=== block 1 ===
Figure 1. Metal layers overlaid (block 1).
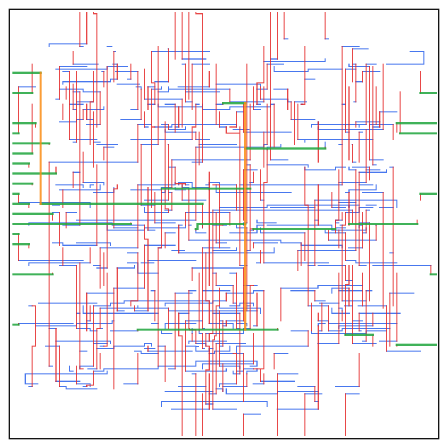

--- src/rtl/rca2_ora_if.sv ---
// Bundles the adder-under-test stimulus/response and analyzer results for rca2_ora.
interface rca2_ora_if;
  logic       test;
  logic [3:0] at;
  logic [3:0] bt;
  logic       cint;
  logic [3:0] sum;
  logic       cout;
  logic       busy;
  logic       done;
  logic       pass;
  logic [3:0] err_cnt;
  logic [4:0] err_mask;
  logic [2:0] first_fail;
  logic       fail_seen;
  logic [7:0] signature;

  modport slave (
    input  test, at, bt, cint, sum, cout,
    output busy, done, pass, err_cnt, err_mask, first_fail, fail_seen, signature
  );

  modport master (
    output test, at, bt, cint, sum, cout,
    input  busy, done, pass, err_cnt, err_mask, first_fail, fail_seen, signature
  );
endinterface

--- src/rtl/rca2_ora.sv ---
// Output response analyzer for the 4-bit ripple-carry adder test session:
// golden compare, error statistics and an 8-bit MISR over 8 patterns.
module rca2_ora (
  input logic         clk,
  input logic         init_n,
  rca2_ora_if.slave   bus
);

  localparam int unsigned IDX_W = 3;
  localparam int unsigned RSP_W = 5;
  localparam int unsigned CNT_W = 4;
  localparam int unsigned SIG_W = 8;

  typedef enum logic [1:0] {IDLE, RUN, DONE} state_t;

  state_t             state_q, state_n;
  logic [IDX_W-1:0]   idx_q, idx_n;
  logic [CNT_W-1:0]   err_cnt_q, err_cnt_n;
  logic [RSP_W-1:0]   err_mask_q, err_mask_n;
  logic [IDX_W-1:0]   first_fail_q, first_fail_n;
  logic               fail_seen_q, fail_seen_n;
  logic [SIG_W-1:0]   sig_q, sig_n;
  logic               busy_q, busy_n;
  logic               done_q, done_n;
  logic               pass_q, pass_n;

  logic [RSP_W-1:0]   exp_rsp;
  logic [RSP_W-1:0]   diff;
  logic               mism;
  logic [SIG_W-1:0]   sh;
  logic [SIG_W-1:0]   sig_upd;

  // Golden add and MISR step for the current sample
  always_comb begin
    exp_rsp = RSP_W'(bus.at) + RSP_W'(bus.bt) + RSP_W'(bus.cint);
    diff    = exp_rsp ^ {bus.cout, bus.sum};
    mism    = |diff;
    sh      = {sig_q[SIG_W-2:0], 1'b0} ^ (sig_q[SIG_W-1] ? 8'h1D : 8'h00);
    sig_upd = sh ^ {3'b000, bus.cout, bus.sum};
  end

  // Next-state and result update
  always_comb begin
    state_n      = state_q;
    idx_n        = idx_q;
    err_cnt_n    = err_cnt_q;
    err_mask_n   = err_mask_q;
    first_fail_n = first_fail_q;
    fail_seen_n  = fail_seen_q;
    sig_n        = sig_q;

    case (state_q)
      IDLE: begin
        if (bus.test) begin
          state_n      = RUN;
          idx_n        = '0;
          err_cnt_n    = '0;
          err_mask_n   = '0;
          first_fail_n = '0;
          fail_seen_n  = 1'b0;
          sig_n        = '0;
        end
      end
      RUN: begin
        if (bus.test) begin
          idx_n      = idx_q + IDX_W'(1);
          err_cnt_n  = err_cnt_q + CNT_W'(mism);
          err_mask_n = err_mask_q | diff;
          sig_n      = sig_upd;
          if (!fail_seen_q && mism) begin
            first_fail_n = idx_q;
            fail_seen_n  = 1'b1;
          end
          if (idx_q == IDX_W'(7)) state_n = DONE;
        end
      end
      DONE: begin
        if (!bus.test) state_n = IDLE;
      end
      default: state_n = IDLE;
    endcase

    busy_n = (state_n == RUN);
    done_n = (state_n == DONE);
    pass_n = done_n && (err_cnt_n == '0);
  end

  always_ff @(posedge clk) begin
    if (!init_n) begin
      state_q      <= IDLE;
      idx_q        <= '0;
      err_cnt_q    <= '0;
      err_mask_q   <= '0;
      first_fail_q <= '0;
      fail_seen_q  <= 1'b0;
      sig_q        <= '0;
      busy_q       <= 1'b0;
      done_q       <= 1'b0;
      pass_q       <= 1'b0;
    end else begin
      state_q      <= state_n;
      idx_q        <= idx_n;
      err_cnt_q    <= err_cnt_n;
      err_mask_q   <= err_mask_n;
      first_fail_q <= first_fail_n;
      fail_seen_q  <= fail_seen_n;
      sig_q        <= sig_n;
      busy_q       <= busy_n;
      done_q       <= done_n;
      pass_q       <= pass_n;
    end
  end

  assign bus.busy       = busy_q;
  assign bus.done       = done_q;
  assign bus.pass       = pass_q;
  assign bus.err_cnt    = err_cnt_q;
  assign bus.err_mask   = err_mask_q;
  assign bus.first_fail = first_fail_q;
  assign bus.fail_seen  = fail_seen_q;
  assign bus.signature  = sig_q;

endmodule

--- src/flat_wrapper.sv ---
// flat-port wrapper written by rule: the top's interface ports become plain ports
module rca2_ora_flat 
  (clk, init_n, bus_test, bus_at, bus_bt, bus_cint, bus_sum, bus_cout, bus_busy, bus_done, bus_pass, bus_err_cnt, bus_err_mask, bus_first_fail, bus_fail_seen, bus_signature);
  rca2_ora_if bus_i ();
  input logic clk;
  input logic init_n;
  input wire logic [$bits(bus_i.test)-1:0] bus_test;
  input wire logic [$bits(bus_i.at)-1:0] bus_at;
  input wire logic [$bits(bus_i.bt)-1:0] bus_bt;
  input wire logic [$bits(bus_i.cint)-1:0] bus_cint;
  input wire logic [$bits(bus_i.sum)-1:0] bus_sum;
  input wire logic [$bits(bus_i.cout)-1:0] bus_cout;
  output wire logic [$bits(bus_i.busy)-1:0] bus_busy;
  output wire logic [$bits(bus_i.done)-1:0] bus_done;
  output wire logic [$bits(bus_i.pass)-1:0] bus_pass;
  output wire logic [$bits(bus_i.err_cnt)-1:0] bus_err_cnt;
  output wire logic [$bits(bus_i.err_mask)-1:0] bus_err_mask;
  output wire logic [$bits(bus_i.first_fail)-1:0] bus_first_fail;
  output wire logic [$bits(bus_i.fail_seen)-1:0] bus_fail_seen;
  output wire logic [$bits(bus_i.signature)-1:0] bus_signature;
  assign bus_i.test = bus_test;
  assign bus_i.at = bus_at;
  assign bus_i.bt = bus_bt;
  assign bus_i.cint = bus_cint;
  assign bus_i.sum = bus_sum;
  assign bus_i.cout = bus_cout;
  assign bus_busy = bus_i.busy;
  assign bus_done = bus_i.done;
  assign bus_pass = bus_i.pass;
  assign bus_err_cnt = bus_i.err_cnt;
  assign bus_err_mask = bus_i.err_mask;
  assign bus_first_fail = bus_i.first_fail;
  assign bus_fail_seen = bus_i.fail_seen;
  assign bus_signature = bus_i.signature;
  rca2_ora u_core (.clk(clk), .init_n(init_n), .bus(bus_i));
endmodule
--- config.mk ---
export PLATFORM = sky130hd
export DESIGN_NAME = rca2_ora_flat
export DESIGN_NICKNAME = d
export VERILOG_FILES = /design/src/rtl/rca2_ora_if.sv /design/src/rtl/rca2_ora.sv /design/src/flat_wrapper.sv
export SDC_FILE = /design/constraint.sdc
export NUM_CORES = 1
export LEC_CHECK = 0
export CORE_MARGIN = 2
export CORE_UTILIZATION = 50
export DETAILED_ROUTE_END_ITERATION = 6
export GPL_ROUTABILITY_DRIVEN = 0
export PLACE_DENSITY_LB_ADDON = 0.15
export SETUP_SLACK_MARGIN = 0.2
export SYNTH_ARGS = -nofsm -noshare
export SYNTH_HDL_FRONTEND = slang
export SYNTH_SLANG_ARGS = --single-unit
--- constraint.sdc ---
create_clock -name clk -period 5.72 [get_ports clk]
set_input_delay 0.858 -clock clk [delete_from_list [all_inputs] [get_ports clk]]
set_output_delay 0.858 -clock clk [all_outputs]
set_load 0.02 [all_outputs]
=== block 2 ===
===== src/rtl/load_issue_scheduler_pkg.sv =====
// Shared constants and state encoding for the load issue scheduler slice.
package load_issue_scheduler_pkg;

    localparam int LQ_NUM_DEF     = 8;
    localparam int LQ_SEL_DEF     = 3;
    localparam int ADDR_WIDTH_DEF = 32;
    localparam int DATA_WIDTH_DEF = 32;
    localparam int ROB_SEL_DEF    = 6;

    typedef enum logic [1:0] {
        ST_IDLE  = 2'd0,
        ST_REQ   = 2'd1,
        ST_WAIT  = 2'd2,
        ST_DRAIN = 2'd3
    } lis_state_e;

endpackage


===== src/rtl/rr_age_picker.sv =====
// Oldest-first picker: grants the first requesting index reached scanning
// upward from base, wrapping modulo NUM.
module rr_age_picker
    import load_issue_scheduler_pkg::*;
#(
    parameter int NUM = LQ_NUM_DEF,
    parameter int SEL = LQ_SEL_DEF
) (
    input  logic [NUM-1:0] req,
    input  logic [SEL-1:0] base,
    output logic           gnt_valid,
    output logic [SEL-1:0] gnt_idx
);

    logic [SEL-1:0] idx;

    // Scan from the youngest offset down so the smallest offset hit is the final winner.
    always_comb begin
        gnt_valid = 1'b0;
        gnt_idx   = '0;
        idx       = '0;
        for (int i = NUM - 1; i >= 0; i--) begin
            idx = base + SEL'(i);
            if (req[idx]) begin
                gnt_valid = 1'b1;
                gnt_idx   = idx;
            end
        end
    end

endmodule


===== src/rtl/load_issue_scheduler.sv =====
// Issues one ready load at a time to the data cache, oldest-first from the
// load-queue head, and writes back hits; misses return the entry for replay.
module load_issue_scheduler
    import load_issue_scheduler_pkg::*;
#(
    parameter int LQ_NUM     = LQ_NUM_DEF,
    parameter int LQ_SEL     = LQ_SEL_DEF,
    parameter int ADDR_WIDTH = ADDR_WIDTH_DEF,
    parameter int DATA_WIDTH = DATA_WIDTH_DEF,
    parameter int ROB_SEL    = ROB_SEL_DEF
) (
    input  logic                  clk,
    input  logic                  reset,
    input  logic [LQ_NUM-1:0]     lq_cand_vec,
    input  logic [LQ_SEL-1:0]     lq_head,
    output logic [LQ_SEL-1:0]     lq_rd_idx,
    input  logic [ADDR_WIDTH-1:0] lq_rd_addr,
    input  logic [ROB_SEL-1:0]    lq_rd_rob,
    input  logic                  flush,
    output logic                  dc_req_valid,
    output logic [ADDR_WIDTH-1:0] dc_req_addr,
    input  logic                  dc_req_ready,
    input  logic                  dc_resp_valid,
    input  logic                  dc_resp_miss,
    input  logic [DATA_WIDTH-1:0] dc_resp_data,
    output logic                  wb_valid,
    output logic [ROB_SEL-1:0]    wb_rob_idx,
    output logic [DATA_WIDTH-1:0] wb_data,
    output logic                  busy
);

    lis_state_e            state, state_nxt;
    logic [LQ_NUM-1:0]     issued, issued_nxt;
    logic [LQ_NUM-1:0]     eligible;
    logic                  gnt_valid;
    logic [LQ_SEL-1:0]     gnt_idx;
    logic                  latch_en;
    logic                  wb_fire;

    logic [LQ_SEL-1:0]     sel_idx_p0;
    logic [ADDR_WIDTH-1:0] req_addr_p0;
    logic [ROB_SEL-1:0]    req_rob_p0;

    assign eligible = lq_cand_vec & ~issued;

    rr_age_picker #(
        .NUM (LQ_NUM),
        .SEL (LQ_SEL)
    ) u_picker (
        .req       (eligible),
        .base      (lq_head),
        .gnt_valid (gnt_valid),
        .gnt_idx   (gnt_idx)
    );

    // The load queue is read at the live winner while idle, at the held entry otherwise.
    assign lq_rd_idx   = (state == ST_IDLE) ? gnt_idx : sel_idx_p0;
    assign dc_req_addr = req_addr_p0;
    assign busy        = (state != ST_IDLE);

    always_comb begin
        state_nxt    = state;
        issued_nxt   = issued;
        latch_en     = 1'b0;
        wb_fire      = 1'b0;
        dc_req_valid = 1'b0;
        case (state)
            ST_IDLE: begin
                if (flush) begin
                    issued_nxt = '0;
                end else if (gnt_valid) begin
                    latch_en            = 1'b1;
                    issued_nxt[gnt_idx] = 1'b1;
                    state_nxt           = ST_REQ;
                end
            end
            ST_REQ: begin
                if (flush) begin
                    issued_nxt = '0;
                    state_nxt  = ST_IDLE;
                end else begin
                    dc_req_valid = 1'b1;
                    if (dc_req_ready) begin
                        state_nxt = ST_WAIT;
                    end
                end
            end
            ST_WAIT: begin
                // A flush racing the response still consumes it, so no drain is needed.
                if (flush) begin
                    issued_nxt = '0;
                    state_nxt  = dc_resp_valid ? ST_IDLE : ST_DRAIN;
                end else if (dc_resp_valid) begin
                    issued_nxt[sel_idx_p0] = 1'b0;
                    wb_fire                = ~dc_resp_miss;
                    state_nxt              = ST_IDLE;
                end
            end
            ST_DRAIN: begin
                if (flush) begin
                    issued_nxt = '0;
                end
                if (dc_resp_valid) begin
                    state_nxt = ST_IDLE;
                end
            end
            default: begin
                state_nxt  = ST_IDLE;
                issued_nxt = '0;
            end
        endcase
    end

    // Stage p0: request fields captured at selection time.
    always_ff @(posedge clk) begin
        if (latch_en) begin
            sel_idx_p0  <= gnt_idx;
            req_addr_p0 <= lq_rd_addr;
            req_rob_p0  <= lq_rd_rob;
        end
    end

    // Stage p1: control state and writeback.
    always_ff @(posedge clk or posedge reset) begin
        if (reset) begin
            state      <= ST_IDLE;
            issued     <= '0;
            wb_valid   <= 1'b0;
            wb_rob_idx <= '0;
            wb_data    <= '0;
        end else begin
            state    <= state_nxt;
            issued   <= issued_nxt;
            wb_valid <= wb_fire;
            if (wb_fire) begin
                wb_rob_idx <= req_rob_p0;
                wb_data    <= dc_resp_data;
            end
        end
    end

endmodule


===== config.mk =====
export PLATFORM = sky130hd
export DESIGN_NAME = load_issue_scheduler
export DESIGN_NICKNAME = d
export VERILOG_FILES = /design/src/rtl/load_issue_scheduler_pkg.sv /design/src/rtl/rr_age_picker.sv /design/src/rtl/load_issue_scheduler.sv
export SDC_FILE = /design/constraint.sdc
export NUM_CORES = 1
export LEC_CHECK = 0
export ABC_AREA = 1
export CAP_MARGIN = 40
export CORE_MARGIN = 2
export CORE_UTILIZATION = 47
export CTS_CLUSTER_DIAMETER = 150
export CTS_CLUSTER_SIZE = 10
export DETAILED_ROUTE_END_ITERATION = 10
export GPL_ROUTABILITY_DRIVEN = 0
export HOLD_SLACK_MARGIN = 0.06
export PLACE_DENSITY = 0.86
export RECOVER_POWER = 25
export SYNTH_ARGS = -nofsm -noshare
export SYNTH_HDL_FRONTEND = slang
export SYNTH_SLANG_ARGS = --single-unit

===== constraint.sdc =====
create_clock -name clk -period 7.9 [get_ports clk]
set_input_delay 1.58 -clock clk [delete_from_list [all_inputs] [get_ports clk]]
set_output_delay 1.58 -clock clk [all_outputs]
set_load 0.03 [all_outputs]

=== block 3 ===
<file path="src/rtl/normal_reader_if.sv">
// Read-port bundle between the segment memory and its scan engine.
// Address and segment select flow to the memory; VALUE returns two cycles later.
interface normal_bus_if;
    logic [7:0]  ADDR;
    logic        SEGMENT;
    logic [15:0] VALUE;

    modport out_port (output ADDR, output SEGMENT, input VALUE);
    modport in_port  (input ADDR, input SEGMENT, output VALUE);
endinterface

</file>
<file path="src/rtl/normal_reader.sv">
// Normal-mode scan engine: sweeps one latched segment of the memory and
// emits a registered per-transducer intensity/phase/index stream.
module normal_reader #(
    parameter int DEPTH        = 249,
    parameter int READ_LATENCY = 2
) (
    input  logic                CLK,
    input  logic                RESET_N,
    input  logic                START,
    input  logic                SEGMENT_IN,
    normal_bus_if.out_port      NORMAL_BUS,
    output logic [7:0]          INTENSITY,
    output logic [7:0]          PHASE,
    output logic [7:0]          IDX,
    output logic                DOUT_VALID,
    output logic                BUSY,
    output logic                DONE
);

    localparam logic [7:0] LAST_ADDR = 8'(DEPTH - 1);

    typedef enum logic [1:0] {
        ST_IDLE  = 2'd0,
        ST_RUN   = 2'd1,
        ST_DRAIN = 2'd2
    } state_t;

    state_t                  state_r, state_s;
    logic [7:0]              addr_r, addr_s;
    logic                    segment_r, segment_s;
    logic                    pending_r, pending_s;
    logic                    issue_s;
    logic                    last_s;
    logic [READ_LATENCY-1:0] vld_sr_r;
    logic [7:0]              idx_sr_r [READ_LATENCY];

    assign NORMAL_BUS.ADDR    = addr_r;
    assign NORMAL_BUS.SEGMENT = segment_r;

    // Entry leaving the shift register is the scan's last one.
    assign last_s = vld_sr_r[READ_LATENCY-1] && (idx_sr_r[READ_LATENCY-1] == LAST_ADDR);

    // Next-state, address sequencing and one-deep restart request.
    always_comb begin
        state_s   = state_r;
        addr_s    = addr_r;
        segment_s = segment_r;
        pending_s = pending_r;
        issue_s   = 1'b0;
        case (state_r)
            ST_IDLE: begin
                if (START) begin
                    state_s   = ST_RUN;
                    addr_s    = 8'd0;
                    segment_s = SEGMENT_IN;
                end else begin
                    state_s   = ST_IDLE;
                end
            end
            ST_RUN: begin
                issue_s = 1'b1;
                if (START) begin
                    pending_s = 1'b1;
                end else begin
                    pending_s = pending_r;
                end
                if (addr_r == LAST_ADDR) begin
                    state_s = ST_DRAIN;
                end else begin
                    addr_s  = addr_r + 8'd1;
                end
            end
            ST_DRAIN: begin
                // DONE marks the final entry; a queued or fresh request relaunches here.
                if (DONE) begin
                    if (pending_r || START) begin
                        state_s   = ST_RUN;
                        addr_s    = 8'd0;
                        segment_s = SEGMENT_IN;
                        pending_s = 1'b0;
                    end else begin
                        state_s   = ST_IDLE;
                    end
                end else if (START) begin
                    pending_s = 1'b1;
                end else begin
                    pending_s = pending_r;
                end
            end
            default: begin
                state_s = ST_IDLE;
            end
        endcase
    end

    // Control state registers.
    always_ff @(posedge CLK) begin
        if (!RESET_N) begin
            state_r   <= ST_IDLE;
            addr_r    <= 8'd0;
            segment_r <= 1'b0;
            pending_r <= 1'b0;
            BUSY      <= 1'b0;
        end else begin
            state_r   <= state_s;
            addr_r    <= addr_s;
            segment_r <= segment_s;
            pending_r <= pending_s;
            BUSY      <= (state_s != ST_IDLE);
        end
    end

    // Latency-matched valid/index pipeline and output register.
    always_ff @(posedge CLK) begin
        if (!RESET_N) begin
            vld_sr_r <= '0;
            for (int i = 0; i < READ_LATENCY; i++) begin
                idx_sr_r[i] <= 8'd0;
            end
            INTENSITY  <= 8'd0;
            PHASE      <= 8'd0;
            IDX        <= 8'd0;
            DOUT_VALID <= 1'b0;
            DONE       <= 1'b0;
        end else begin
            vld_sr_r[0] <= issue_s;
            idx_sr_r[0] <= addr_r;
            for (int i = 1; i < READ_LATENCY; i++) begin
                vld_sr_r[i] <= vld_sr_r[i-1];
                idx_sr_r[i] <= idx_sr_r[i-1];
            end
            DOUT_VALID <= vld_sr_r[READ_LATENCY-1];
            DONE       <= last_s;
            if (vld_sr_r[READ_LATENCY-1]) begin
                INTENSITY <= NORMAL_BUS.VALUE[15:8];
                PHASE     <= NORMAL_BUS.VALUE[7:0];
                IDX       <= idx_sr_r[READ_LATENCY-1];
            end else begin
                INTENSITY <= INTENSITY;
                PHASE     <= PHASE;
                IDX       <= IDX;
            end
        end
    end

endmodule

</file>
<file path="src/flat_wrapper.sv">
// flat-port wrapper written by rule: the top's interface ports become plain ports
module normal_reader_flat 
#(
    parameter int DEPTH        = 249,
    parameter int READ_LATENCY = 2
)
  (CLK, RESET_N, START, SEGMENT_IN, INTENSITY, PHASE, IDX, DOUT_VALID, BUSY, DONE, NORMAL_BUS_ADDR, NORMAL_BUS_SEGMENT, NORMAL_BUS_VALUE);
  normal_bus_if NORMAL_BUS_i ();
  input  logic CLK;
  input  logic RESET_N;
  input  logic START;
  input  logic SEGMENT_IN;
  output logic [7:0] INTENSITY;
  output logic [7:0] PHASE;
  output logic [7:0] IDX;
  output logic DOUT_VALID;
  output logic BUSY;
  output logic DONE;
  output wire logic [$bits(NORMAL_BUS_i.ADDR)-1:0] NORMAL_BUS_ADDR;
  output wire logic [$bits(NORMAL_BUS_i.SEGMENT)-1:0] NORMAL_BUS_SEGMENT;
  input wire logic [$bits(NORMAL_BUS_i.VALUE)-1:0] NORMAL_BUS_VALUE;
  assign NORMAL_BUS_ADDR = NORMAL_BUS_i.ADDR;
  assign NORMAL_BUS_SEGMENT = NORMAL_BUS_i.SEGMENT;
  assign NORMAL_BUS_i.VALUE = NORMAL_BUS_VALUE;
  normal_reader #(.DEPTH(DEPTH), .READ_LATENCY(READ_LATENCY)) u_core (.CLK(CLK), .RESET_N(RESET_N), .START(START), .SEGMENT_IN(SEGMENT_IN), .NORMAL_BUS(NORMAL_BUS_i), .INTENSITY(INTENSITY), .PHASE(PHASE), .IDX(IDX), .DOUT_VALID(DOUT_VALID), .BUSY(BUSY), .DONE(DONE));
endmodule
</file>
<file path="config.mk">
export PLATFORM = sky130hd
export DESIGN_NAME = normal_reader_flat
export DESIGN_NICKNAME = d
export VERILOG_FILES = /design/src/rtl/normal_reader_if.sv /design/src/rtl/normal_reader.sv /design/src/flat_wrapper.sv
export SDC_FILE = /design/constraint.sdc
export NUM_CORES = 1
export LEC_CHECK = 0
export ABC_AREA = 0
export CORE_MARGIN = 3
export CORE_UTILIZATION = 45
export CTS_CLUSTER_DIAMETER = 30
export DETAILED_ROUTE_END_ITERATION = 8
export PLACE_DENSITY = 0.78
export RECOVER_POWER = 25
export SLEW_MARGIN = 20
export SYNTH_ARGS = -nofsm -noshare
export SYNTH_HDL_FRONTEND = slang
export SYNTH_SLANG_ARGS = --single-unit
</file>
<file path="constraint.sdc">
create_clock -name CLK -period 2.5 [get_ports CLK]
set_clock_uncertainty 0.1 [all_clocks]
set_input_delay 0.75 -clock CLK [delete_from_list [all_inputs] [get_ports CLK]]
set_output_delay 0.75 -clock CLK [all_outputs]
set_load 0.01 [all_outputs]
</file>
=== block 4 ===
[src/rtl/voice_mix_engine.sv]
`default_nettype none
// ============================================================================
// Module   : voice_mix_engine
// Brief    : Time-shared MAC voice mixer with saturation and stereo panning.
// Revision : 1.0 - initial release
// ============================================================================
module voice_mix_engine #(
    parameter int NUM_VOICES = 8,
    parameter int SAMPLE_W   = 16,
    parameter int GAIN_W     = 16
) (
    input  logic                           Clk,
    input  logic                           Reset,
    input  logic                           sample_tick,
    input  logic [NUM_VOICES*SAMPLE_W-1:0] voice_in,
    input  logic [NUM_VOICES-1:0]          voice_en,
    input  logic [NUM_VOICES*GAIN_W-1:0]   gain,
    input  logic [15:0]                    pan,
    input  logic                           clear_flags,
    output logic [SAMPLE_W-1:0]            LDATA,
    output logic [SAMPLE_W-1:0]            RDATA,
    output logic                           out_valid,
    output logic                           busy,
    output logic                           clip,
    output logic                           missed_tick
);

    localparam int c_idx_w = $clog2(NUM_VOICES);
    localparam int c_acc_w = SAMPLE_W + GAIN_W + c_idx_w + 1;
    // Coefficient operand holds either a zero-extended gain or a 15-bit pan weight.
    localparam int c_b_w   = ((GAIN_W > 15) ? GAIN_W : 15) + 1;
    localparam int c_p_w   = SAMPLE_W + c_b_w;

    localparam logic signed [c_acc_w-1:0] c_max =
        {{(c_acc_w-SAMPLE_W+1){1'b0}}, {(SAMPLE_W-1){1'b1}}};
    localparam logic signed [c_acc_w-1:0] c_min =
        {{(c_acc_w-SAMPLE_W+1){1'b1}}, {(SAMPLE_W-1){1'b0}}};

    typedef enum logic [2:0] {
        S_IDLE  = 3'd0,
        S_ACCUM = 3'd1,
        S_SAT   = 3'd2,
        S_PAN_L = 3'd3,
        S_PAN_R = 3'd4,
        S_DONE  = 3'd5
    } state_t;

    state_t                         state_q, state_d;
    logic [NUM_VOICES*SAMPLE_W-1:0] voice_q;
    logic [NUM_VOICES-1:0]          en_q;
    logic [NUM_VOICES*GAIN_W-1:0]   gain_q;
    logic [14:0]                    pan_q;
    logic signed [c_acc_w-1:0]      acc_q;
    logic [c_idx_w-1:0]             idx_q;
    logic signed [SAMPLE_W-1:0]     mix_q, l_q, r_q;
    logic [SAMPLE_W-1:0]            ldata_q, rdata_q;
    logic                           valid_q, clip_q, missed_q;

    logic signed [SAMPLE_W-1:0]     w_op_a;
    logic signed [c_b_w-1:0]        w_op_b;
    logic signed [c_p_w-1:0]        w_prod, w_pan_full;
    logic signed [c_acc_w-1:0]      w_term, w_shift;
    logic signed [SAMPLE_W-1:0]     w_mix_sat;
    logic                           w_sat_hi, w_sat_lo;
    logic [14:0]                    w_pan_clamped;
    logic                           w_last;

    assign busy        = (state_q != S_IDLE);
    assign LDATA       = ldata_q;
    assign RDATA       = rdata_q;
    assign out_valid   = valid_q;
    assign clip        = clip_q;
    assign missed_tick = missed_q;

    assign w_pan_clamped = pan[15] ? 15'h7FFF : pan[14:0];
    assign w_last        = (idx_q == c_idx_w'(NUM_VOICES - 1));

    // The single multiplier serves the voice MAC and both pan products.
    always_comb begin
        w_op_a = voice_q[idx_q*SAMPLE_W +: SAMPLE_W];
        w_op_b = {{(c_b_w-GAIN_W){1'b0}}, gain_q[idx_q*GAIN_W +: GAIN_W]};
        case (state_q)
            S_PAN_L: begin
                w_op_a = mix_q;
                w_op_b = {{(c_b_w-15){1'b0}}, 15'h7FFF - pan_q};
            end
            S_PAN_R: begin
                w_op_a = mix_q;
                w_op_b = {{(c_b_w-15){1'b0}}, pan_q};
            end
            default: ;
        endcase
    end

    assign w_prod     = w_op_a * w_op_b;
    assign w_term     = en_q[idx_q] ? c_acc_w'(w_prod) : '0;
    assign w_pan_full = w_prod >>> 15;
    assign w_shift    = acc_q >>> (GAIN_W - 1);
    assign w_sat_hi   = (w_shift > c_max);
    assign w_sat_lo   = (w_shift < c_min);
    assign w_mix_sat  = w_sat_hi ? c_max[SAMPLE_W-1:0] :
                        w_sat_lo ? c_min[SAMPLE_W-1:0] : w_shift[SAMPLE_W-1:0];

    always_comb begin
        state_d = state_q;
        case (state_q)
            S_IDLE:  if (sample_tick) state_d = S_ACCUM;
            S_ACCUM: if (w_last) state_d = S_SAT;
            S_SAT:   state_d = S_PAN_L;
            S_PAN_L: state_d = S_PAN_R;
            S_PAN_R: state_d = S_DONE;
            S_DONE:  state_d = S_IDLE;
            default: state_d = S_IDLE;
        endcase
    end

    always_ff @(posedge Clk or posedge Reset) begin
        if (Reset) begin
            state_q <= S_IDLE;
        end else begin
            state_q <= state_d;
        end
    end

    always_ff @(posedge Clk or posedge Reset) begin
        if (Reset) begin
            voice_q  <= '0;
            en_q     <= '0;
            gain_q   <= '0;
            pan_q    <= '0;
            acc_q    <= '0;
            idx_q    <= '0;
            mix_q    <= '0;
            l_q      <= '0;
            r_q      <= '0;
            ldata_q  <= '0;
            rdata_q  <= '0;
            valid_q  <= 1'b0;
            clip_q   <= 1'b0;
            missed_q <= 1'b0;
        end else begin
            valid_q  <= 1'b0;
            // A new set event takes priority over a simultaneous clear.
            missed_q <= (busy && sample_tick) || (missed_q && !clear_flags);
            clip_q   <= ((state_q == S_SAT) && (w_sat_hi || w_sat_lo)) ||
                        (clip_q && !clear_flags);
            case (state_q)
                S_IDLE: begin
                    if (sample_tick) begin
                        voice_q <= voice_in;
                        en_q    <= voice_en;
                        gain_q  <= gain;
                        pan_q   <= w_pan_clamped;
                        acc_q   <= '0;
                        idx_q   <= '0;
                    end
                end
                S_ACCUM: begin
                    acc_q <= acc_q + w_term;
                    idx_q <= w_last ? '0 : idx_q + 1'b1;
                end
                S_SAT:   mix_q <= w_mix_sat;
                S_PAN_L: l_q   <= w_pan_full[SAMPLE_W-1:0];
                S_PAN_R: r_q   <= w_pan_full[SAMPLE_W-1:0];
                S_DONE: begin
                    ldata_q <= l_q;
                    rdata_q <= r_q;
                    valid_q <= 1'b1;
                end
                default: ;
            endcase
        end
    end

endmodule
`default_nettype wire

[config.mk]
export PLATFORM = sky130hd
export DESIGN_NAME = voice_mix_engine
export DESIGN_NICKNAME = d
export VERILOG_FILES = /design/src/rtl/voice_mix_engine.sv
export SDC_FILE = /design/constraint.sdc
export NUM_CORES = 2
export LEC_CHECK = 0
export CAP_MARGIN = 0
export CORE_MARGIN = 10
export CORE_UTILIZATION = 30
export DETAILED_ROUTE_END_ITERATION = 6
export GPL_TIMING_DRIVEN = 0
export PLACE_DENSITY = 0.51
export SYNTH_ARGS = -nofsm -noshare
export SYNTH_HDL_FRONTEND = slang
export SYNTH_SLANG_ARGS = --single-unit
[constraint.sdc]
create_clock -name Clk -period 31.9 [get_ports Clk]
set_clock_uncertainty 0.15 [all_clocks]
set_input_delay 4.785 -clock Clk [delete_from_list [all_inputs] [get_ports Clk]]
set_output_delay 4.785 -clock Clk [all_outputs]
set_load 0.01 [all_outputs]
Figure 2. Metal 3 (block 2).
The bar under the picture is 20 um long.
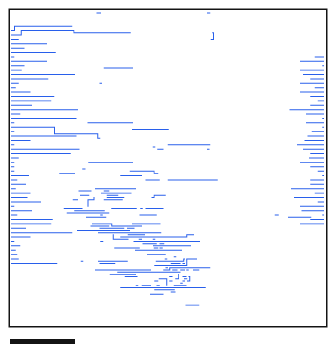
- wire length on this layer: 1190 um
- main direction: horizontal
- share of all routed wire: 10%
via total after detailed routing: 3830
met3 usage in global routing: 7.16%
total detailed-routing wirelength: 11600 um

Figure 3. Placement view (block 2).
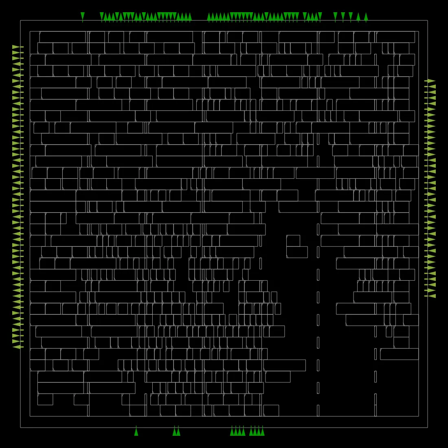
fill count: 611
non-filler cells in the finished layout: 721
total number of sequential cells: 90
n_taps: 108
Final Util: 70.6%

==> Table 3: Implementation characteristics, block 2 <==
Table: implementation figures

Parameter                              Value

Outcome
  Outcome .................. finished, violations left
  Violated checks .................. capacitance limit, slew limit

Cells and area
  Most common cell after layout, fill and taps aside .................. nand2_1
  Number of ordinary and repair buffers in the finished layout .................. 166
  Seq. cell area .................. 0.00246 sq mm
  Net count, final .................. 697

Critical path
  Cell-by-cell trace of the critical path .................. clkdlybuf4s50_1, inv_8, ha_1, inv_2, nand3_1, nand2_1, nand2_1, nand2_1, nor2_1, nand2_1, nand3_1, nand2_1, nand2_1, nand2_1, nand2_2, nand2_4, o21ai_0, clkdlybuf4s50_1
  Destination of the critical timing path .................. lq_rd_idx[1]
  Top fanout value on the critical path .................. 11

Synthesis
  Cell area after synthesis .................. 0.00414 sq mm

GRT
  Via count of the first global-routing pass .................. 3842
  GRT met2 Usage .................. 41.7%
  Highest-utilization routing layer at the global route stage .................. met2

Placed design
  Placed cells .................. 705
  Pre-CTS setup slack .................. 1.39 ns

Clocking
  Count of buffers added by post-CTS timing repair for setup .................. 0
  CTS tree .................. yes
  Number of levels in the clock H-tree .................. 3
  Clk latency late pin .................. 0.36 ns

Final timing
  Setup repair after global routing missed its margin .................. false
  Worst rel slew slack .................. -3.54%
  Post-route worst setup slack .................. 1.31 ns
  Final Max Tran Viols .................. 30
  Final-layout setup total negative slack .................. 0 ns
  Worst-margin pin slew .................. 1.55 ns
  Post-route minimum period .................. 6.59 ns

Worst hold path
  Number of stages on the worst hold path .................. 2
  Hold EP .................. wb_rob_idx[0]

Job
  Number of warnings the tools reported .................. 27
  Count of max-cap constraint violations .................. 1

Floorplan
  Floorplan die width .................. 97.8 um
[block 2: flip-flops by register name, summed over array words and instances, names as in the netlist]
register,flops
wb_valid,1
state,2
dc_req_addr,32
sel_idx_p0,3
wb_data,32
req_rob_p0,6
wb_rob_idx,6
issued,8
[block 2: worst min-delay path, stage by stage (launching register included)]
cell	delay, ns
edfxtp_1	0.33
nand2_1	0.05
nand2_1	0.05
Figure 4. Metal layers overlaid (block 4).
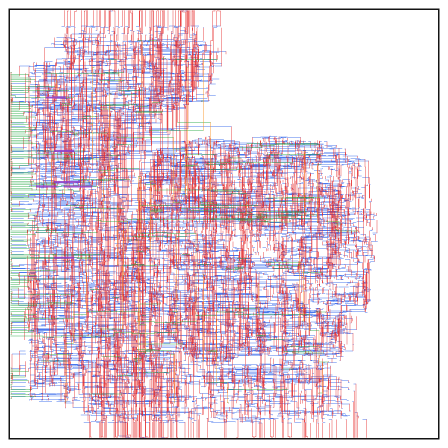
- metal 3: green (wire length 5210 um)
- metal 5: purple (wire length 93.8 um)
- metal 2: red (wire length 48.1 mm)
- metal 1: blue (wire length 42.6 mm)
- metal 4: orange (wire length 1750 um)
average wire length per cell after detail routing: 20.5 um
total detailed-routing wirelength: 97700 um

Figure 5. Clock wires, drivers and flops (block 4).
The bar under the picture is 100 um long.
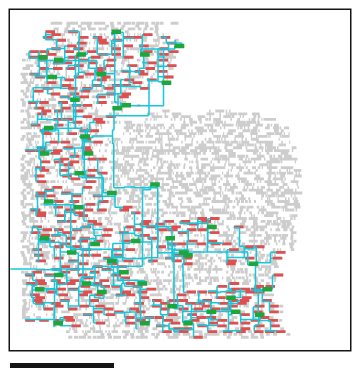
- clock wires: cyan (length 6080 um)
- clock drivers: green (count 46)
- flip-flops: red (count 404)
- routed clock nets: 47

==> Table 3: Implementation characteristics, block 4 <==
Table: implementation figures

Parameter                              Value

Worst hold path
  Hold EP .................. gain_q[118]
  Number of stages on the worst hold path .................. 2
  Type of the worst min-delay path .................. flop to flop

Job
  Count of max-cap constraint violations .................. 0

Cells and area
  Clock buffers and inverters, area share .................. 4.55%
  Net count, final .................. 4125
  Area occupied by multi-input gates .................. 0.0165 sq mm
  Largest cell class .................. multi-input combinational cells
  Non-filler cells in the finished layout .................. 4778
  Layout area overhead .................. 22.9%

Synthesis
  Number of distinct library cell variants in the gate-level netlist after synthesis .................. 74
  Cells after Synth .................. 3115
  Most numerous cell types in the synthesized netlist .................. nand2_1, dfrtp_1, inv_1
  Number of warnings reported in the yosys synthesis log .................. 0
  Ao+oa area frac .................. 8.04%
  Mux area share .................. 7.86%
  Cell type contributing the most total cell area after synthesis .................. dfrtp_1
  Commonest flop .................. dfrtp_1
  Adder-Cell Fraction of Synth Area .................. 20.9%

Critical path
  Startpoint of the worst-slack reg-to-reg timing path .................. idx_q[1]
  Max stage delay cell, worst path .................. clkbuf_1
  Worst endpoint data arrival time .................. 12.62 ns
  Type of element launching the critical path .................. flop
  Number of cells on the worst reg-to-reg path .................. 37
  Critical Path RT .................. 32.22 ns

GRT
  Via count of the first global-routing pass .................. 23900
  Number of antenna violations at the first check in global routing .................. 6

Outcome
  Outcome .................. complete, no violations

Final timing
  Number of endpoints failing setup at the final stage .................. 0
  Final-layout setup total negative slack .................. 0 ns
  Final Max Tran Viols .................. 0

Floorplan
  N_taps .................. 1254
  Overall die area .................. 0.107 sq mm
  Io pins .................. 320

Detailed routing
  Number of optimization iterations in the first detailed-route pass .................. 6

Clocking
  Count of instances resized after the clock tree is built .................. 0
  Count of buffers added by post-CTS timing repair for setup .................. 0
  CTS tree .................. yes

Placed design
  Final HPWL from detailed placement .................. 78500 um
block 4: metal layers:
| layer | global-route usage, % | routed length (um) | vias up |
|---|---|---|---|
| met5 | 0 | 93 | - |
| met1 | 23.3 | 42600 | 11400 |
| met2 | 31.2 | 48100 | 558 |
| met3 | 3.42 | 5210 | 109 |
| met4 | 3.44 | 1750 | 12 |
| li1 | - | - | 10800 |
block 4: per-stage QoR:
stage | area (sq um) | hold slack (ns)
finish | 34700 | 0.317
global route | 34700 | 0.333
CTS | 34700 | 0.322
detailed placement | 33100 | 0.307
global placement | 33000 | 0.302
floorplan | 28300 | 0.290
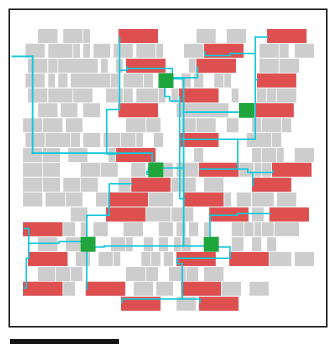
Figure 6: block 1, clock wires, drivers and flops.
The bar under the picture is 20 um long.
- clock drivers: green (count 5)
- clock wires: cyan (length 369 um)
- flip-flops: red (count 29)
- routed clock nets: 6
worst clock skew on the final layout: 0.00675 ns

## Picture notes: Figure 1
- metal 3: green (wire length 178 um)
- metal 4: orange (wire length 48.3 um)
- metal 1: blue (wire length 1330 um)
- metal 2: red (wire length 1560 um)
via total after detailed routing: 1240
total detailed-routing wirelength: 3110 um

==> Table 3: Implementation characteristics, block 1 <==
Table: implementation figures

Parameter                              Value

Outcome
  Outcome .................. complete, no violations

GRT
  All-Layer GR Usage .................. 20.3%
  Maximum number of pins on one net before global-route repair .................. 27

Clocking
  Number of buffers on the longest clock path .................. 2
  Count of buffers added by post-CTS timing repair for setup .................. 0
  Number of buffers inserted for hold repair after clock tree synthesis .................. 0

Critical path
  Top fanout value on the critical path .................. 2
  Worst setup slack for register-to-register paths .................. 3.98 ns

Cells and area
  Layout area overhead .................. 31.3%
  Non-clock inverters .................. 6
  MI comb cells .................. 111
  Buffering overhead .................. 21.5%
  Area occupied by multi-input gates .................. 801 sq um

Final timing
  Post-route worst hold slack .................. 0.481 ns
  Setup repair after global routing missed its margin .................. false

Floorplan
  Die height .................. 57.8 um

Synthesis
  Post-synthesis share of cell area spent on xor and xnor gates .................. 9.08%
==> block 1: through the flow <==
step | cells | setup WS [ns] | area, sq um
2_1_floorplan | 157 | 1.86 | 1450
3_3_place_gp | 218 | 1.30 | 1850
3_5_place_dp | 218 | 1.21 | 1850
4_1_cts | 226 | 1.54 | 1900
5_1_grt | 226 | 1.28 | 1900
6_report | 226 | 1.52 | 1900
==> block 1: per-layer routing <==
layer / GRT usage (%) / routed length (um) / vias up
met5: 0 / 0 / -
met1: 23.9 / 1330 / 585
met2: 34.1 / 1560 / 36
met4: 7.64 / 48 / 0
li1: - / - / 613
met3: 7.14 / 178 / 6
Figure 7. Placement view (block 3).
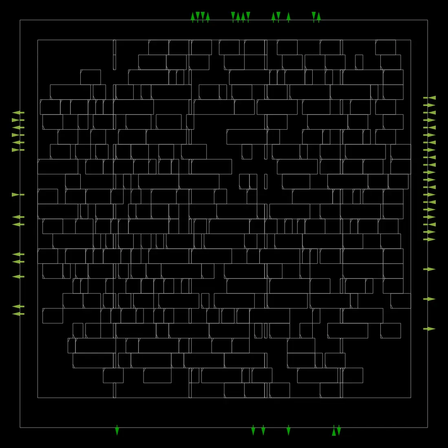
n_taps: 52
non-filler cells in the finished layout: 333
Core Footprint: 0.00444 sq mm
Final Util: 65.7%

==> Table 3: Implementation characteristics, block 3 <==
Table: implementation figures

Parameter                              Value

Outcome
  Outcome .................. complete, no violations

Clocking
  Count of buffers added by post-CTS timing repair for setup .................. 0
  Clock slew at reported path FFs .................. 0.06 ns
  Root cell of the clock tree .................. clkbuf_8
  Number of buffers on the longest clock path .................. 2

Critical path
  Top fanout value on the critical path .................. 9
  Cell-by-cell trace of the critical path .................. clkdlybuf4s50_1

Placed design
  Placed cells .................. 317

Synthesis
  Most common cell in the synthesized netlist .................. dfxtp_1
  Number of register bits inferred by synthesis .................. 57

Cells and area
  Number of ordinary and repair buffers in the finished layout .................. 63
  Layout area overhead .................. 38.7%
  Total number of sequential cells .................. 57
  Most common cell after layout, fill and taps aside .................. dfxtp_1
  Fraction of layout instances using a drive strength above 1 .................. 8.54%
  Seq. cell area .................. 0.00114 sq mm
  Logic share of the area .................. 30.8%

Final timing
  Post-route worst hold slack .................. 0.331 ns

Floorplan
  Floorplan die width .................. 74.4 um

Detailed routing
  Violation count after the first detailed-route iteration .................. 76

GRT
  Via count of the first global-routing pass .................. 1588
-- block 3: kinds of logic (layout without fill, tap and decap cells) --
logic type	Yosys count	after routing	share of synthesized area, %
buf+inv	16	87	2.97
simple gates	78	78	18.9
fa+ha+maj	6	6	3.57
mux	23	23	10.9
compound gates	30	30	9.34
flops	57	57	54.3
-- block 3: metal layers --
metal / global-route usage (%) / vias to the layer above
met5: 0 / -
met2: 24.0 / 72
met4: 10.3 / 0
met1: 22.4 / 771
li1: - / 857
met3: 5.14 / 11

=== block 5 ===
Figure 8. Metal 3 (block 5).
The bar under the picture is 50 um long.
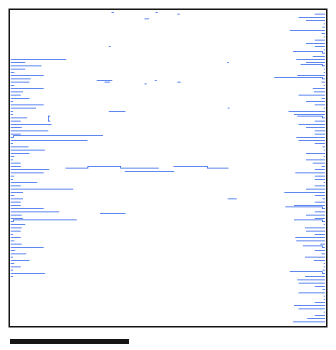

--- src/rtl/data_mem_arbiter.sv ---
// Round-robin arbiter that shares one single-port data memory between the CPU
// load/store path (port 0) and the test/DMA loader (port 1).
module data_mem_arbiter #(
    parameter int word_len = 32,
    parameter int addr_len = 32
) (
    input  logic                clk,
    input  logic                rst_n,
    input  logic                m0_req,
    input  logic                m0_we,
    input  logic [addr_len-1:0] m0_addr,
    input  logic [word_len-1:0] m0_wdata,
    output logic                m0_ack,
    output logic                m0_err,
    output logic [word_len-1:0] m0_rdata,
    input  logic                m1_req,
    input  logic                m1_we,
    input  logic [addr_len-1:0] m1_addr,
    input  logic [word_len-1:0] m1_wdata,
    output logic                m1_ack,
    output logic                m1_err,
    output logic [word_len-1:0] m1_rdata,
    output logic [addr_len-1:0] mem_address,
    output logic [word_len-1:0] mem_write_bus,
    output logic                mem_write_en,
    output logic                mem_read_en,
    input  logic [word_len-1:0] mem_out_bus
);

    localparam logic [1:0] IDLE   = 2'd0;
    localparam logic [1:0] ACCESS = 2'd1;
    localparam logic [1:0] RESP   = 2'd2;

    logic [1:0]          state;
    logic [addr_len-1:0] addr_q;
    logic [word_len-1:0] wdata_q;
    logic [word_len-1:0] rdata_q;
    logic                we_q;
    logic                err_q;
    logic                owner_q;
    logic                last_q;

    logic                any_req;
    logic                winner;
    logic                sel_we;
    logic [addr_len-1:0] sel_addr;
    logic [word_len-1:0] sel_wdata;

    // On a tie the port that was not served last wins, so grants alternate.
    always_comb begin
        any_req = m0_req | m1_req;
        winner  = 1'b0;
        if (m0_req && m1_req) begin
            winner = ~last_q;
        end else if (m1_req) begin
            winner = 1'b1;
        end
        sel_we    = winner ? m1_we    : m0_we;
        sel_addr  = winner ? m1_addr  : m0_addr;
        sel_wdata = winner ? m1_wdata : m0_wdata;
    end

    always_ff @(posedge clk or negedge rst_n) begin
        if (!rst_n) begin
            state   <= IDLE;
            addr_q  <= '0;
            wdata_q <= '0;
            rdata_q <= '0;
            we_q    <= 1'b0;
            err_q   <= 1'b0;
            owner_q <= 1'b0;
            last_q  <= 1'b1;
        end else begin
            case (state)
                IDLE: begin
                    if (any_req) begin
                        addr_q  <= sel_addr;
                        wdata_q <= sel_wdata;
                        we_q    <= sel_we;
                        owner_q <= winner;
                        last_q  <= winner;
                        err_q   <= (sel_addr[1:0] != 2'b00);
                        state   <= ACCESS;
                    end
                end
                ACCESS: begin
                    if (!we_q && !err_q) begin
                        rdata_q <= mem_out_bus;
                    end
                    state <= RESP;
                end
                RESP: begin
                    state <= IDLE;
                end
                default: begin
                    state <= IDLE;
                end
            endcase
        end
    end

    // Enables decode straight from state, so an async reset drops them at once
    // and an in-flight write never reaches the memory.
    always_comb begin
        mem_address   = addr_q;
        mem_write_bus = wdata_q;
        mem_write_en  = (state == ACCESS) && !err_q && we_q;
        mem_read_en   = (state == ACCESS) && !err_q && !we_q;
        m0_ack        = (state == RESP) && !owner_q;
        m1_ack        = (state == RESP) && owner_q;
        m0_err        = m0_ack && err_q;
        m1_err        = m1_ack && err_q;
        m0_rdata      = rdata_q;
        m1_rdata      = rdata_q;
    end

endmodule

--- config.mk ---
export PLATFORM = sky130hd
export DESIGN_NAME = data_mem_arbiter
export DESIGN_NICKNAME = d
export VERILOG_FILES = /design/src/rtl/data_mem_arbiter.sv
export SDC_FILE = /design/constraint.sdc
export NUM_CORES = 1
export LEC_CHECK = 0
export CORE_MARGIN = 4
export CORE_UTILIZATION = 33
export DETAILED_ROUTE_END_ITERATION = 10
export PLACE_DENSITY = 0.72
export SYNTH_ARGS = -nofsm -noshare
export SYNTH_HDL_FRONTEND = slang
export SYNTH_SLANG_ARGS = --single-unit
--- constraint.sdc ---
create_clock -name clk -period 2.67 [get_ports clk]
set_input_delay 0.534 -clock clk [delete_from_list [all_inputs] [get_ports clk]]
set_output_delay 0.534 -clock clk [all_outputs]
set_load 0.01 [all_outputs]
=== block 6 ===
[src/rtl/aibnd_dcc_pkg.sv]
// rtl/aibnd_dcc_pkg.sv - shared types and defaults for the DCC calibration controller
//
// Purpose: FSM state encoding, DLL status width and parameter defaults used by
// aibnd_dcc_cal_ctrl and aibnd_dcc_sync.
// Ports: none (package).
package aibnd_dcc_pkg;

  localparam int DLL_STAT_W      = 13;
  localparam int SYNC_STAGES_DEF = 2;
  localparam int TMO_W_DEF       = 16;
  localparam int RETRY_MAX_DEF   = 3;

  typedef enum logic [1:0] {
    IDLE    = 2'd0,
    ACTIVE  = 2'd1,
    RELEASE = 2'd2,
    BACKOFF = 2'd3
  } dcc_state_e;

endpackage

[src/rtl/aibnd_dcc_sync.sv]
// rtl/aibnd_dcc_sync.sv - multi-flop synchronizer for the asynchronous DCC done
//
// Purpose: brings d into the clk domain through SYNC_STAGES flops.
// Ports:
//   clk - core clock
//   rst - synchronous active-high reset, clears every stage
//   d   - asynchronous input
//   q   - synchronized output (last stage)
module aibnd_dcc_sync
  import aibnd_dcc_pkg::*;
#(
  parameter int SYNC_STAGES = SYNC_STAGES_DEF
) (
  input  logic clk,
  input  logic rst,
  input  logic d,
  output logic q
);

  logic [SYNC_STAGES-1:0] sync_d;
  logic [SYNC_STAGES-1:0] sync_q;

  always_comb begin
    sync_d    = sync_q;
    sync_d[0] = d;
    for (int i = 1; i < SYNC_STAGES; i++) begin
      sync_d[i] = sync_q[i-1];
    end
  end

  always_ff @(posedge clk) begin
    if (rst) begin
      sync_q <= '0;
    end else begin
      sync_q <= sync_d;
    end
  end

  assign q = sync_q[SYNC_STAGES-1];

endmodule

[src/rtl/aibnd_dcc_cal_ctrl.sv]
// rtl/aibnd_dcc_cal_ctrl.sv - DCC calibration request/handshake controller
//
// Purpose: runs a four-phase req/done handshake with the DCC/DLL, with a per
// attempt timeout, bounded retries, abort/disable handling and sticky
// pass/fail flags. Captures the DLL status bus when done arrives.
// Ports:
//   clk, rst        - core clock, synchronous active-high reset
//   cal_start       - single-cycle start pulse (honoured only in IDLE)
//   cal_abort       - abandon calibration in progress
//   rb_dcc_en       - block enable
//   rb_dcc_timeout  - attempt timeout in cycles (0 behaves as 1)
//   dcc_done        - asynchronous done from the DCC/DLL
//   odll_dll2core   - DLL status bus
//   dcc_req         - registered request to the DCC
//   cal_busy        - high in every state except IDLE
//   cal_pass/fail   - sticky result flags, mutually exclusive
//   retry_cnt       - retries used
//   dll_status      - odll_dll2core captured when done was seen
module aibnd_dcc_cal_ctrl
  import aibnd_dcc_pkg::*;
#(
  parameter int SYNC_STAGES = SYNC_STAGES_DEF,
  parameter int TMO_W       = TMO_W_DEF,
  parameter int RETRY_MAX   = RETRY_MAX_DEF
) (
  input  logic                  clk,
  input  logic                  rst,
  input  logic                  cal_start,
  input  logic                  cal_abort,
  input  logic                  rb_dcc_en,
  input  logic [TMO_W-1:0]      rb_dcc_timeout,
  input  logic                  dcc_done,
  input  logic [DLL_STAT_W-1:0] odll_dll2core,
  output logic                  dcc_req,
  output logic                  cal_busy,
  output logic                  cal_pass,
  output logic                  cal_fail,
  output logic [1:0]            retry_cnt,
  output logic [DLL_STAT_W-1:0] dll_status
);

  // retry_cnt is two bits wide, so the limit is clamped to 3.
  localparam logic [2:0] RETRY_LIM = (RETRY_MAX > 3) ? 3'd3 : 3'(RETRY_MAX);

  logic done_s;

  aibnd_dcc_sync #(
    .SYNC_STAGES(SYNC_STAGES)
  ) u_done_sync (
    .clk(clk),
    .rst(rst),
    .d  (dcc_done),
    .q  (done_s)
  );

  dcc_state_e            state_d,     state_q;
  logic [TMO_W-1:0]      cnt_d,       cnt_q;
  logic                  req_d,       req_q;
  logic                  busy_d,      busy_q;
  logic                  pass_d,      pass_q;
  logic                  fail_d,      fail_q;
  logic [1:0]            retry_d,     retry_q;
  logic [DLL_STAT_W-1:0] dll_d,       dll_q;
  // Remembers that the current RELEASE/BACKOFF was caused by abort/disable,
  // so the exit reports fail instead of pass or retrying.
  logic                  aborted_d,   aborted_q;

  logic [TMO_W-1:0] tmo_eff;
  logic             timeout_hit;

  always_comb begin
    tmo_eff     = (rb_dcc_timeout == '0) ? TMO_W'(1) : rb_dcc_timeout;
    // Compare one bit wider so cnt_q+1 cannot wrap at the counter maximum.
    timeout_hit = (({1'b0, cnt_q} + (TMO_W+1)'(1)) >= {1'b0, tmo_eff});
  end

  always_comb begin
    state_d   = state_q;
    cnt_d     = cnt_q;
    pass_d    = pass_q;
    fail_d    = fail_q;
    retry_d   = retry_q;
    dll_d     = dll_q;
    aborted_d = aborted_q;

    case (state_q)
      IDLE: begin
        if (cal_start && rb_dcc_en && !done_s) begin
          state_d   = ACTIVE;
          pass_d    = 1'b0;
          fail_d    = 1'b0;
          retry_d   = 2'd0;
          cnt_d     = '0;
          aborted_d = 1'b0;
        end
      end
      ACTIVE: begin
        cnt_d = (cnt_q == {TMO_W{1'b1}}) ? cnt_q : cnt_q + TMO_W'(1);
        if (cal_abort || !rb_dcc_en) begin
          state_d   = RELEASE;
          aborted_d = 1'b1;
        end else if (done_s) begin
          // Done beats a simultaneous timeout.
          state_d = RELEASE;
          dll_d   = odll_dll2core;
        end else if (timeout_hit) begin
          state_d = BACKOFF;
        end
      end
      RELEASE: begin
        if (!done_s) begin
          state_d = IDLE;
          if (aborted_q) begin
            fail_d = 1'b1;
          end else begin
            pass_d = 1'b1;
          end
        end
      end
      BACKOFF: begin
        if (cal_abort) begin
          aborted_d = 1'b1;
        end
        if (!done_s) begin
          if (cal_abort || aborted_q) begin
            state_d = IDLE;
            fail_d  = 1'b1;
          end else if ({1'b0, retry_q} < RETRY_LIM) begin
            state_d = ACTIVE;
            retry_d = retry_q + 2'd1;
            cnt_d   = '0;
          end else begin
            state_d = IDLE;
            fail_d  = 1'b1;
          end
        end
      end
      default: begin
        state_d = IDLE;
      end
    endcase

    // Request and busy are decoded from the next state so they are registered
    // alongside it; req is high exactly while the FSM sits in ACTIVE.
    req_d  = (state_d == ACTIVE);
    busy_d = (state_d != IDLE);
  end

  always_ff @(posedge clk) begin
    if (rst) begin
      state_q   <= IDLE;
      cnt_q     <= '0;
      req_q     <= 1'b0;
      busy_q    <= 1'b0;
      pass_q    <= 1'b0;
      fail_q    <= 1'b0;
      retry_q   <= 2'd0;
      dll_q     <= '0;
      aborted_q <= 1'b0;
    end else begin
      state_q   <= state_d;
      cnt_q     <= cnt_d;
      req_q     <= req_d;
      busy_q    <= busy_d;
      pass_q    <= pass_d;
      fail_q    <= fail_d;
      retry_q   <= retry_d;
      dll_q     <= dll_d;
      aborted_q <= aborted_d;
    end
  end

  assign dcc_req    = req_q;
  assign cal_busy   = busy_q;
  assign cal_pass   = pass_q;
  assign cal_fail   = fail_q;
  assign retry_cnt  = retry_q;
  assign dll_status = dll_q;

endmodule

[config.mk]
export PLATFORM = sky130hd
export DESIGN_NAME = aibnd_dcc_cal_ctrl
export DESIGN_NICKNAME = d
export VERILOG_FILES = /design/src/rtl/aibnd_dcc_pkg.sv /design/src/rtl/aibnd_dcc_sync.sv /design/src/rtl/aibnd_dcc_cal_ctrl.sv
export SDC_FILE = /design/constraint.sdc
export NUM_CORES = 1
export LEC_CHECK = 0
export CAP_MARGIN = 25
export CORE_MARGIN = 2
export CORE_UTILIZATION = 50
export CTS_CLUSTER_DIAMETER = 80
export CTS_CLUSTER_SIZE = 10
export DETAILED_ROUTE_END_ITERATION = 8
export GPL_TIMING_DRIVEN = 0
export PLACE_DENSITY = 0.85
export SLEW_MARGIN = 20
export SYNTH_ARGS = -nofsm -noshare
export SYNTH_HDL_FRONTEND = slang
export SYNTH_SLANG_ARGS = --single-unit
[constraint.sdc]
create_clock -name clk -period 3.8 [get_ports clk]
set_clock_uncertainty 0.2 [all_clocks]
set_input_delay 0.76 -clock clk [delete_from_list [all_inputs] [get_ports clk]]
set_output_delay 0.76 -clock clk [all_outputs]
set_load 0.01 [all_outputs]
=== block 7 ===
==> config.mk <==
export PLATFORM = sky130hd
export DESIGN_NAME = uart_fifo_ctrl
export DESIGN_NICKNAME = d
export VERILOG_FILES = /design/src/rtl/uart_pkg.sv /design/src/rtl/uart_sync_fifo.sv /design/src/rtl/uart_fifo_ctrl.sv
export SDC_FILE = /design/constraint.sdc
export NUM_CORES = 1
export LEC_CHECK = 0
export CAP_MARGIN = 30
export CORE_ASPECT_RATIO = 2
export CORE_MARGIN = 8
export CORE_UTILIZATION = 34
export DETAILED_ROUTE_END_ITERATION = 8
export PLACE_DENSITY = 0.52
export SLEW_MARGIN = 20
export SYNTH_ARGS = -nofsm -noshare
export SYNTH_HDL_FRONTEND = slang
export SYNTH_SLANG_ARGS = --single-unit
==> constraint.sdc <==
create_clock -name clk -period 3.6 [get_ports clk]
set_input_delay 0.54 -clock clk [delete_from_list [all_inputs] [get_ports clk]]
set_output_delay 0.54 -clock clk [all_outputs]
set_load 0.005 [all_outputs]
==> src/rtl/uart_pkg.sv <==
// uart_pkg: shared FSM state types, oversampling constants and baud divisor helper.
// Parity states exist only when UART_PARITY_EN is defined.
package uart_pkg;
    localparam int OVERSAMPLE = 16;
    localparam int MID_SAMPLE = 8;

    typedef enum logic [2:0] {
        RX_IDLE,
        RX_START,
        RX_DATA,
`ifdef UART_PARITY_EN
        RX_PARITY,
`endif
        RX_STOP
    } rx_state_t;

    typedef enum logic [2:0] {
        TX_IDLE,
        TX_START,
        TX_DATA,
`ifdef UART_PARITY_EN
        TX_PARITY,
`endif
        TX_STOP
    } tx_state_t;

    function automatic int baud_divisor(input int clock_rate, input int baud_rate);
        int d;
        d = clock_rate / (baud_rate * OVERSAMPLE);
        return (d < 1) ? 1 : d;
    endfunction
endpackage

==> src/rtl/uart_sync_fifo.sv <==
// uart_sync_fifo: first-word fall-through FIFO with extra-MSB pointers.
// When empty, data_o keeps showing the last word popped.
module uart_sync_fifo #(
    parameter int WIDTH = 8,
    parameter int DEPTH = 16
) (
    input  logic             clk,
    input  logic             reset,
    input  logic             push_i,
    input  logic [WIDTH-1:0] data_i,
    input  logic             pop_i,
    output logic [WIDTH-1:0] data_o,
    output logic             empty_o,
    output logic             full_o
);
    localparam int AW = $clog2(DEPTH);
    logic [WIDTH-1:0] mem_q [DEPTH];
    logic [AW:0] wptr_q, rptr_q;
    logic [WIDTH-1:0] last_q;
    logic do_push, do_pop;
    assign empty_o = wptr_q == rptr_q;
    assign full_o  = (wptr_q[AW] != rptr_q[AW]) && (wptr_q[AW-1:0] == rptr_q[AW-1:0]);
    assign do_push = push_i && !full_o;
    assign do_pop  = pop_i && !empty_o;
    assign data_o  = empty_o ? last_q : mem_q[rptr_q[AW-1:0]];
    always_ff @(posedge clk) begin
        if (do_push) mem_q[wptr_q[AW-1:0]] <= data_i;
    end
    always_ff @(posedge clk or negedge reset) begin
        if (!reset) begin
            wptr_q <= '0;
            rptr_q <= '0;
            last_q <= '0;
        end else begin
            if (do_push) wptr_q <= wptr_q + 1'b1;
            if (do_pop) begin
                rptr_q <= rptr_q + 1'b1;
                last_q <= mem_q[rptr_q[AW-1:0]];
            end
        end
    end
endmodule

==> src/rtl/uart_fifo_ctrl.sv <==
// uart_fifo_ctrl: buffered UART with 16x oversampling RX, sticky error flags and RX/TX FIFOs.
// Define UART_PARITY_EN to add a parity bit per frame (PARITY_ODD selects odd parity).
module uart_fifo_ctrl
    import uart_pkg::*;
#(
    parameter int CLOCK_RATE = 100_000_000,
    parameter int BAUD_RATE  = 460_800,
    parameter int DATA_BITS  = 8,
    parameter int FIFO_DEPTH = 16,
    parameter int STOP_BITS  = 1
`ifdef UART_PARITY_EN
    ,
    parameter bit PARITY_ODD = 1'b0
`endif
) (
    input  logic                 clk,
    input  logic                 reset,
    input  logic                 enable,
    input  logic                 rx,
    output logic                 tx,
    input  logic [DATA_BITS-1:0] write_tx_data,
    input  logic                 enable_tx_write,
    input  logic                 enable_rx_read,
    output logic [DATA_BITS-1:0] read_rx_data,
    output logic                 rx_empty,
    output logic                 tx_full,
    input  logic                 clear_errors,
    output logic                 frame_error,
    output logic                 overrun_error,
    output logic                 parity_error
);
    localparam int DIV = baud_divisor(CLOCK_RATE, BAUD_RATE);
    localparam int CW  = $clog2(DIV + 1);
    localparam logic [3:0] LAST_TICK = 4'(OVERSAMPLE - 1);
    localparam logic [3:0] MID_TICK  = 4'(MID_SAMPLE - 1);
    localparam logic [3:0] DATA_LAST = 4'(DATA_BITS - 1);
    localparam logic [3:0] STOP_LAST = 4'(STOP_BITS - 1);
`ifdef UART_PARITY_EN
    localparam rx_state_t RX_AFTER_DATA = RX_PARITY;
    localparam tx_state_t TX_AFTER_DATA = TX_PARITY;
`else
    localparam rx_state_t RX_AFTER_DATA = RX_STOP;
    localparam tx_state_t TX_AFTER_DATA = TX_STOP;
`endif

    logic [CW-1:0] baud_q;
    logic tick;
    logic [2:0] rx_sync_q;
    logic rx_s;
    rx_state_t rx_state_q, rx_state_d;
    tx_state_t tx_state_q, tx_state_d;
    logic [3:0] rx_cnt_q, rx_cnt_d, rx_bit_q, rx_bit_d;
    logic [3:0] tx_cnt_q, tx_cnt_d, tx_bit_q, tx_bit_d;
    logic [DATA_BITS-1:0] rx_shift_q, rx_shift_d, tx_shift_q, tx_shift_d, tx_head;
    logic tx_q, tx_d;
    logic rx_push, rx_full, tx_pop, tx_empty, rx_bad;
    logic set_ferr, set_oerr, frame_error_q, overrun_error_q;
`ifdef UART_PARITY_EN
    logic rx_bad_q, rx_bad_d, set_perr, parity_error_q, tx_par_q, tx_par_d;
    assign rx_bad = rx_bad_q;
    assign parity_error = parity_error_q;
`else
    assign rx_bad = 1'b0;
    assign parity_error = 1'b0;
`endif

    assign tick = baud_q == CW'(DIV - 1);
    // rx_sync_q[1:0] is the synchronizer; [2] holds the previous synchronized sample
    assign rx_s = rx_sync_q[1];
    assign tx = tx_q;
    assign frame_error = frame_error_q;
    assign overrun_error = overrun_error_q;

    uart_sync_fifo #(.WIDTH(DATA_BITS), .DEPTH(FIFO_DEPTH)) u_rx_fifo (
        .clk(clk), .reset(reset), .push_i(rx_push), .data_i(rx_shift_q), .pop_i(enable_rx_read),
        .data_o(read_rx_data), .empty_o(rx_empty), .full_o(rx_full)
    );

    uart_sync_fifo #(.WIDTH(DATA_BITS), .DEPTH(FIFO_DEPTH)) u_tx_fifo (
        .clk(clk), .reset(reset), .push_i(enable_tx_write), .data_i(write_tx_data), .pop_i(tx_pop),
        .data_o(tx_head), .empty_o(tx_empty), .full_o(tx_full)
    );

    always_comb begin
        rx_state_d = rx_state_q;
        rx_cnt_d   = rx_cnt_q;
        rx_bit_d   = rx_bit_q;
        rx_shift_d = rx_shift_q;
        rx_push    = 1'b0;
        set_ferr   = 1'b0;
        set_oerr   = 1'b0;
`ifdef UART_PARITY_EN
        rx_bad_d   = rx_bad_q;
        set_perr   = 1'b0;
`endif
        case (rx_state_q)
            RX_IDLE: if (enable && rx_sync_q[2] && !rx_s) begin
                rx_state_d = RX_START;
                rx_cnt_d   = '0;
            end
            RX_START: if (tick) begin
                rx_cnt_d = rx_cnt_q + 1'b1;
                if (rx_cnt_q == MID_TICK) begin
                    rx_state_d = rx_s ? RX_IDLE : RX_DATA;
                    rx_cnt_d   = '0;
                    rx_bit_d   = '0;
`ifdef UART_PARITY_EN
                    rx_bad_d   = 1'b0;
`endif
                end
            end
            RX_DATA: if (tick) begin
                rx_cnt_d = rx_cnt_q + 1'b1;
                if (rx_cnt_q == LAST_TICK) begin
                    rx_shift_d = {rx_s, rx_shift_q[DATA_BITS-1:1]};
                    rx_bit_d   = rx_bit_q + 1'b1;
                    if (rx_bit_q == DATA_LAST) rx_state_d = RX_AFTER_DATA;
                end
            end
`ifdef UART_PARITY_EN
            RX_PARITY: if (tick) begin
                rx_cnt_d = rx_cnt_q + 1'b1;
                if (rx_cnt_q == LAST_TICK) begin
                    rx_state_d = RX_STOP;
                    rx_bad_d   = ((^rx_shift_q) ^ rx_s) != PARITY_ODD;
                    set_perr   = rx_bad_d;
                end
            end
`endif
            RX_STOP: if (tick) begin
                rx_cnt_d = rx_cnt_q + 1'b1;
                if (rx_cnt_q == LAST_TICK) begin
                    rx_state_d = RX_IDLE;
                    set_ferr   = !rx_s;
                    set_oerr   = rx_s && !rx_bad && rx_full;
                    rx_push    = rx_s && !rx_bad && !rx_full;
                end
            end
            default: rx_state_d = RX_IDLE;
        endcase
    end

    always_comb begin
        tx_state_d = tx_state_q;
        tx_cnt_d   = tx_cnt_q;
        tx_bit_d   = tx_bit_q;
        tx_shift_d = tx_shift_q;
        tx_pop     = 1'b0;
`ifdef UART_PARITY_EN
        tx_par_d   = tx_par_q;
`endif
        case (tx_state_q)
            TX_IDLE: if (tick && enable && !tx_empty) begin
                tx_pop     = 1'b1;
                tx_shift_d = tx_head;
                tx_cnt_d   = '0;
                tx_state_d = TX_START;
`ifdef UART_PARITY_EN
                tx_par_d   = (^tx_head) ^ PARITY_ODD;
`endif
            end
            TX_START: if (tick) begin
                tx_cnt_d = tx_cnt_q + 1'b1;
                if (tx_cnt_q == LAST_TICK) begin
                    tx_state_d = TX_DATA;
                    tx_bit_d   = '0;
                end
            end
            TX_DATA: if (tick) begin
                tx_cnt_d = tx_cnt_q + 1'b1;
                if (tx_cnt_q == LAST_TICK) begin
                    tx_shift_d = tx_shift_q >> 1;
                    tx_bit_d   = tx_bit_q + 1'b1;
                    if (tx_bit_q == DATA_LAST) begin
                        tx_state_d = TX_AFTER_DATA;
                        tx_bit_d   = '0;
                    end
                end
            end
`ifdef UART_PARITY_EN
            TX_PARITY: if (tick) begin
                tx_cnt_d = tx_cnt_q + 1'b1;
                if (tx_cnt_q == LAST_TICK) tx_state_d = TX_STOP;
            end
`endif
            TX_STOP: if (tick) begin
                tx_cnt_d = tx_cnt_q + 1'b1;
                if (tx_cnt_q == LAST_TICK) begin
                    tx_bit_d = tx_bit_q + 1'b1;
                    if (tx_bit_q == STOP_LAST) tx_state_d = TX_IDLE;
                end
            end
            default: tx_state_d = TX_IDLE;
        endcase
        // tx is registered from the next state so the pin never glitches on state decode
        tx_d = 1'b1;
        if (tx_state_d == TX_START) tx_d = 1'b0;
        if (tx_state_d == TX_DATA) tx_d = tx_shift_d[0];
`ifdef UART_PARITY_EN
        if (tx_state_d == TX_PARITY) tx_d = tx_par_d;
`endif
    end

    always_ff @(posedge clk or negedge reset) begin
        if (!reset) begin
            baud_q          <= '0;
            rx_sync_q       <= '1;
            rx_state_q      <= RX_IDLE;
            rx_cnt_q        <= '0;
            rx_bit_q        <= '0;
            rx_shift_q      <= '0;
            tx_state_q      <= TX_IDLE;
            tx_cnt_q        <= '0;
            tx_bit_q        <= '0;
            tx_shift_q      <= '0;
            tx_q            <= 1'b1;
            frame_error_q   <= 1'b0;
            overrun_error_q <= 1'b0;
`ifdef UART_PARITY_EN
            rx_bad_q        <= 1'b0;
            tx_par_q        <= 1'b0;
            parity_error_q  <= 1'b0;
`endif
        end else begin
            baud_q          <= tick ? '0 : baud_q + 1'b1;
            rx_sync_q       <= {rx_sync_q[1:0], rx};
            rx_state_q      <= rx_state_d;
            rx_cnt_q        <= rx_cnt_d;
            rx_bit_q        <= rx_bit_d;
            rx_shift_q      <= rx_shift_d;
            tx_state_q      <= tx_state_d;
            tx_cnt_q        <= tx_cnt_d;
            tx_bit_q        <= tx_bit_d;
            tx_shift_q      <= tx_shift_d;
            tx_q            <= tx_d;
            frame_error_q   <= set_ferr | (frame_error_q & ~clear_errors);
            overrun_error_q <= set_oerr | (overrun_error_q & ~clear_errors);
`ifdef UART_PARITY_EN
            rx_bad_q        <= rx_bad_d;
            tx_par_q        <= tx_par_d;
            parity_error_q  <= set_perr | (parity_error_q & ~clear_errors);
`endif
        end
    end
endmodule

=== block 8 ===
--- src/rtl/fpu_add_scheduler.sv ---
// Arbitrates NUM_REQ requesters onto one shared fixed-latency FP add/sub datapath and routes each result back to its issuer.
// Build option: define FPU_SCHED_FIXED_PRIO_EN for fixed lowest-index-wins priority instead of round-robin.
module fpu_add_scheduler #(
    parameter int NUM_REQ = 2,
    parameter int DATA_W  = 32,
    parameter int LATENCY = 4
) (
    input  logic                          clk,
    input  logic                          arst_n,
    input  logic [NUM_REQ-1:0]            req_valid,
    output logic [NUM_REQ-1:0]            req_ready,
    input  logic [NUM_REQ-1:0]            req_op,
    input  logic [NUM_REQ*DATA_W-1:0]     req_a,
    input  logic [NUM_REQ*DATA_W-1:0]     req_b,
    input  logic                          flush,
    output logic                          dp_valid,
    output logic                          dp_op,
    output logic [DATA_W-1:0]             dp_a,
    output logic [DATA_W-1:0]             dp_b,
    input  logic [DATA_W-1:0]             dp_result,
    output logic [NUM_REQ-1:0]            rsp_valid,
    output logic [DATA_W-1:0]             rsp_data,
    output logic [$clog2(LATENCY+3)-1:0]  inflight,
    output logic                          busy
);

    localparam int ID_W  = $clog2(NUM_REQ);
    localparam int CNT_W = $clog2(LATENCY+3);

    logic [NUM_REQ-1:0] grant;
    logic [ID_W-1:0]    grant_id;
    logic               grant_any;
    logic [ID_W-1:0]    idx;
    logic               accept;

`ifdef FPU_SCHED_FIXED_PRIO_EN
    always_comb begin
        // NOTE: combinational blocks use blocking '=' and assign every output a default first, so no latch is inferred.
        grant     = '0;
        grant_id  = '0;
        grant_any = 1'b0;
        idx       = '0;
        for (int i = 0; i < NUM_REQ; i++) begin
            idx = ID_W'(i);
            if (!grant_any && req_valid[idx]) begin
                grant[idx] = 1'b1;
                grant_id   = idx;
                grant_any  = 1'b1;
            end
        end
    end
`else
    logic [ID_W-1:0] last_grant;

    // Search starts one past the last winner, so a lone requester still wins every cycle.
    always_comb begin
        grant     = '0;
        grant_id  = '0;
        grant_any = 1'b0;
        idx       = '0;
        for (int i = 1; i <= NUM_REQ; i++) begin
            idx = ID_W'((int'(last_grant) + i) % NUM_REQ);
            if (!grant_any && req_valid[idx]) begin
                grant[idx] = 1'b1;
                grant_id   = idx;
                grant_any  = 1'b1;
            end
        end
    end

    // Pointer survives flush; reset value gives requester 0 top priority.
    always_ff @(posedge clk or negedge arst_n) begin
        if (!arst_n)
            last_grant <= ID_W'(NUM_REQ - 1);
        else if (accept)
            last_grant <= grant_id;
    end
`endif

    assign req_ready = flush ? '0 : grant;
    assign accept    = grant_any & ~flush;

    always_ff @(posedge clk or negedge arst_n) begin
        if (!arst_n) begin
            dp_valid <= 1'b0;
            dp_op    <= 1'b0;
            dp_a     <= '0;
            dp_b     <= '0;
        end else begin
            dp_valid <= accept;
            if (accept) begin
                dp_op <= req_op[grant_id];
                dp_a  <= req_a[grant_id*DATA_W +: DATA_W];
                dp_b  <= req_b[grant_id*DATA_W +: DATA_W];
            end
        end
    end

    // Stage 0 lines up with dp_valid; stage LATENCY lines up with dp_result.
    logic [LATENCY:0] tag_valid;
    logic [ID_W-1:0]  tag_id [LATENCY+1];

    always_ff @(posedge clk or negedge arst_n) begin
        if (!arst_n)
            tag_valid <= '0;
        else if (flush)
            tag_valid <= '0;
        else
            tag_valid <= {tag_valid[LATENCY-1:0], accept};
    end

    // NOTE: the id shift register has no reset; tag_valid qualifies every stage, so stale ids are never used.
    always_ff @(posedge clk) begin
        tag_id[0] <= grant_id;
        for (int k = 1; k <= LATENCY; k++)
            tag_id[k] <= tag_id[k-1];
    end

    always_ff @(posedge clk or negedge arst_n) begin
        if (!arst_n) begin
            rsp_valid <= '0;
            rsp_data  <= '0;
        end else if (flush) begin
            rsp_valid <= '0;
        end else if (tag_valid[LATENCY]) begin
            rsp_valid <= NUM_REQ'(1) << tag_id[LATENCY];
            rsp_data  <= dp_result;
        end else begin
            rsp_valid <= '0;
        end
    end

    logic rsp_done;
    assign rsp_done = |rsp_valid;

    always_ff @(posedge clk or negedge arst_n) begin
        if (!arst_n)
            inflight <= '0;
        else if (flush)
            inflight <= '0;
        else if (accept && !rsp_done)
            inflight <= inflight + CNT_W'(1);
        else if (!accept && rsp_done)
            inflight <= inflight - CNT_W'(1);
    end

    assign busy = (inflight != '0);

endmodule

--- config.mk ---
export PLATFORM = sky130hd
export DESIGN_NAME = fpu_add_scheduler
export DESIGN_NICKNAME = d
export VERILOG_FILES = /design/src/rtl/fpu_add_scheduler.sv
export SDC_FILE = /design/constraint.sdc
export NUM_CORES = 1
export LEC_CHECK = 0
export ABC_AREA = 1
export ABC_CLOCK_PERIOD_IN_PS = 3600
export CELL_PAD_IN_SITES_DETAIL_PLACEMENT = 1
export CELL_PAD_IN_SITES_GLOBAL_PLACEMENT = 2
export CORE_MARGIN = 2
export CORE_UTILIZATION = 23
export DETAILED_ROUTE_END_ITERATION = 16
export GPL_ROUTABILITY_DRIVEN = 0
export PLACE_DENSITY = 0.88
export SLEW_MARGIN = 20
export SYNTH_ARGS = -nofsm -noshare
export SYNTH_HDL_FRONTEND = slang
export SYNTH_SLANG_ARGS = --single-unit
--- constraint.sdc ---
create_clock -name clk -period 3.6 [get_ports clk]
set_input_delay 0.54 -clock clk [delete_from_list [all_inputs] [get_ports clk]]
set_output_delay 0.54 -clock clk [all_outputs]
set_load 0.05 [all_outputs]

==> layout pictures side by side <==
Clock wires, drivers and flops.
(a)
The bar under the picture is 50 um long.
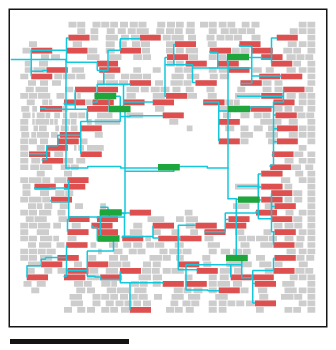
(b)
The bar under the picture is 20 um long.
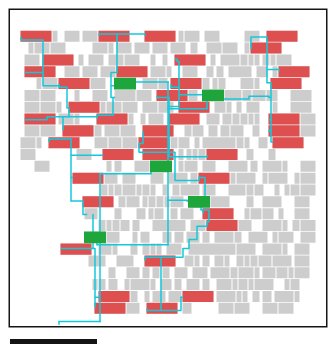
(c)
The bar under the picture is 50 um long.
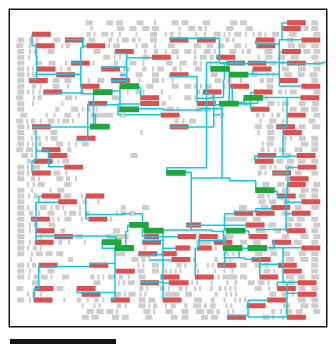
(d)
The bar under the picture is 50 um long.
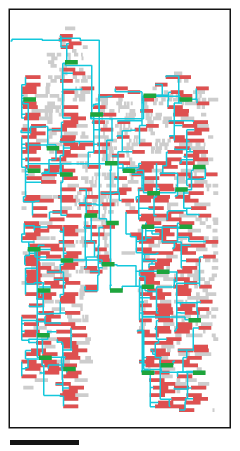
(d) -> block 7
(a) -> block 5
(b) -> block 6
(c) -> block 8

Figure 9. Placement view (block 5).
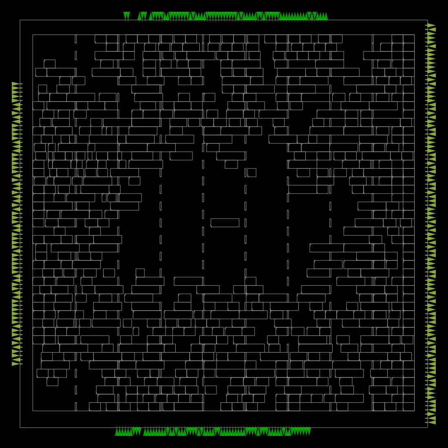
fill count: 1195
non-filler cells in the finished layout: 803
Final Util: 55.8%
total number of sequential cells: 102

Figure 10. Metal layers overlaid (block 5).
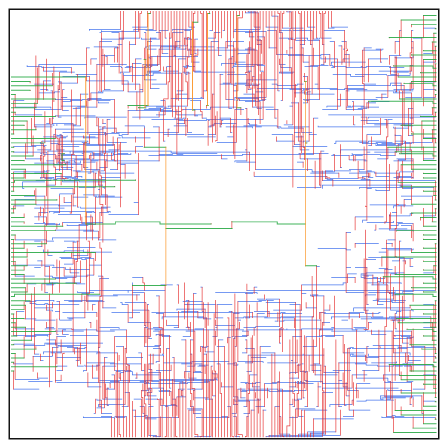
- metal 3: green (wire length 1250 um)
- metal 2: red (wire length 7180 um)
- metal 1: blue (wire length 5510 um)
- metal 4: orange (wire length 273 um)
via total after detailed routing: 3731
All-Layer GR Usage: 16.0%
average wire length per cell after detail routing: 17.7 um

About Figure 8:
- share of all routed wire: 8.8%
- longest straight run: 37.5 um
- nets with wire on the layer: 171
- wire length on this layer: 1250 um
- main direction: horizontal

==> Table 3: Implementation characteristics, block 5 <==
Table: implementation figures

Parameter                              Value

Placed design
  Placed cells .................. 787
  Pre-CTS setup slack .................. 0.148 ns
  Routability Congestion .................. 0.821
  Final HPWL from detailed placement .................. 11200 um

Synthesis
  Synthesized-area fraction occupied by and/or/nand/nor cells .................. 1.68%
  Area of the synthesized netlist per yosys stat .................. 0.00513 sq mm
  Most numerous cell types in the synthesized netlist .................. dfrtp_1, mux2_2, mux2_4
  Main logic family after synthesis .................. multiplexers
  Dominant cell area share .................. 49.3%
  Number of distinct library cell variants in the gate-level netlist after synthesis .................. 29
  Yosys stat cell total .................. 336
  Ranking of synthesized cells by area .................. dfrtp_1, mux2_2, mux2_4
  Post-synthesis share of cell area spent on xor and xnor gates .................. 0%

Floorplan
  Io pins .................. 300

Power and ir drop
  Power Density .................. 1090 mW/mm^2
  Power group with the highest consumption .................. combinational cells
  Part of the total power dissipated in combinational logic .................. 51.6%
  Clock network fraction of design power .................. 17.4%
  Sw Share .................. 30.3%
  Internal power of the cells .................. 6.44 mW
  Sequential cell power .................. 2.87 mW
  Reported combinational group power .................. 4.77 mW

Worst hold path
  Type of the worst min-delay path .................. primary input to asynchronous set/reset pin

Cells and area
  Net count, final .................. 776
  Largest cell class .................. buffers
  Sequential cell area share .................. 30.1%
  MI comb cells .................. 182
  Area occupied by multi-input gates .................. 0.00218 sq mm
  Number of clock buffers in the layout .................. 10

Final timing
  Post-route worst setup slack .................. 0.253 ns
  Post-route worst hold slack .................. 0.156 ns
  Final-layout setup total negative slack .................. 0 ns
  Worst rel slew slack .................. 65.4%
  Final Max Tran Viols .................. 0

Critical path
  Capturing element type of the critical path .................. primary output
  Number of cells on the worst reg-to-reg path .................. 4
  Worst setup path start .................. state[1]

Clocking
  Root cell of the clock tree .................. clkbuf_16
  CTS tree .................. yes
  Number of levels in the clock H-tree .................. 3
  Count of instances resized after the clock tree is built .................. 0

GRT
  GRT met2 Usage .................. 27.1%
  Highest-utilization routing layer at the global route stage .................. met2

Detailed routing
  DRT met1 WL .................. 5510 um
  Post-route DRC .................. 0
  Met3 Routed Length .................. 1250 um

Outcome
  Outcome .................. complete, no violations
block 5: worst max-delay path: stages, from the launching register on:
cell and delay (ns):
dfrtp_1 0.43, and2b_1 0.24, nor3b_4 0.26, clkdlybuf4s50_1 0.62
block 5: placed cells by master, fill, tap and decap left out, types with 2 or more instances in the layout:
cell type / instances
buf_12: 4
nor2_1: 2
mux2_2: 97
mux2_1: 2
nor2b_1: 2
dfrtp_1: 101
o21ai_0: 2
inv_1: 2
bufinv_16: 4
and3_1: 2
a21oi_1: 2
mux2_4: 59
buf_4: 10
clkbuf_16: 9
clkdlybuf4s50_1: 298
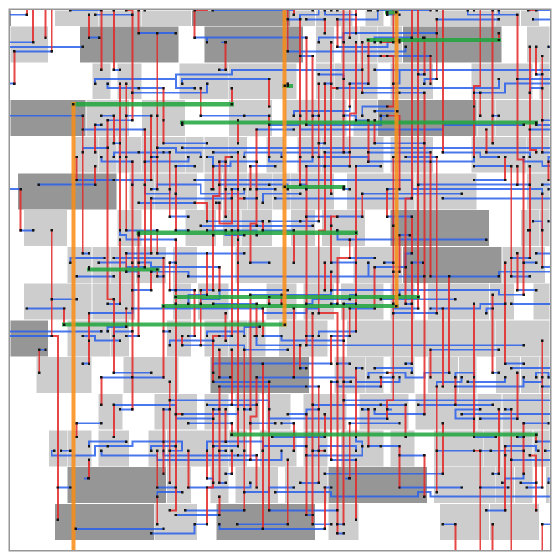
Figure 11: block 6, close-up of the layout.
Region (16, 2) to (56, 42) um. Cells in gray, sequential cells in the stronger gray; small squares are vias.
- metal 3: green
- metal 2: red
- metal 4: orange
- metal 1: blue
- netlist names of flops here include: `cnt_q` (13)
- cells with their middle in the window: 136
- most frequent: nand2_1 (13), dfxtp_1 (13)
- sequential cells in the window: 13

==> Table 3: Implementation characteristics, block 6 <==
Table: implementation figures

Parameter                              Value

Outcome
  Outcome .................. complete, no violations

Cells and area
  Number of ordinary and repair buffers in the finished layout .................. 62
  Seq. cell area .................. 801 sq um
  MI comb cells .................. 200
  Top library cells by usage in the layout, fill and taps aside .................. clkdlybuf4s50_1, dfxtp_1, nor2_1
  Area occupied by multi-input gates .................. 0.00140 sq mm
  Number of antenna repair diodes .................. 0

Power and ir drop
  Internal power of the cells .................. 0.701 mW
  Power group with the highest consumption .................. sequential cells
  Sequential cell power .................. 0.429 mW
  Tot Pwr .................. 0.909 mW

GRT
  Maximum number of pins on one net before global-route repair .................. 14
  Number of antenna violations at the first check in global routing .................. 0

Critical path
  Number of cells on the worst reg-to-reg path .................. 10
  Top fanout value on the critical path .................. 9
  Endpoint of the lowest-slack register-to-register path .................. state_q[1]
  Worst setup slack for register-to-register paths .................. 0.20 ns
  Capturing element type of the critical path .................. flop
  Type of element launching the critical path .................. flop
  Crit path buf inv count .................. 0

Final timing
  Final-layout setup total negative slack .................. 0 ns
  Worst rel slew slack .................. 59.4%
  Portion of the clock cycle consumed by the worst path in the final layout .................. 94.7%

Worst hold path
  Hold EP .................. u_done_sync.sync_q[1]
  Type of the worst min-delay path .................. flop to flop

Synthesis
  Commonest flop .................. dfxtp_1
  Yosys stat cell total .................. 273
  Area of the synthesized netlist per yosys stat .................. 0.00236 sq mm
  Asr flop ratio synth .................. 0%

Clocking
  CTS tree .................. yes
  Clock slew at reported path FFs .................. 0.08 ns

Placed design
  Final HPWL from detailed placement .................. 4010 um

Detailed routing
  Average wire length per cell after detail routing .................. 13.9 um

Job
  Number of warnings the tools reported .................. 26
-- block 6: routing by layer --
metal	routed length (um)	vias to the layer above	global-route usage, %
met1	2450	962	25.9
met2	2570	47	35.9
met4	93	0	8.23
li1	-	1088	-
met3	252	9	4.01
met5	0	-	0
-- block 6: flip-flops by register name (all words and copies together) (netlist names) --
signal / flops
cnt_q: 16
dll_status: 13
retry_cnt: 2
state_q: 2
u_done_sync.sync_q: 2
aborted_q: 1
cal_busy: 1
cal_fail: 1
cal_pass: 1
dcc_req: 1
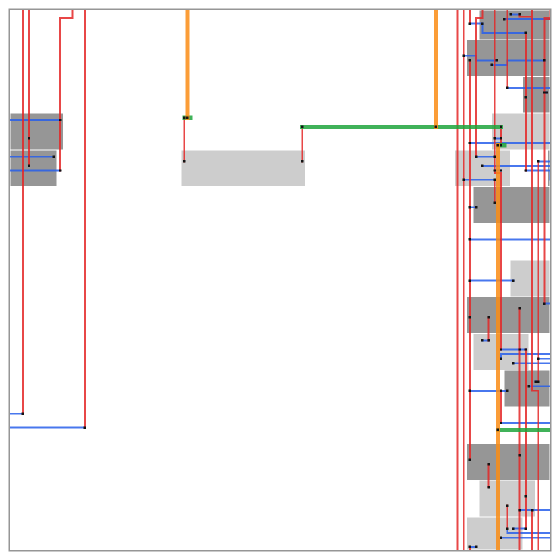
Figure 12: block 7, close-up of the layout.
Region (60, 71) to (100, 111) um. Cells in gray, sequential cells in the stronger gray; small squares are vias.
- metal 4: orange
- metal 3: green
- metal 2: red
- metal 1: blue
- cells with their middle in the window: 10
- netlist names of flops here include: `rx_shift_q` (3), `u_rx_fifo.mem_q` (1)
- sequential cells in the window: 4
- most frequent: mux2_2 (4), dfrtp_1 (3)

Figure 13. Placement view (block 7).
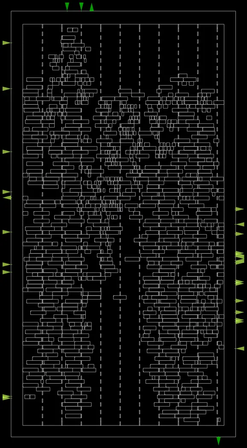
fill count: 3711
total number of sequential cells: 331

==> Table 3: Implementation characteristics, block 7 <==
Table: implementation figures

Parameter                              Value

Power and ir drop
  Worst VDD drop .................. 0.000537 V
  Sw Share .................. 23.1%
  Tot Pwr .................. 8.86 mW
  Reported combinational group power .................. 0.840 mW

Critical path
  Type of element launching the critical path .................. flop
  Cell-by-cell trace of the critical path .................. buf_12, buf_4, mux4_1, a211oi_1, a21oi_1, mux2_2, clkdlybuf4s50_1
  Crit path max-delay family .................. multiplexers
  Critical Path RT .................. 3.06 ns
  Maximum cell stage delay along the critical path .................. 0.54 ns
  Top fanout value on the critical path .................. 8

Cells and area
  Most common cell after layout, fill and taps aside .................. edfxtp_1
  Number of clock buffers in the layout .................. 38
  Top library cells by usage in the layout, fill and taps aside .................. edfxtp_1, dfrtp_1, mux4_2, buf_4
  Seq. cell area .................. 0.00957 sq mm
  Layout area overhead .................. 15.2%

GRT
  Number of antenna violations at the first check in global routing .................. 0

Clocking
  Root cell of the clock tree .................. clkbuf_16
  Clk latency late pin .................. 0.58 ns
  Inserted Clock Buffers .................. 31
  Clock slew at reported path FFs .................. 0.07 ns

Final timing
  Worst clock skew on the final layout .................. 0.0111 ns
  Worst rel slew slack .................. 43.9%
  Setup repair after global routing missed its margin .................. false
  Hold Vio Cnt, Final .................. 0
  Post-route worst hold slack .................. 0.366 ns

Floorplan
  N_taps .................. 535
  Floorplan die width .................. 160 um

Outcome
  Outcome .................. complete, no violations

Detailed routing
  Violation count after the first detailed-route iteration .................. 306
  Routed wire length on met2 .................. 18700 um
  Number of optimization iterations in the first detailed-route pass .................. 4
  DRT met1 WL .................. 9420 um

Job
  Count of max-cap constraint violations .................. 0
  Number of warnings the tools reported .................. 34

Synthesis
  Commonest flop .................. edfxtp_1
  Most numerous cell types in the synthesized netlist .................. edfxtp_1, dfrtp_1, mux4_2
[block 7: path summary, 6_finish.rpt]
| path | slack, ns | cells past startpoint | endpoint | startpoint |
|---|---|---|---|---|
| max | 0.13 | 7 | read_rx_data[2] | u_rx_fifo.rptr_q[0] |
| min | 0.37 | 0 | rx_sync_q[1] | rx_sync_q[0] |
| max reg2reg | 0.66 | 6 | u_rx_fifo.mem_q[8][5] | baud_q[0] |
| min reg2reg | 0.37 | 0 | rx_sync_q[1] | rx_sync_q[0] |
| max in group asynchronous | 2.50 | 3 | rx_sync_q[2] | reset |
| min in group asynchronous | 0.44 | 2 | u_rx_fifo.last_q[4] | reset |
Figure 14. Placement view (block 8).
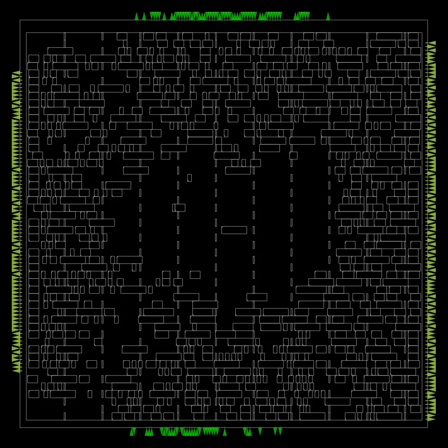
std cell rows: 52
Core Footprint: 0.0204 sq mm
total number of sequential cells: 113

==> Table 3: Implementation characteristics, block 8 <==
Table: implementation figures

Parameter                              Value

Outcome
  Outcome .................. complete, no violations

Power and ir drop
  Power group with the highest consumption .................. combinational cells
  Worst VDD drop .................. 0.000259 V
  Power Density .................. 608 mW/mm^2
  NetSw .................. 1.80 mW
  Part of the total power dissipated in combinational logic .................. 34.6%
  Internal power of the cells .................. 3.27 mW

Job
  Number of warnings the tools reported .................. 26

GRT
  GRT met2 Usage .................. 24.4%
  Via count of the first global-routing pass .................. 4595
  Highest-utilization routing layer at the global route stage .................. met2
  Met1 GRT Util .................. 18.0%
  Met3 usage in global routing .................. 7.16%

Cells and area
  Fraction of layout instances using a drive strength above 1 .................. 10.2%
  Largest registers ranked by flip-flop count .................. dp_a x32, dp_b x32, rsp_data x32
  Final Util .................. 40.8%
  Net count, final .................. 930

Detailed routing
  Total detailed-routing wirelength .................. 16400 um
  Uppermost layer routed .................. met4
  Via-to-Cell Ratio .................. 4.26
  Average wire length per cell after detail routing .................. 15.7 um

Floorplan
  Io pins .................. 273
  Starting density of the core .................. 23.6%
  Floorplan die width .................. 149 um
  Overall die area .................. 0.0221 sq mm

Synthesis
  Cells after Synth .................. 495
  Avg Cell Area, Syn .................. 9.74 sq um
  Cell area after synthesis .................. 0.00482 sq mm

Critical path
  Worst setup path start .................. flush
  Capturing element type of the critical path .................. primary output
  Type of element launching the critical path .................. primary input
  Startpoint of the worst-slack reg-to-reg timing path .................. last_grant
  Top fanout value on the critical path .................. 9

Clocking
  Number of buffers on the longest clock path .................. 2
  Inserted Clock Buffers .................. 17

Final timing
  Final Max Tran Viols .................. 0
  Maximum clock rate .................. 345 MHz

Worst hold path
  Type of the worst min-delay path .................. primary input to asynchronous set/reset pin
block 8: worst max-delay path, stage by stage:
cell	delay, ns
clkdlybuf4s50_1	0.63
inv_6	0.18
nand2_4	0.07
a21oi_1	0.12
clkdlybuf4s50_1	0.81
block 8: cell type report:
type	instances	area (sq um)
diodes	1	2.50
clock buffers	21	470
clock inverters	9	133
fillers	2323	12100
inverters	18	72.6
multi-input cells	332	1710
flip-flops and latches	113	2800
well taps	270	338
repair buffers	280	2820

=== block 9 ===
Figure 15. Where the registers sit (block 9).
Other sequential cells in the stronger gray, the rest of the logic in the fainter gray.
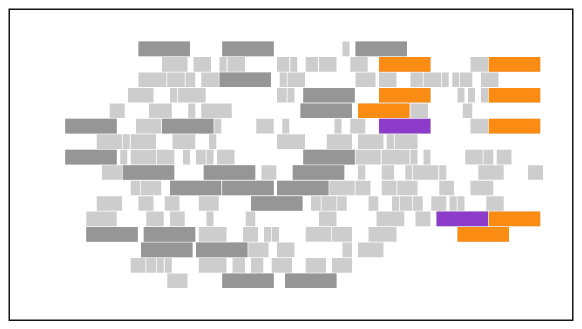

<file path="src/rtl/fsm_trenes_planta_pkg.sv">
// Shared definitions for the two-track crossing plant: track states, track indices, default crossing time.
// Latency: none (definitions only).
// Backpressure: none (definitions only).
package trenes_pkg;

  typedef enum logic [1:0] {
    LIBRE  = 2'd0,
    ESPERA = 2'd1,
    CRUZA  = 2'd2
  } estado_t;

  localparam int VIA0 = 0;
  localparam int VIA1 = 1;

  localparam int CRUCE_CICLOS_DEF = 4;

  // True when switch position b routes traffic onto track 'via'
  function automatic logic via_sel(input int via, input logic b);
    return b == (via == VIA1);
  endfunction

endpackage

</file>
<file path="src/rtl/fsm_trenes_planta_via.sv">
// One track of the crossing plant: LIBRE/ESPERA/CRUZA FSM, one-deep pending slot, crossing timer, passed counter.
// Latency: arrival to V is 1 cycle; grant to cruzando is 1 cycle; V lasts CRUCE_CICLOS cycles after the grant edge.
// Backpressure: none; a second arrival while the pending slot is full is dropped and flagged on sticky perdido.
module fsm_trenes_via
  import trenes_pkg::*;
#(
  parameter int CRUCE_CICLOS = CRUCE_CICLOS_DEF,
  parameter int CNT_W        = 8
) (
  input  logic             clk,
  input  logic             reset,
  input  logic             arr,
  input  logic             T,
  input  logic             sel_ok,
  output logic             V,
  output logic             cruzando,
  output logic [CNT_W-1:0] pasados,
  output logic             perdido
);

  localparam int CW = (CRUCE_CICLOS > 1) ? $clog2(CRUCE_CICLOS) : 1;

  estado_t       estado;
  logic          pend;
  logic [CW-1:0] cnt;

  // Track FSM with registered sensor/crossing outputs, pending slot and sticky drop flag
  always_ff @(posedge clk or posedge reset) begin
    if (reset) begin
      estado   <= LIBRE;
      V        <= 1'b0;
      cruzando <= 1'b0;
      pend     <= 1'b0;
      cnt      <= '0;
      pasados  <= '0;
      perdido  <= 1'b0;
    end else begin
      case (estado)
        LIBRE: begin
          if (arr || pend) begin
            estado <= ESPERA;
            V      <= 1'b1;
            // The pending train is consumed; a simultaneous new arrival takes its slot
            pend   <= pend & arr;
          end
        end
        ESPERA: begin
          if (T && sel_ok) begin
            estado   <= CRUZA;
            cruzando <= 1'b1;
            cnt      <= CW'(CRUCE_CICLOS - 1);
          end
        end
        CRUZA: begin
          // Signal withdrawal is ignored: a train already on the crossing keeps going
          if (cnt == '0) begin
            estado   <= LIBRE;
            V        <= 1'b0;
            cruzando <= 1'b0;
            pasados  <= pasados + 1'b1;
          end else begin
            cnt <= cnt - 1'b1;
          end
        end
        default: begin
          estado   <= LIBRE;
          V        <= 1'b0;
          cruzando <= 1'b0;
        end
      endcase

      // Arrivals while the track is occupied go to the pending slot, or are lost if it is full
      if (arr && (estado != LIBRE)) begin
        if (pend) begin
          perdido <= 1'b1;
        end else begin
          pend <= 1'b1;
        end
      end
    end
  end

endmodule

</file>
<file path="src/rtl/fsm_trenes_planta.sv">
// Track-side plant for the two-track crossing controller; optional wait timeout under macro TRENES_TIMEOUT_EN.
// Latency: arrival to V0/V1 is 1 cycle; grant to status is 1 cycle; choque/timeout register on the offending edge.
// Backpressure: none; surplus arrivals are dropped and flagged on sticky perdido.
module fsm_trenes_planta
  import trenes_pkg::*;
#(
  parameter int CRUCE_CICLOS = CRUCE_CICLOS_DEF,
  parameter int CNT_W        = 8
`ifdef TRENES_TIMEOUT_EN
  ,
  parameter int ESPERA_MAX   = 16
`endif
) (
  input  logic             clk,
  input  logic             reset,
  input  logic             arr0,
  input  logic             arr1,
  input  logic             T0,
  input  logic             T1,
  input  logic             B,
  output logic             V0,
  output logic             V1,
  output logic [1:0]       status,
  output logic [CNT_W-1:0] pasados0,
  output logic [CNT_W-1:0] pasados1,
  output logic             choque,
  output logic             perdido
`ifdef TRENES_TIMEOUT_EN
  ,
  output logic             timeout
`endif
);

  logic sel_ok0, sel_ok1;
  logic cruzando0, cruzando1;
  logic perdido0, perdido1;

  assign sel_ok0 = via_sel(VIA0, B);
  assign sel_ok1 = via_sel(VIA1, B);

  fsm_trenes_via #(
    .CRUCE_CICLOS (CRUCE_CICLOS),
    .CNT_W        (CNT_W)
  ) u_via0 (
    .clk      (clk),
    .reset    (reset),
    .arr      (arr0),
    .T        (T0),
    .sel_ok   (sel_ok0),
    .V        (V0),
    .cruzando (cruzando0),
    .pasados  (pasados0),
    .perdido  (perdido0)
  );

  fsm_trenes_via #(
    .CRUCE_CICLOS (CRUCE_CICLOS),
    .CNT_W        (CNT_W)
  ) u_via1 (
    .clk      (clk),
    .reset    (reset),
    .arr      (arr1),
    .T        (T1),
    .sel_ok   (sel_ok1),
    .V        (V1),
    .cruzando (cruzando1),
    .pasados  (pasados1),
    .perdido  (perdido1)
  );

  assign status  = {cruzando1, cruzando0};
  assign perdido = perdido0 | perdido1;

  // Sticky collision flag: both tracks crossing, or a crossing track with the switch set against it
  always_ff @(posedge clk or posedge reset) begin
    if (reset) begin
      choque <= 1'b0;
    end else if ((cruzando0 && cruzando1) ||
                 (cruzando0 && !sel_ok0) ||
                 (cruzando1 && !sel_ok1)) begin
      choque <= 1'b1;
    end
  end

`ifdef TRENES_TIMEOUT_EN
  localparam int EW = (ESPERA_MAX > 1) ? $clog2(ESPERA_MAX) : 1;

  logic          espera0, espera1;
  logic [EW-1:0] esp0, esp1;

  // A track is waiting when its sensor is on but it is not yet crossing
  assign espera0 = V0 & ~cruzando0;
  assign espera1 = V1 & ~cruzando1;

  // Per-track wait counters, saturating one below the limit; the sticky flag fires when the limit is reached
  always_ff @(posedge clk or posedge reset) begin
    if (reset) begin
      esp0    <= '0;
      esp1    <= '0;
      timeout <= 1'b0;
    end else begin
      if (!espera0) begin
        esp0 <= '0;
      end else if (esp0 != EW'(ESPERA_MAX - 1)) begin
        esp0 <= esp0 + 1'b1;
      end
      if (!espera1) begin
        esp1 <= '0;
      end else if (esp1 != EW'(ESPERA_MAX - 1)) begin
        esp1 <= esp1 + 1'b1;
      end
      if ((espera0 && esp0 == EW'(ESPERA_MAX - 1)) ||
          (espera1 && esp1 == EW'(ESPERA_MAX - 1))) begin
        timeout <= 1'b1;
      end
    end
  end
`endif

endmodule
</file>
<file path="config.mk">
export PLATFORM = sky130hd
export DESIGN_NAME = fsm_trenes_planta
export DESIGN_NICKNAME = d
export VERILOG_FILES = /design/src/rtl/fsm_trenes_planta_pkg.sv /design/src/rtl/fsm_trenes_planta_via.sv /design/src/rtl/fsm_trenes_planta.sv
export SDC_FILE = /design/constraint.sdc
export NUM_CORES = 1
export LEC_CHECK = 0
export CELL_PAD_IN_SITES_DETAIL_PLACEMENT = 0
export CELL_PAD_IN_SITES_GLOBAL_PLACEMENT = 2
export CORE_ASPECT_RATIO = 0.5
export CORE_MARGIN = 5
export CORE_UTILIZATION = 42
export CTS_BUF_LIST = sky130_fd_sc_hd__clkbuf_4 sky130_fd_sc_hd__clkbuf_8
export CTS_CLUSTER_SIZE = 28
export DETAILED_ROUTE_END_ITERATION = 8
export DONT_BUFFER_PORTS = 1
export HOLD_SLACK_MARGIN = 0.15
export PLACE_DENSITY = 0.86
export SLEW_MARGIN = 20
export SYNTH_ARGS = -nofsm -noshare
export SYNTH_HDL_FRONTEND = slang
export SYNTH_SLANG_ARGS = --single-unit
</file>
<file path="constraint.sdc">
create_clock -name clk -period 1.6 [get_ports clk]
set_input_delay 0.24 -clock clk [delete_from_list [all_inputs] [get_ports clk]]
set_output_delay 0.24 -clock clk [all_outputs]
set_load 0.02 [all_outputs]
</file>
=== block 10 ===
===== src/rtl/readout_capture.sv =====
// ---------------------------------------------------------------------------
// readout_capture
//   Consumer end of the pixel readout sequence. Samples the ADC bus during the
//   ADC_1 (reset level) and ADC_2 (signal level) phases, and on END pushes the
//   correlated-double-sample difference (signal - reset) into a small
//   first-word-fall-through FIFO drained through a valid/ready handshake.
//
//   Optional build macro: CDS_CLAMP_EN
//     defined   : negative differences are stored as zero
//     undefined : the raw signed DATA_W+1 bit difference is stored
// ---------------------------------------------------------------------------
module readout_capture #(
    parameter int DATA_W     = 8,
    parameter int FIFO_DEPTH = 4
) (
    input  logic              i_Clock,
    input  logic              i_Reset,
    input  logic [2:0]        i_RD_FSM,
    input  logic [DATA_W-1:0] i_ADC_Data,
    output logic [DATA_W:0]   o_Data,
    output logic              o_Valid,
    input  logic              i_Ready,
    output logic              o_Busy,
    output logic              o_Overflow,
    output logic              o_Seq_Err
);

    localparam int PTR_W = $clog2(FIFO_DEPTH);
    localparam int CNT_W = PTR_W + 1;

    // Readout phase codes issued by the readout timer.
    localparam logic [2:0] CODE_INIT    = 3'b000;
    localparam logic [2:0] CODE_ADC_1   = 3'b010;
    localparam logic [2:0] CODE_ADC_2   = 3'b101;
    localparam logic [2:0] CODE_END     = 3'b110;
    localparam logic [2:0] CODE_UNUSED  = 3'b111;

    typedef enum logic [1:0] {
        ST_IDLE  = 2'd0,
        ST_GOT_A = 2'd1,
        ST_GOT_B = 2'd2
    } state_t;

    // CDS difference of the two samples; optionally clamped at zero.
    function automatic logic [DATA_W:0] calc_cds(
        input logic [DATA_W-1:0] reset_lvl,
        input logic [DATA_W-1:0] signal_lvl
    );
        logic [DATA_W:0] diff;
        diff = {1'b0, signal_lvl} - {1'b0, reset_lvl};
`ifdef CDS_CLAMP_EN
        if (signal_lvl < reset_lvl) begin
            diff = {(DATA_W+1){1'b0}};
        end else begin
            diff = {1'b0, signal_lvl} - {1'b0, reset_lvl};
        end
`endif
        return diff;
    endfunction

    state_t                  state_r;
    state_t                  state_next_s;
    logic [2:0]              code_s;
    logic                    load_a_s;
    logic                    load_b_s;
    logic                    push_s;
    logic                    seq_err_set_s;

    logic [DATA_W-1:0]       a_r;
    logic [DATA_W-1:0]       b_r;
    logic [DATA_W:0]         cds_s;

    logic [DATA_W:0]         mem_r [FIFO_DEPTH];
    logic [PTR_W-1:0]        wr_ptr_r;
    logic [PTR_W-1:0]        rd_ptr_r;
    logic [PTR_W-1:0]        rd_ptr_next_s;
    logic [CNT_W-1:0]        count_r;
    logic [CNT_W-1:0]        count_next_s;
    logic                    full_s;
    logic                    pop_s;
    logic                    push_accept_s;
    logic                    overflow_set_s;
    logic [DATA_W:0]         head_next_s;

    // Fold the unused code onto INIT so the FSM only sees defined phases.
    always_comb begin
        code_s = i_RD_FSM;
        if (i_RD_FSM == CODE_UNUSED) begin
            code_s = CODE_INIT;
        end else begin
            code_s = i_RD_FSM;
        end
    end

    // Capture FSM state register.
    always_ff @(posedge i_Clock) begin
        if (i_Reset) begin
            state_r <= ST_IDLE;
        end else begin
            state_r <= state_next_s;
        end
    end

    // Capture FSM next-state and sample/push strobes.
    always_comb begin
        state_next_s  = state_r;
        load_a_s      = 1'b0;
        load_b_s      = 1'b0;
        push_s        = 1'b0;
        seq_err_set_s = 1'b0;
        case (state_r)
            ST_IDLE: begin
                case (code_s)
                    CODE_ADC_1: begin
                        load_a_s     = 1'b1;
                        state_next_s = ST_GOT_A;
                    end
                    CODE_ADC_2, CODE_END: begin
                        seq_err_set_s = 1'b1;
                    end
                    default: begin
                        state_next_s = ST_IDLE;
                    end
                endcase
            end
            ST_GOT_A: begin
                case (code_s)
                    CODE_ADC_1: begin
                        load_a_s = 1'b1;
                    end
                    CODE_ADC_2: begin
                        load_b_s     = 1'b1;
                        state_next_s = ST_GOT_B;
                    end
                    CODE_END: begin
                        seq_err_set_s = 1'b1;
                        state_next_s  = ST_IDLE;
                    end
                    CODE_INIT: begin
                        state_next_s = ST_IDLE;
                    end
                    default: begin
                        state_next_s = ST_GOT_A;
                    end
                endcase
            end
            ST_GOT_B: begin
                case (code_s)
                    CODE_ADC_2: begin
                        load_b_s = 1'b1;
                    end
                    CODE_END: begin
                        push_s       = 1'b1;
                        state_next_s = ST_IDLE;
                    end
                    CODE_INIT: begin
                        state_next_s = ST_IDLE;
                    end
                    CODE_ADC_1: begin
                        seq_err_set_s = 1'b1;
                        load_a_s      = 1'b1;
                        state_next_s  = ST_GOT_A;
                    end
                    default: begin
                        state_next_s = ST_GOT_B;
                    end
                endcase
            end
            default: begin
                state_next_s = ST_IDLE;
            end
        endcase
    end

    // Reset-level (A) and signal-level (B) sample registers; last write wins.
    always_ff @(posedge i_Clock) begin
        if (i_Reset) begin
            a_r <= {DATA_W{1'b0}};
            b_r <= {DATA_W{1'b0}};
        end else begin
            if (load_a_s) begin
                a_r <= i_ADC_Data;
            end
            if (load_b_s) begin
                b_r <= i_ADC_Data;
            end
        end
    end

    assign cds_s = calc_cds(a_r, b_r);

    // FIFO control: handshake, accept/drop decision and next occupancy.
    always_comb begin
        pop_s          = o_Valid & i_Ready;
        full_s         = (count_r == CNT_W'(FIFO_DEPTH));
        push_accept_s  = push_s & (~full_s | pop_s);
        overflow_set_s = push_s & full_s & ~pop_s;
        if (pop_s) begin
            rd_ptr_next_s = rd_ptr_r + PTR_W'(1'b1);
        end else begin
            rd_ptr_next_s = rd_ptr_r;
        end
        case ({push_accept_s, pop_s})
            2'b10:   count_next_s = count_r + CNT_W'(1'b1);
            2'b01:   count_next_s = count_r - CNT_W'(1'b1);
            default: count_next_s = count_r;
        endcase
    end

    // Head entry after this edge; a write landing on the new head is forwarded.
    always_comb begin
        head_next_s = {(DATA_W+1){1'b0}};
        if (count_next_s == {CNT_W{1'b0}}) begin
            head_next_s = {(DATA_W+1){1'b0}};
        end else if (push_accept_s && (rd_ptr_next_s == wr_ptr_r)) begin
            head_next_s = cds_s;
        end else begin
            head_next_s = mem_r[rd_ptr_next_s];
        end
    end

    // FIFO storage, pointers and occupancy.
    always_ff @(posedge i_Clock) begin
        if (i_Reset) begin
            for (int i = 0; i < FIFO_DEPTH; i++) begin
                mem_r[i] <= {(DATA_W+1){1'b0}};
            end
            wr_ptr_r <= {PTR_W{1'b0}};
            rd_ptr_r <= {PTR_W{1'b0}};
            count_r  <= {CNT_W{1'b0}};
        end else begin
            if (push_accept_s) begin
                mem_r[wr_ptr_r] <= cds_s;
                wr_ptr_r        <= wr_ptr_r + PTR_W'(1'b1);
            end
            rd_ptr_r <= rd_ptr_next_s;
            count_r  <= count_next_s;
        end
    end

    // Registered outputs: FIFO head, valid, busy and sticky error flags.
    always_ff @(posedge i_Clock) begin
        if (i_Reset) begin
            o_Data     <= {(DATA_W+1){1'b0}};
            o_Valid    <= 1'b0;
            o_Busy     <= 1'b0;
            o_Overflow <= 1'b0;
            o_Seq_Err  <= 1'b0;
        end else begin
            o_Data     <= head_next_s;
            o_Valid    <= (count_next_s != {CNT_W{1'b0}});
            o_Busy     <= (state_next_s != ST_IDLE);
            o_Overflow <= o_Overflow | overflow_set_s;
            o_Seq_Err  <= o_Seq_Err | seq_err_set_s;
        end
    end

endmodule

===== config.mk =====
export PLATFORM = sky130hd
export DESIGN_NAME = readout_capture
export DESIGN_NICKNAME = d
export VERILOG_FILES = /design/src/rtl/readout_capture.sv
export SDC_FILE = /design/constraint.sdc
export NUM_CORES = 1
export LEC_CHECK = 0
export CORE_MARGIN = 1
export CORE_UTILIZATION = 50
export DETAILED_ROUTE_END_ITERATION = 10
export HOLD_SLACK_MARGIN = 0.02
export PLACE_DENSITY = 0.69
export SLEW_MARGIN = 15
export SYNTH_ARGS = -nofsm -noshare
export SYNTH_HDL_FRONTEND = slang
export SYNTH_SLANG_ARGS = --single-unit

===== constraint.sdc =====
create_clock -name i_Clock -period 2.85 [get_ports i_Clock]
set_input_delay 0.57 -clock i_Clock [delete_from_list [all_inputs] [get_ports i_Clock]]
set_output_delay 0.57 -clock i_Clock [all_outputs]
set_load 0.02 [all_outputs]

=== block 11 ===
[src/rtl/laser_beacon_tx_pkg.sv]
// Shared types and constants for the lap-timer beacon transmitter.
// Frame = SYNC (4 slots) + ID (2 slots/bit) + parity (2 slots) + GAP.
package laser_pkg;

  typedef enum logic [2:0] {IDLE, SYNC, DATA, PAR, GAP} laser_state_e;

  localparam logic [3:0] SYNC_PAT   = 4'b1110;
  localparam int         SYNC_SLOTS = 4;

  function automatic int frame_slots(input int id_bits, input int gap_slots);
    return SYNC_SLOTS + 2 * id_bits + 2 + gap_slots;
  endfunction

endpackage

[src/rtl/laser_beacon_tx_carrier_gen.sv]
// Slot timer and carrier divider. 'mark' describes the cycle about to start,
// so the registered carrier lines up with the state the FSM is entering.
module carrier_gen #(
  parameter int CARRIER_DIV = 650,
  parameter int BIT_CYCLES  = 16
) (
  input  logic master_clk,
  input  logic rs,
  input  logic mark,
  input  logic slot_restart,
  output logic carrier,
  output logic slot_end
);

  localparam int SLOT = 2 * CARRIER_DIV * BIT_CYCLES;
  localparam int SW   = $clog2(SLOT);
  localparam int CW   = (CARRIER_DIV > 1) ? $clog2(CARRIER_DIV) : 1;

  logic [SW-1:0] slot_cnt_q, slot_cnt_d;
  logic [CW-1:0] car_cnt_q, car_cnt_d;
  logic          ph_lo_q, ph_lo_d;
  logic          carrier_q, carrier_d;

  assign slot_end = (slot_cnt_q == SW'(SLOT - 1));
  assign carrier  = carrier_q;

  always_comb begin
    slot_cnt_d = slot_cnt_q + SW'(1);
    car_cnt_d  = car_cnt_q + CW'(1);
    ph_lo_d    = ph_lo_q;
    // Every slot boundary realigns the carrier so each mark slot starts high.
    if (slot_restart || slot_end) begin
      slot_cnt_d = '0;
      car_cnt_d  = '0;
      ph_lo_d    = 1'b0;
    end else if (car_cnt_q == CW'(CARRIER_DIV - 1)) begin
      car_cnt_d = '0;
      ph_lo_d   = ~ph_lo_q;
    end
    carrier_d = mark & ~ph_lo_d;
  end

  always_ff @(posedge master_clk) begin
    if (rs) begin
      slot_cnt_q <= '0;
      car_cnt_q  <= '0;
      ph_lo_q    <= 1'b0;
      carrier_q  <= 1'b0;
    end else begin
      slot_cnt_q <= slot_cnt_d;
      car_cnt_q  <= car_cnt_d;
      ph_lo_q    <= ph_lo_d;
      carrier_q  <= carrier_d;
    end
  end

endmodule

[src/rtl/laser_beacon_tx.sv]
// Beam-link transmitter: Manchester-coded beacon frames on a modulated carrier,
// repeated back-to-back while en is high.
module laser_beacon_tx
  import laser_pkg::*;
#(
  parameter int CARRIER_DIV = 650,
  parameter int BIT_CYCLES  = 16,
  parameter int ID_BITS     = 4,
  parameter int GAP_SLOTS   = 32
) (
  input  logic               master_clk,
  input  logic               rs,
  input  logic               en,
  input  logic [ID_BITS-1:0] beacon_id,
  output logic               laser_out,
  output logic               frame_start,
  output logic               busy,
  output logic [ID_BITS-1:0] cur_id
);

  localparam int DATA_SLOTS = 2 * ID_BITS;
  localparam int MAX_A      = (SYNC_SLOTS > DATA_SLOTS) ? SYNC_SLOTS : DATA_SLOTS;
  localparam int IDX_MAX    = (MAX_A > GAP_SLOTS) ? MAX_A : GAP_SLOTS;
  localparam int IDX_W      = (IDX_MAX > 1) ? $clog2(IDX_MAX) : 1;

  laser_state_e       state_q, state_d;
  logic [IDX_W-1:0]   idx_q, idx_d, idx_last;
  logic [ID_BITS-1:0] cur_id_q, cur_id_d;
  logic               frame_start_q, frame_start_d;
  logic               busy_q, busy_d;
  logic               start_frame;
  logic               slot_end;
  logic               mark_d;
  logic [3:0]         sync_sh;
  logic [ID_BITS-1:0] id_sh;

  always_comb begin
    idx_last = '0;
    unique case (state_q)
      SYNC:    idx_last = IDX_W'(SYNC_SLOTS - 1);
      DATA:    idx_last = IDX_W'(DATA_SLOTS - 1);
      PAR:     idx_last = IDX_W'(1);
      GAP:     idx_last = IDX_W'(GAP_SLOTS - 1);
      default: idx_last = '0;
    endcase
  end

  always_comb begin
    state_d       = state_q;
    idx_d         = idx_q;
    cur_id_d      = cur_id_q;
    frame_start_d = 1'b0;
    start_frame   = 1'b0;
    if (state_q == IDLE) begin
      start_frame = en;
    end else if (slot_end) begin
      if (idx_q == idx_last) begin
        idx_d = '0;
        unique case (state_q)
          SYNC:    state_d = DATA;
          DATA:    state_d = PAR;
          PAR:     state_d = GAP;
          GAP:     begin
                     state_d     = IDLE;
                     start_frame = en;
                   end
          default: state_d = IDLE;
        endcase
      end else begin
        idx_d = idx_q + IDX_W'(1);
      end
    end
    // The ID is captured only here, so mid-frame beacon_id changes wait for the next SYNC.
    if (start_frame) begin
      state_d       = SYNC;
      idx_d         = '0;
      cur_id_d      = beacon_id;
      frame_start_d = 1'b1;
    end
    busy_d = (state_d != IDLE);
  end

  // Mark/space of the slot being entered; within DATA/PAR idx[0] picks the Manchester half.
  always_comb begin
    sync_sh = SYNC_PAT << idx_d;
    id_sh   = cur_id_d << (idx_d >> 1);
    unique case (state_d)
      SYNC:    mark_d = sync_sh[3];
      DATA:    mark_d = id_sh[ID_BITS-1] ^ idx_d[0];
      PAR:     mark_d = (^cur_id_d) ^ idx_d[0];
      default: mark_d = 1'b0;
    endcase
  end

  always_ff @(posedge master_clk) begin
    if (rs) begin
      state_q       <= IDLE;
      idx_q         <= '0;
      cur_id_q      <= '0;
      frame_start_q <= 1'b0;
      busy_q        <= 1'b0;
    end else begin
      state_q       <= state_d;
      idx_q         <= idx_d;
      cur_id_q      <= cur_id_d;
      frame_start_q <= frame_start_d;
      busy_q        <= busy_d;
    end
  end

  carrier_gen #(
    .CARRIER_DIV (CARRIER_DIV),
    .BIT_CYCLES  (BIT_CYCLES)
  ) u_carrier (
    .master_clk   (master_clk),
    .rs           (rs),
    .mark         (mark_d),
    .slot_restart (state_q == IDLE),
    .carrier      (laser_out),
    .slot_end     (slot_end)
  );

  assign frame_start = frame_start_q;
  assign busy        = busy_q;
  assign cur_id      = cur_id_q;

endmodule

[config.mk]
export PLATFORM = sky130hd
export DESIGN_NAME = laser_beacon_tx
export DESIGN_NICKNAME = d
export VERILOG_FILES = /design/src/rtl/laser_beacon_tx_pkg.sv /design/src/rtl/laser_beacon_tx_carrier_gen.sv /design/src/rtl/laser_beacon_tx.sv
export SDC_FILE = /design/constraint.sdc
export NUM_CORES = 1
export LEC_CHECK = 0
export ABC_AREA = 0
export CAP_MARGIN = 0
export CORE_UTILIZATION = 60
export DETAILED_ROUTE_END_ITERATION = 10
export DONT_BUFFER_PORTS = 1
export MAX_ROUTING_LAYER = met4
export PLACE_DENSITY = 0.78
export SLEW_MARGIN = 10
export SYNTH_ARGS = -nofsm -noshare
export SYNTH_HDL_FRONTEND = slang
export SYNTH_HIERARCHICAL = 1
export SYNTH_SLANG_ARGS = --single-unit
export TNS_END_PERCENT = 30
[constraint.sdc]
create_clock -name master_clk -period 3.75 [get_ports master_clk]
set_input_delay 0.75 -clock master_clk [delete_from_list [all_inputs] [get_ports master_clk]]
set_output_delay 0.75 -clock master_clk [all_outputs]
set_load 0.03 [all_outputs]
Figure 16. Placement view (block 9).
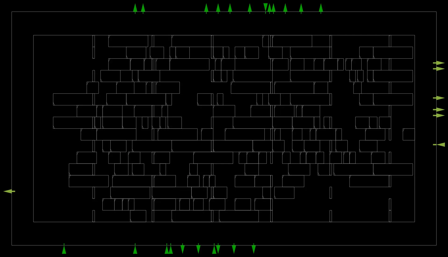
Core Footprint: 0.00386 sq mm
non-filler cells in the finished layout: 219
n_taps: 54
sequential cell area share: 42.9%

Notes on Figure 15 above:
- `u_via0.cnt`: purple (sequential cells 2)
- `u_via0.pasados`: orange (sequential cells 8)
- not colored: 23

==> Table 3: Implementation characteristics, block 9 <==
Table: implementation figures

Parameter                              Value

Detailed routing
  Via-to-Cell Ratio .................. 4.96
  Post-route DRC .................. 0

Critical path
  Critical Path RT .................. 1.77 ns
  Kind of critical path .................. flop to flop
  Count of cell instances traversed by the critical path .................. 5
  Capturing element type of the critical path .................. flop
  Critical path's most frequent cell .................. buf_4
  Number of cells on the worst reg-to-reg path .................. 5
  Worst setup slack for register-to-register paths .................. 0.03 ns
  Worst endpoint data arrival time .................. 1.74 ns

Cells and area
  Non-clock inverters .................. 11
  Number of antenna repair diodes .................. 0
  MI comb cells .................. 100
  Logic share of the area .................. 40.5%
  Clock buffers and inverters, area share .................. 5.27%
  Number of clock buffers in the layout .................. 7
  Seq. cell area .................. 826 sq um
  Fill count .................. 350

Floorplan
  Io pins .................. 29
  Floorplan die width .................. 98.9 um
  Die height .................. 54.4 um

Clocking
  Number of buffers inserted for hold repair after clock tree synthesis .................. 4
  Count of instances resized after the clock tree is built .................. 0
  Clock slew at reported path FFs .................. 0.07 ns
  CTS tree .................. yes
  Root cell of the clock tree .................. clkbuf_8

Final timing
  Post-route worst hold slack .................. 0.202 ns
  Hold Vio Cnt, Final .................. 0

Synthesis
  Number of flops mapped to enable cells by yosys .................. 0
  Yosys stat cell total .................. 147
  Ao+oa area frac .................. 12.7%
  Number of register bits inferred by synthesis .................. 33
  Number of warnings reported in the yosys synthesis log .................. 0
  Cells after Synth .................. 147
  Avg Cell Area, Syn .................. 11.3 sq um
  Mux area share .................. 3.39%
  Post-Syn Nets .................. 168
  Synthesized-area fraction occupied by and/or/nand/nor cells .................. 12.4%
  Most common cell in the synthesized netlist .................. dfrtp_1

GRT
  Highest-utilization routing layer at the global route stage .................. met2
  All-Layer GR Usage .................. 13.0%
  Gr ovfl total .................. 0

Power and ir drop
  Tot Pwr .................. 2.88 mW
  Worst VDD drop .................. 0.000537 V
  Power Density .................. 1500 mW/mm^2

Placed design
  Routability Congestion .................. 0.716
  Placed Instance Area .................. 0.00177 sq mm

Job
  Number of warnings the tools reported .................. 34

Worst hold path
  Startpoint of the most critical hold path .................. arr1

Outcome
  Outcome .................. complete, no violations
## block 9: power groups by stage
stage	combinational (mW)	clock, mW	sequential (mW)
finish	1.02	0.691	1.17
global route	1.13	0.754	1.19
CTS	0.973	0.707	1.17
detailed placement	0.952	0	1.19
global placement	0.923	0	1.18
floorplan	0.784	0	1.13
## block 9: placed cells by master, fill, tap and decap left out, types with 4 or more instances in the layout
cell type,instances
dlygate4sd3_1,4
inv_1,10
clkbuf_8,7
nand2_1,17
ha_1,13
mux2_2,4
xor2_1,4
dfrtp_1,33
a211oi_1,4
xnor2_1,10
buf_4,9
nor2_1,6
Figure 17. Clock wires, drivers and flops (block 11).
The bar under the picture is 20 um long.
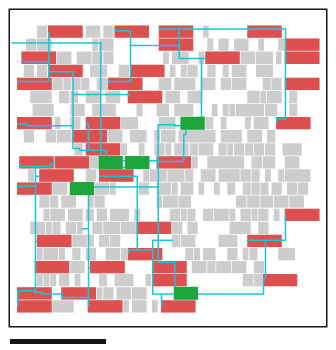
- clock wires: cyan (length 508 um)
- flip-flops: red (count 41)
- clock drivers: green (count 5)
- flops lie: all over the die
- routed clock nets: 6

==> Table 3: Implementation characteristics, block 11 <==
Table: implementation figures

Parameter                              Value

Outcome
  Outcome .................. complete, no violations

Final timing
  Number of endpoints failing setup at the final stage .................. 0
  Final-layout setup total negative slack .................. 0 ns
  Maximum clock rate .................. 317 MHz
  Worst rel slew slack .................. 45.2%

Cells and area
  Fraction of layout instances using a drive strength above 1 .................. 11.4%
  Non-filler cells in the finished layout .................. 321
  Top library cells by usage in the layout, fill and taps aside .................. dfxtp_1, nor2_1, xor2_1
  Final Util .................. 65.6%
  Most common cell after layout, fill and taps aside .................. dfxtp_1

GRT
  Highest-utilization routing layer at the global route stage .................. met2

Floorplan
  Starting density of the core .................. 64.5%

Synthesis
  Main logic family after synthesis .................. simple AND/OR/NAND/NOR gates
  Synthesized-area fraction occupied by and/or/nand/nor cells .................. 30.6%
  Ao+oa area frac .................. 15.6%

Critical path
  Cell-by-cell trace of the critical path .................. ha_1, nor4bb_1, and4_4, o31ai_4, nor2_1, nand3_1, o31a_1, o31a_1, a2111o_1, o31a_1, mux2i_1, o311a_1
  Capturing element type of the critical path .................. flop

Worst hold path
  Type of the worst min-delay path .................. flop to flop

Detailed routing
  Average wire length per cell after detail routing .................. 15.1 um

Placed design
  Routability Congestion .................. 0.948
[block 11: layout make-up]
type / instances / area (sq um)
Clock buffer: 6 / 72.6
Timing Repair Buffer: 2 / 15.0
Sequential cell: 41 / 821
Inverter: 7 / 26.3
Clock inverter: 2 / 10.0
Tap cell: 48 / 60.1
Fill cell: 318 / 1300
Multi-Input combinational cell: 215 / 1470
[block 11: flip-flops by register name, indices dropped and copies added (netlist names)]
register,cells
u_carrier/carrier,1
frame_start,1
u_carrier/ph_lo_q,1
cur_id,4
u_carrier/slot_cnt_q,15
u_carrier/car_cnt_q,10
state_q,3
idx_q,5
busy,1
Figure 18. Placement view (block 10).
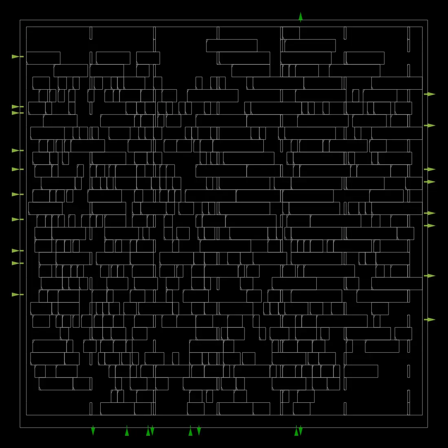
std cell rows: 31
n_taps: 99
Final Util: 61.4%
non-filler cells in the finished layout: 522

Figure 19. Clock wires, drivers and flops (block 10).
The bar under the picture is 20 um long.
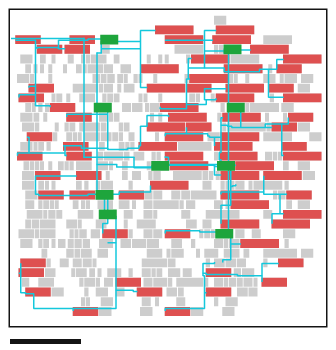
- flip-flops: red (count 74)
- clock wires: cyan (length 934 um)
- clock drivers: green (count 9)
- routed clock nets: 10

==> Table 3: Implementation characteristics, block 10 <==
Table: implementation figures

Parameter                              Value

Cells and area
  Fill count .................. 616
  Number of antenna repair diodes .................. 0
  Largest cell class .................. flip-flops and latches
  Number of ordinary and repair buffers in the finished layout .................. 52

Final timing
  Portion of the clock cycle consumed by the worst path in the final layout .................. 92.0%
  Worst rel slew slack .................. 57.6%
  Hold Vio Cnt, Final .................. 0
  Final-layout setup total negative slack .................. 0 ns

GRT
  Gr ovfl total .................. 0
  Global-route wire length before repair .................. 12700 um

Job
  Count of max-cap constraint violations .................. 0
  Number of warnings the tools reported .................. 30

Placed design
  Placed Instance Area .................. 0.00425 sq mm
  Final HPWL from detailed placement .................. 5380 um
  Routability Congestion .................. 0.854

Critical path
  Type of element launching the critical path .................. primary input
  Critical Path RT .................. 3.13 ns
  Max stage delay cell, worst path .................. clkdlybuf4s50_1
  Maximum cell stage delay along the critical path .................. 0.45 ns
  Worst endpoint data arrival time .................. 2.90 ns

Synthesis
  Asr flop ratio synth .................. 0%
  Dominant cell area share .................. 28.9%
  Post-synthesis share of cell area spent on xor and xnor gates .................. 1.64%
  Most common cell in the synthesized netlist .................. nor2_1
  Number of warnings reported in the yosys synthesis log .................. 0
  Ranking of synthesized cells by area .................. edfxtp_1, dfxtp_1, nor2_1

Detailed routing
  Total detailed-routing wirelength .................. 7270 um
  Number of optimization iterations in the first detailed-route pass .................. 4
  Violation count after the first detailed-route iteration .................. 137

Power and ir drop
  Power Density .................. 563 mW/mm^2
  Tot Pwr .................. 2.51 mW

Clocking
  Clock net sink count .................. 74
  Root cell of the clock tree .................. clkbuf_8

Outcome
  Outcome .................. complete, no violations
[block 10: sequential cells by signal, indices dropped and copies added (netlist names)]
signal	flops
rd_ptr_r	2
o_Overflow	1
count_r	3
o_Busy	1
a_r	8
mem_r	36
wr_ptr_r	2
state_r	2
o_Seq_Err	1
o_Data	9
o_Valid	1
b_r	8
[block 10: power by group]
part	total, mW	internal (mW)	switching [mW]
clock network	0.860	0.420	0.440
logic	0.448	0.219	0.229
registers	1.20	1.17	0.0327
[block 10: tightest hold or removal path, cell delays in order (launching register included)]
cell	delay, ns
dfxtp_1	0.31
nand2_1	0.05
a21oi_1	0.05

==> gallery <==
Metal layers overlaid.
picture 1
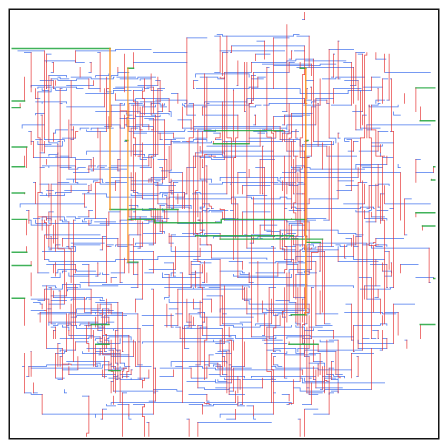
picture 2
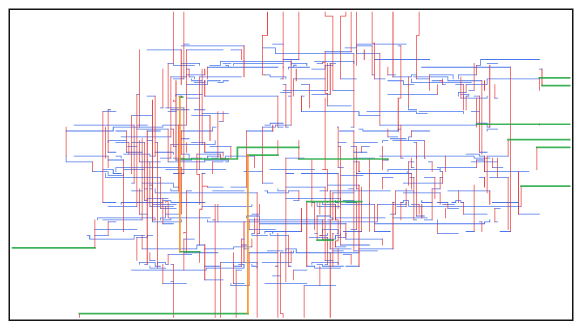
picture 3
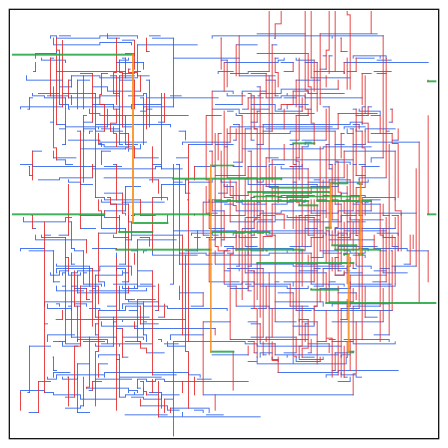
picture 2: block 9
picture 1: block 10
picture 3: block 11
Of these, least wire: picture 2
Of these, most wire: picture 1



==> layout pictures side by side <==
Close-up of the layout.
image #1
Region (46, 20) to (86, 60) um. Cells in gray, sequential cells in the stronger gray; small squares are vias.
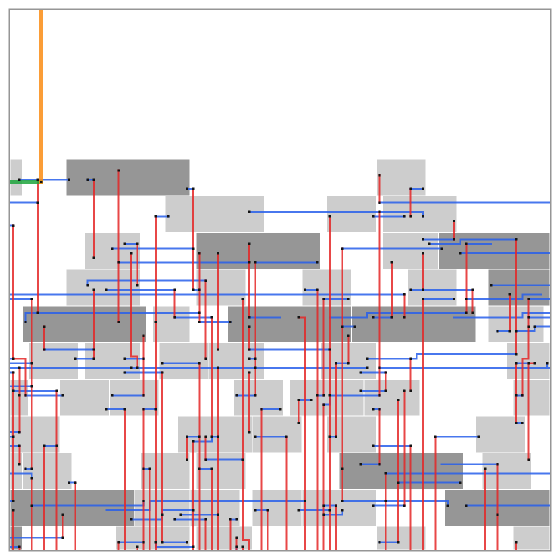
image #2
Region (24, 7) to (64, 47) um. Cells in gray, sequential cells in the stronger gray; small squares are vias.
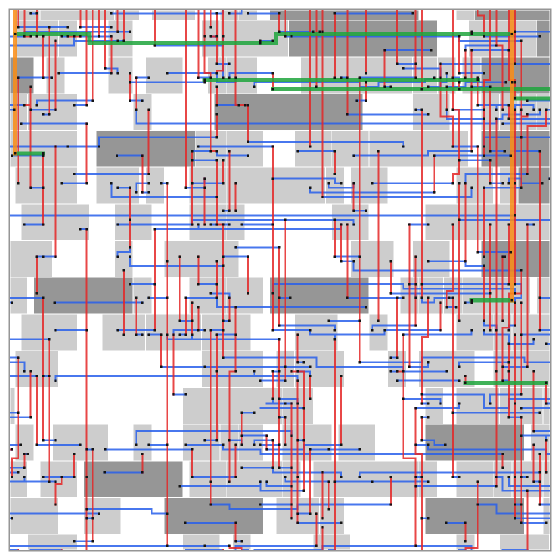
image #3
Region (17, 2) to (57, 42) um. Cells in gray, sequential cells in the stronger gray; small squares are vias.
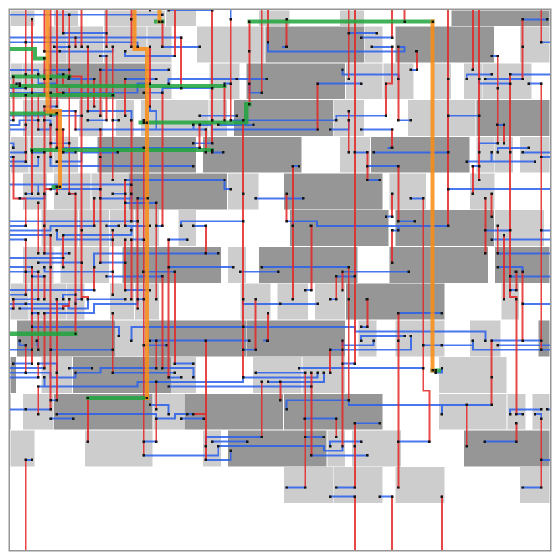
image #4
Region (29, 9) to (69, 49) um. Cells in gray, sequential cells in the stronger gray; small squares are vias.
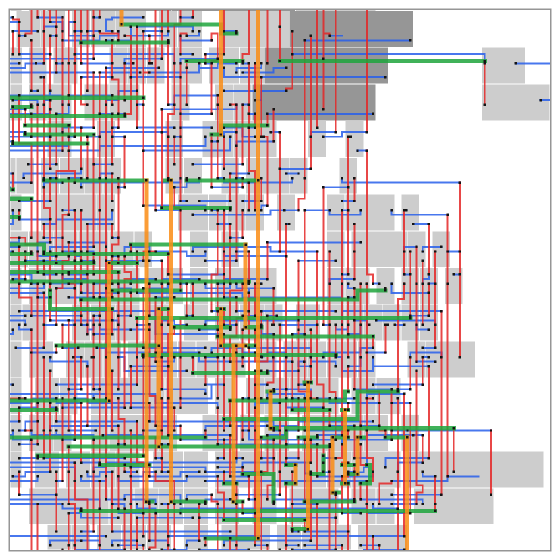
image #5
Region (54, 25) to (94, 65) um. Cells in gray, sequential cells in the stronger gray; small squares are vias.
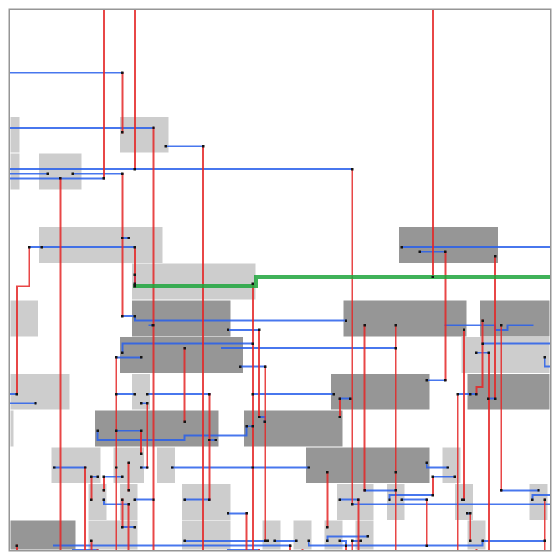
image #6
Region (13, 0) to (53, 40) um. Cells in gray, sequential cells in the stronger gray; small squares are vias.
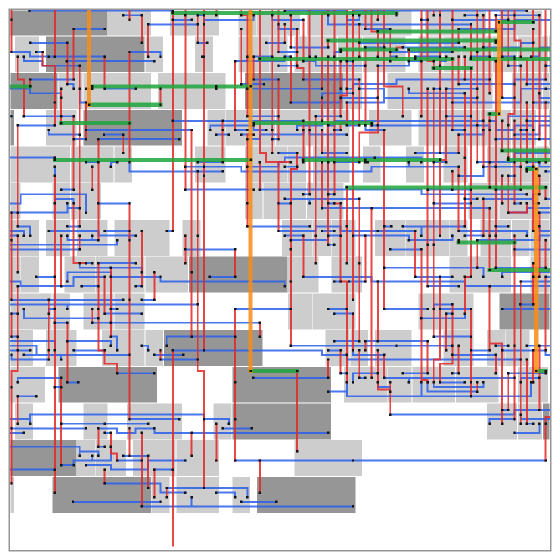
- image #6 = block 11
- image #2 = block 10
- image #4 = block 2
- image #5 = block 8
- image #3 = block 3
- image #1 = block 5

Key to image #4:
- metal 4: orange
- metal 3: green
- metal 2: red
- metal 1: blue
- sequential cells in the window: 3
- most frequent: nand2_1 (47), nand3_1 (38), inv_1 (16)
- cells with their middle in the window: 172
- netlist names of flops here include: `issued` (3)


## Gallery

Metal layers overlaid.
Plate I
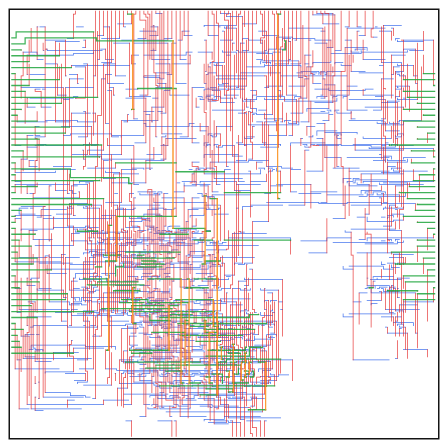
Plate II
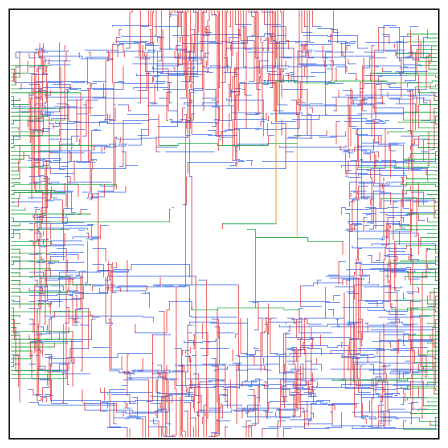
Plate III
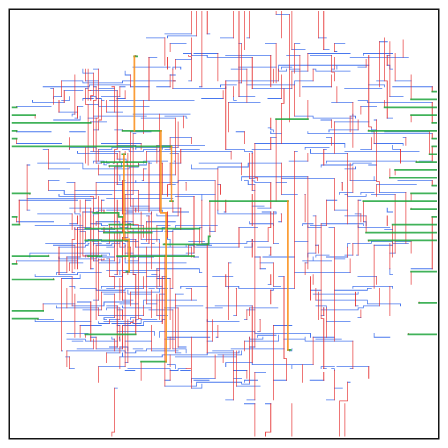
Plate IV
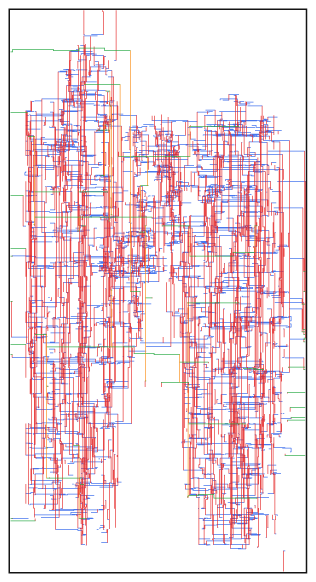
Plate V
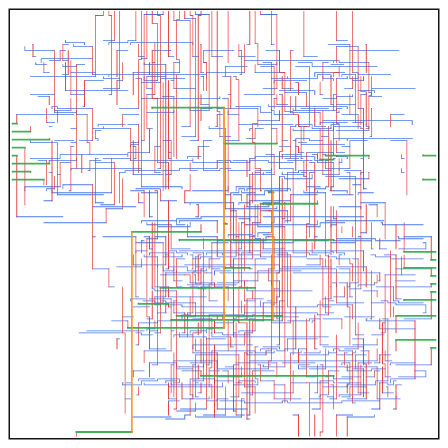
- Plate III = block 3
- Plate I = block 2
- Plate V = block 6
- Plate IV = block 7
- Plate II = block 8
The one with the most wire is Plate IV.
The one with the least wire is Plate III.

Power figures rest on the tool's default switching activity, not on a simulated workload.
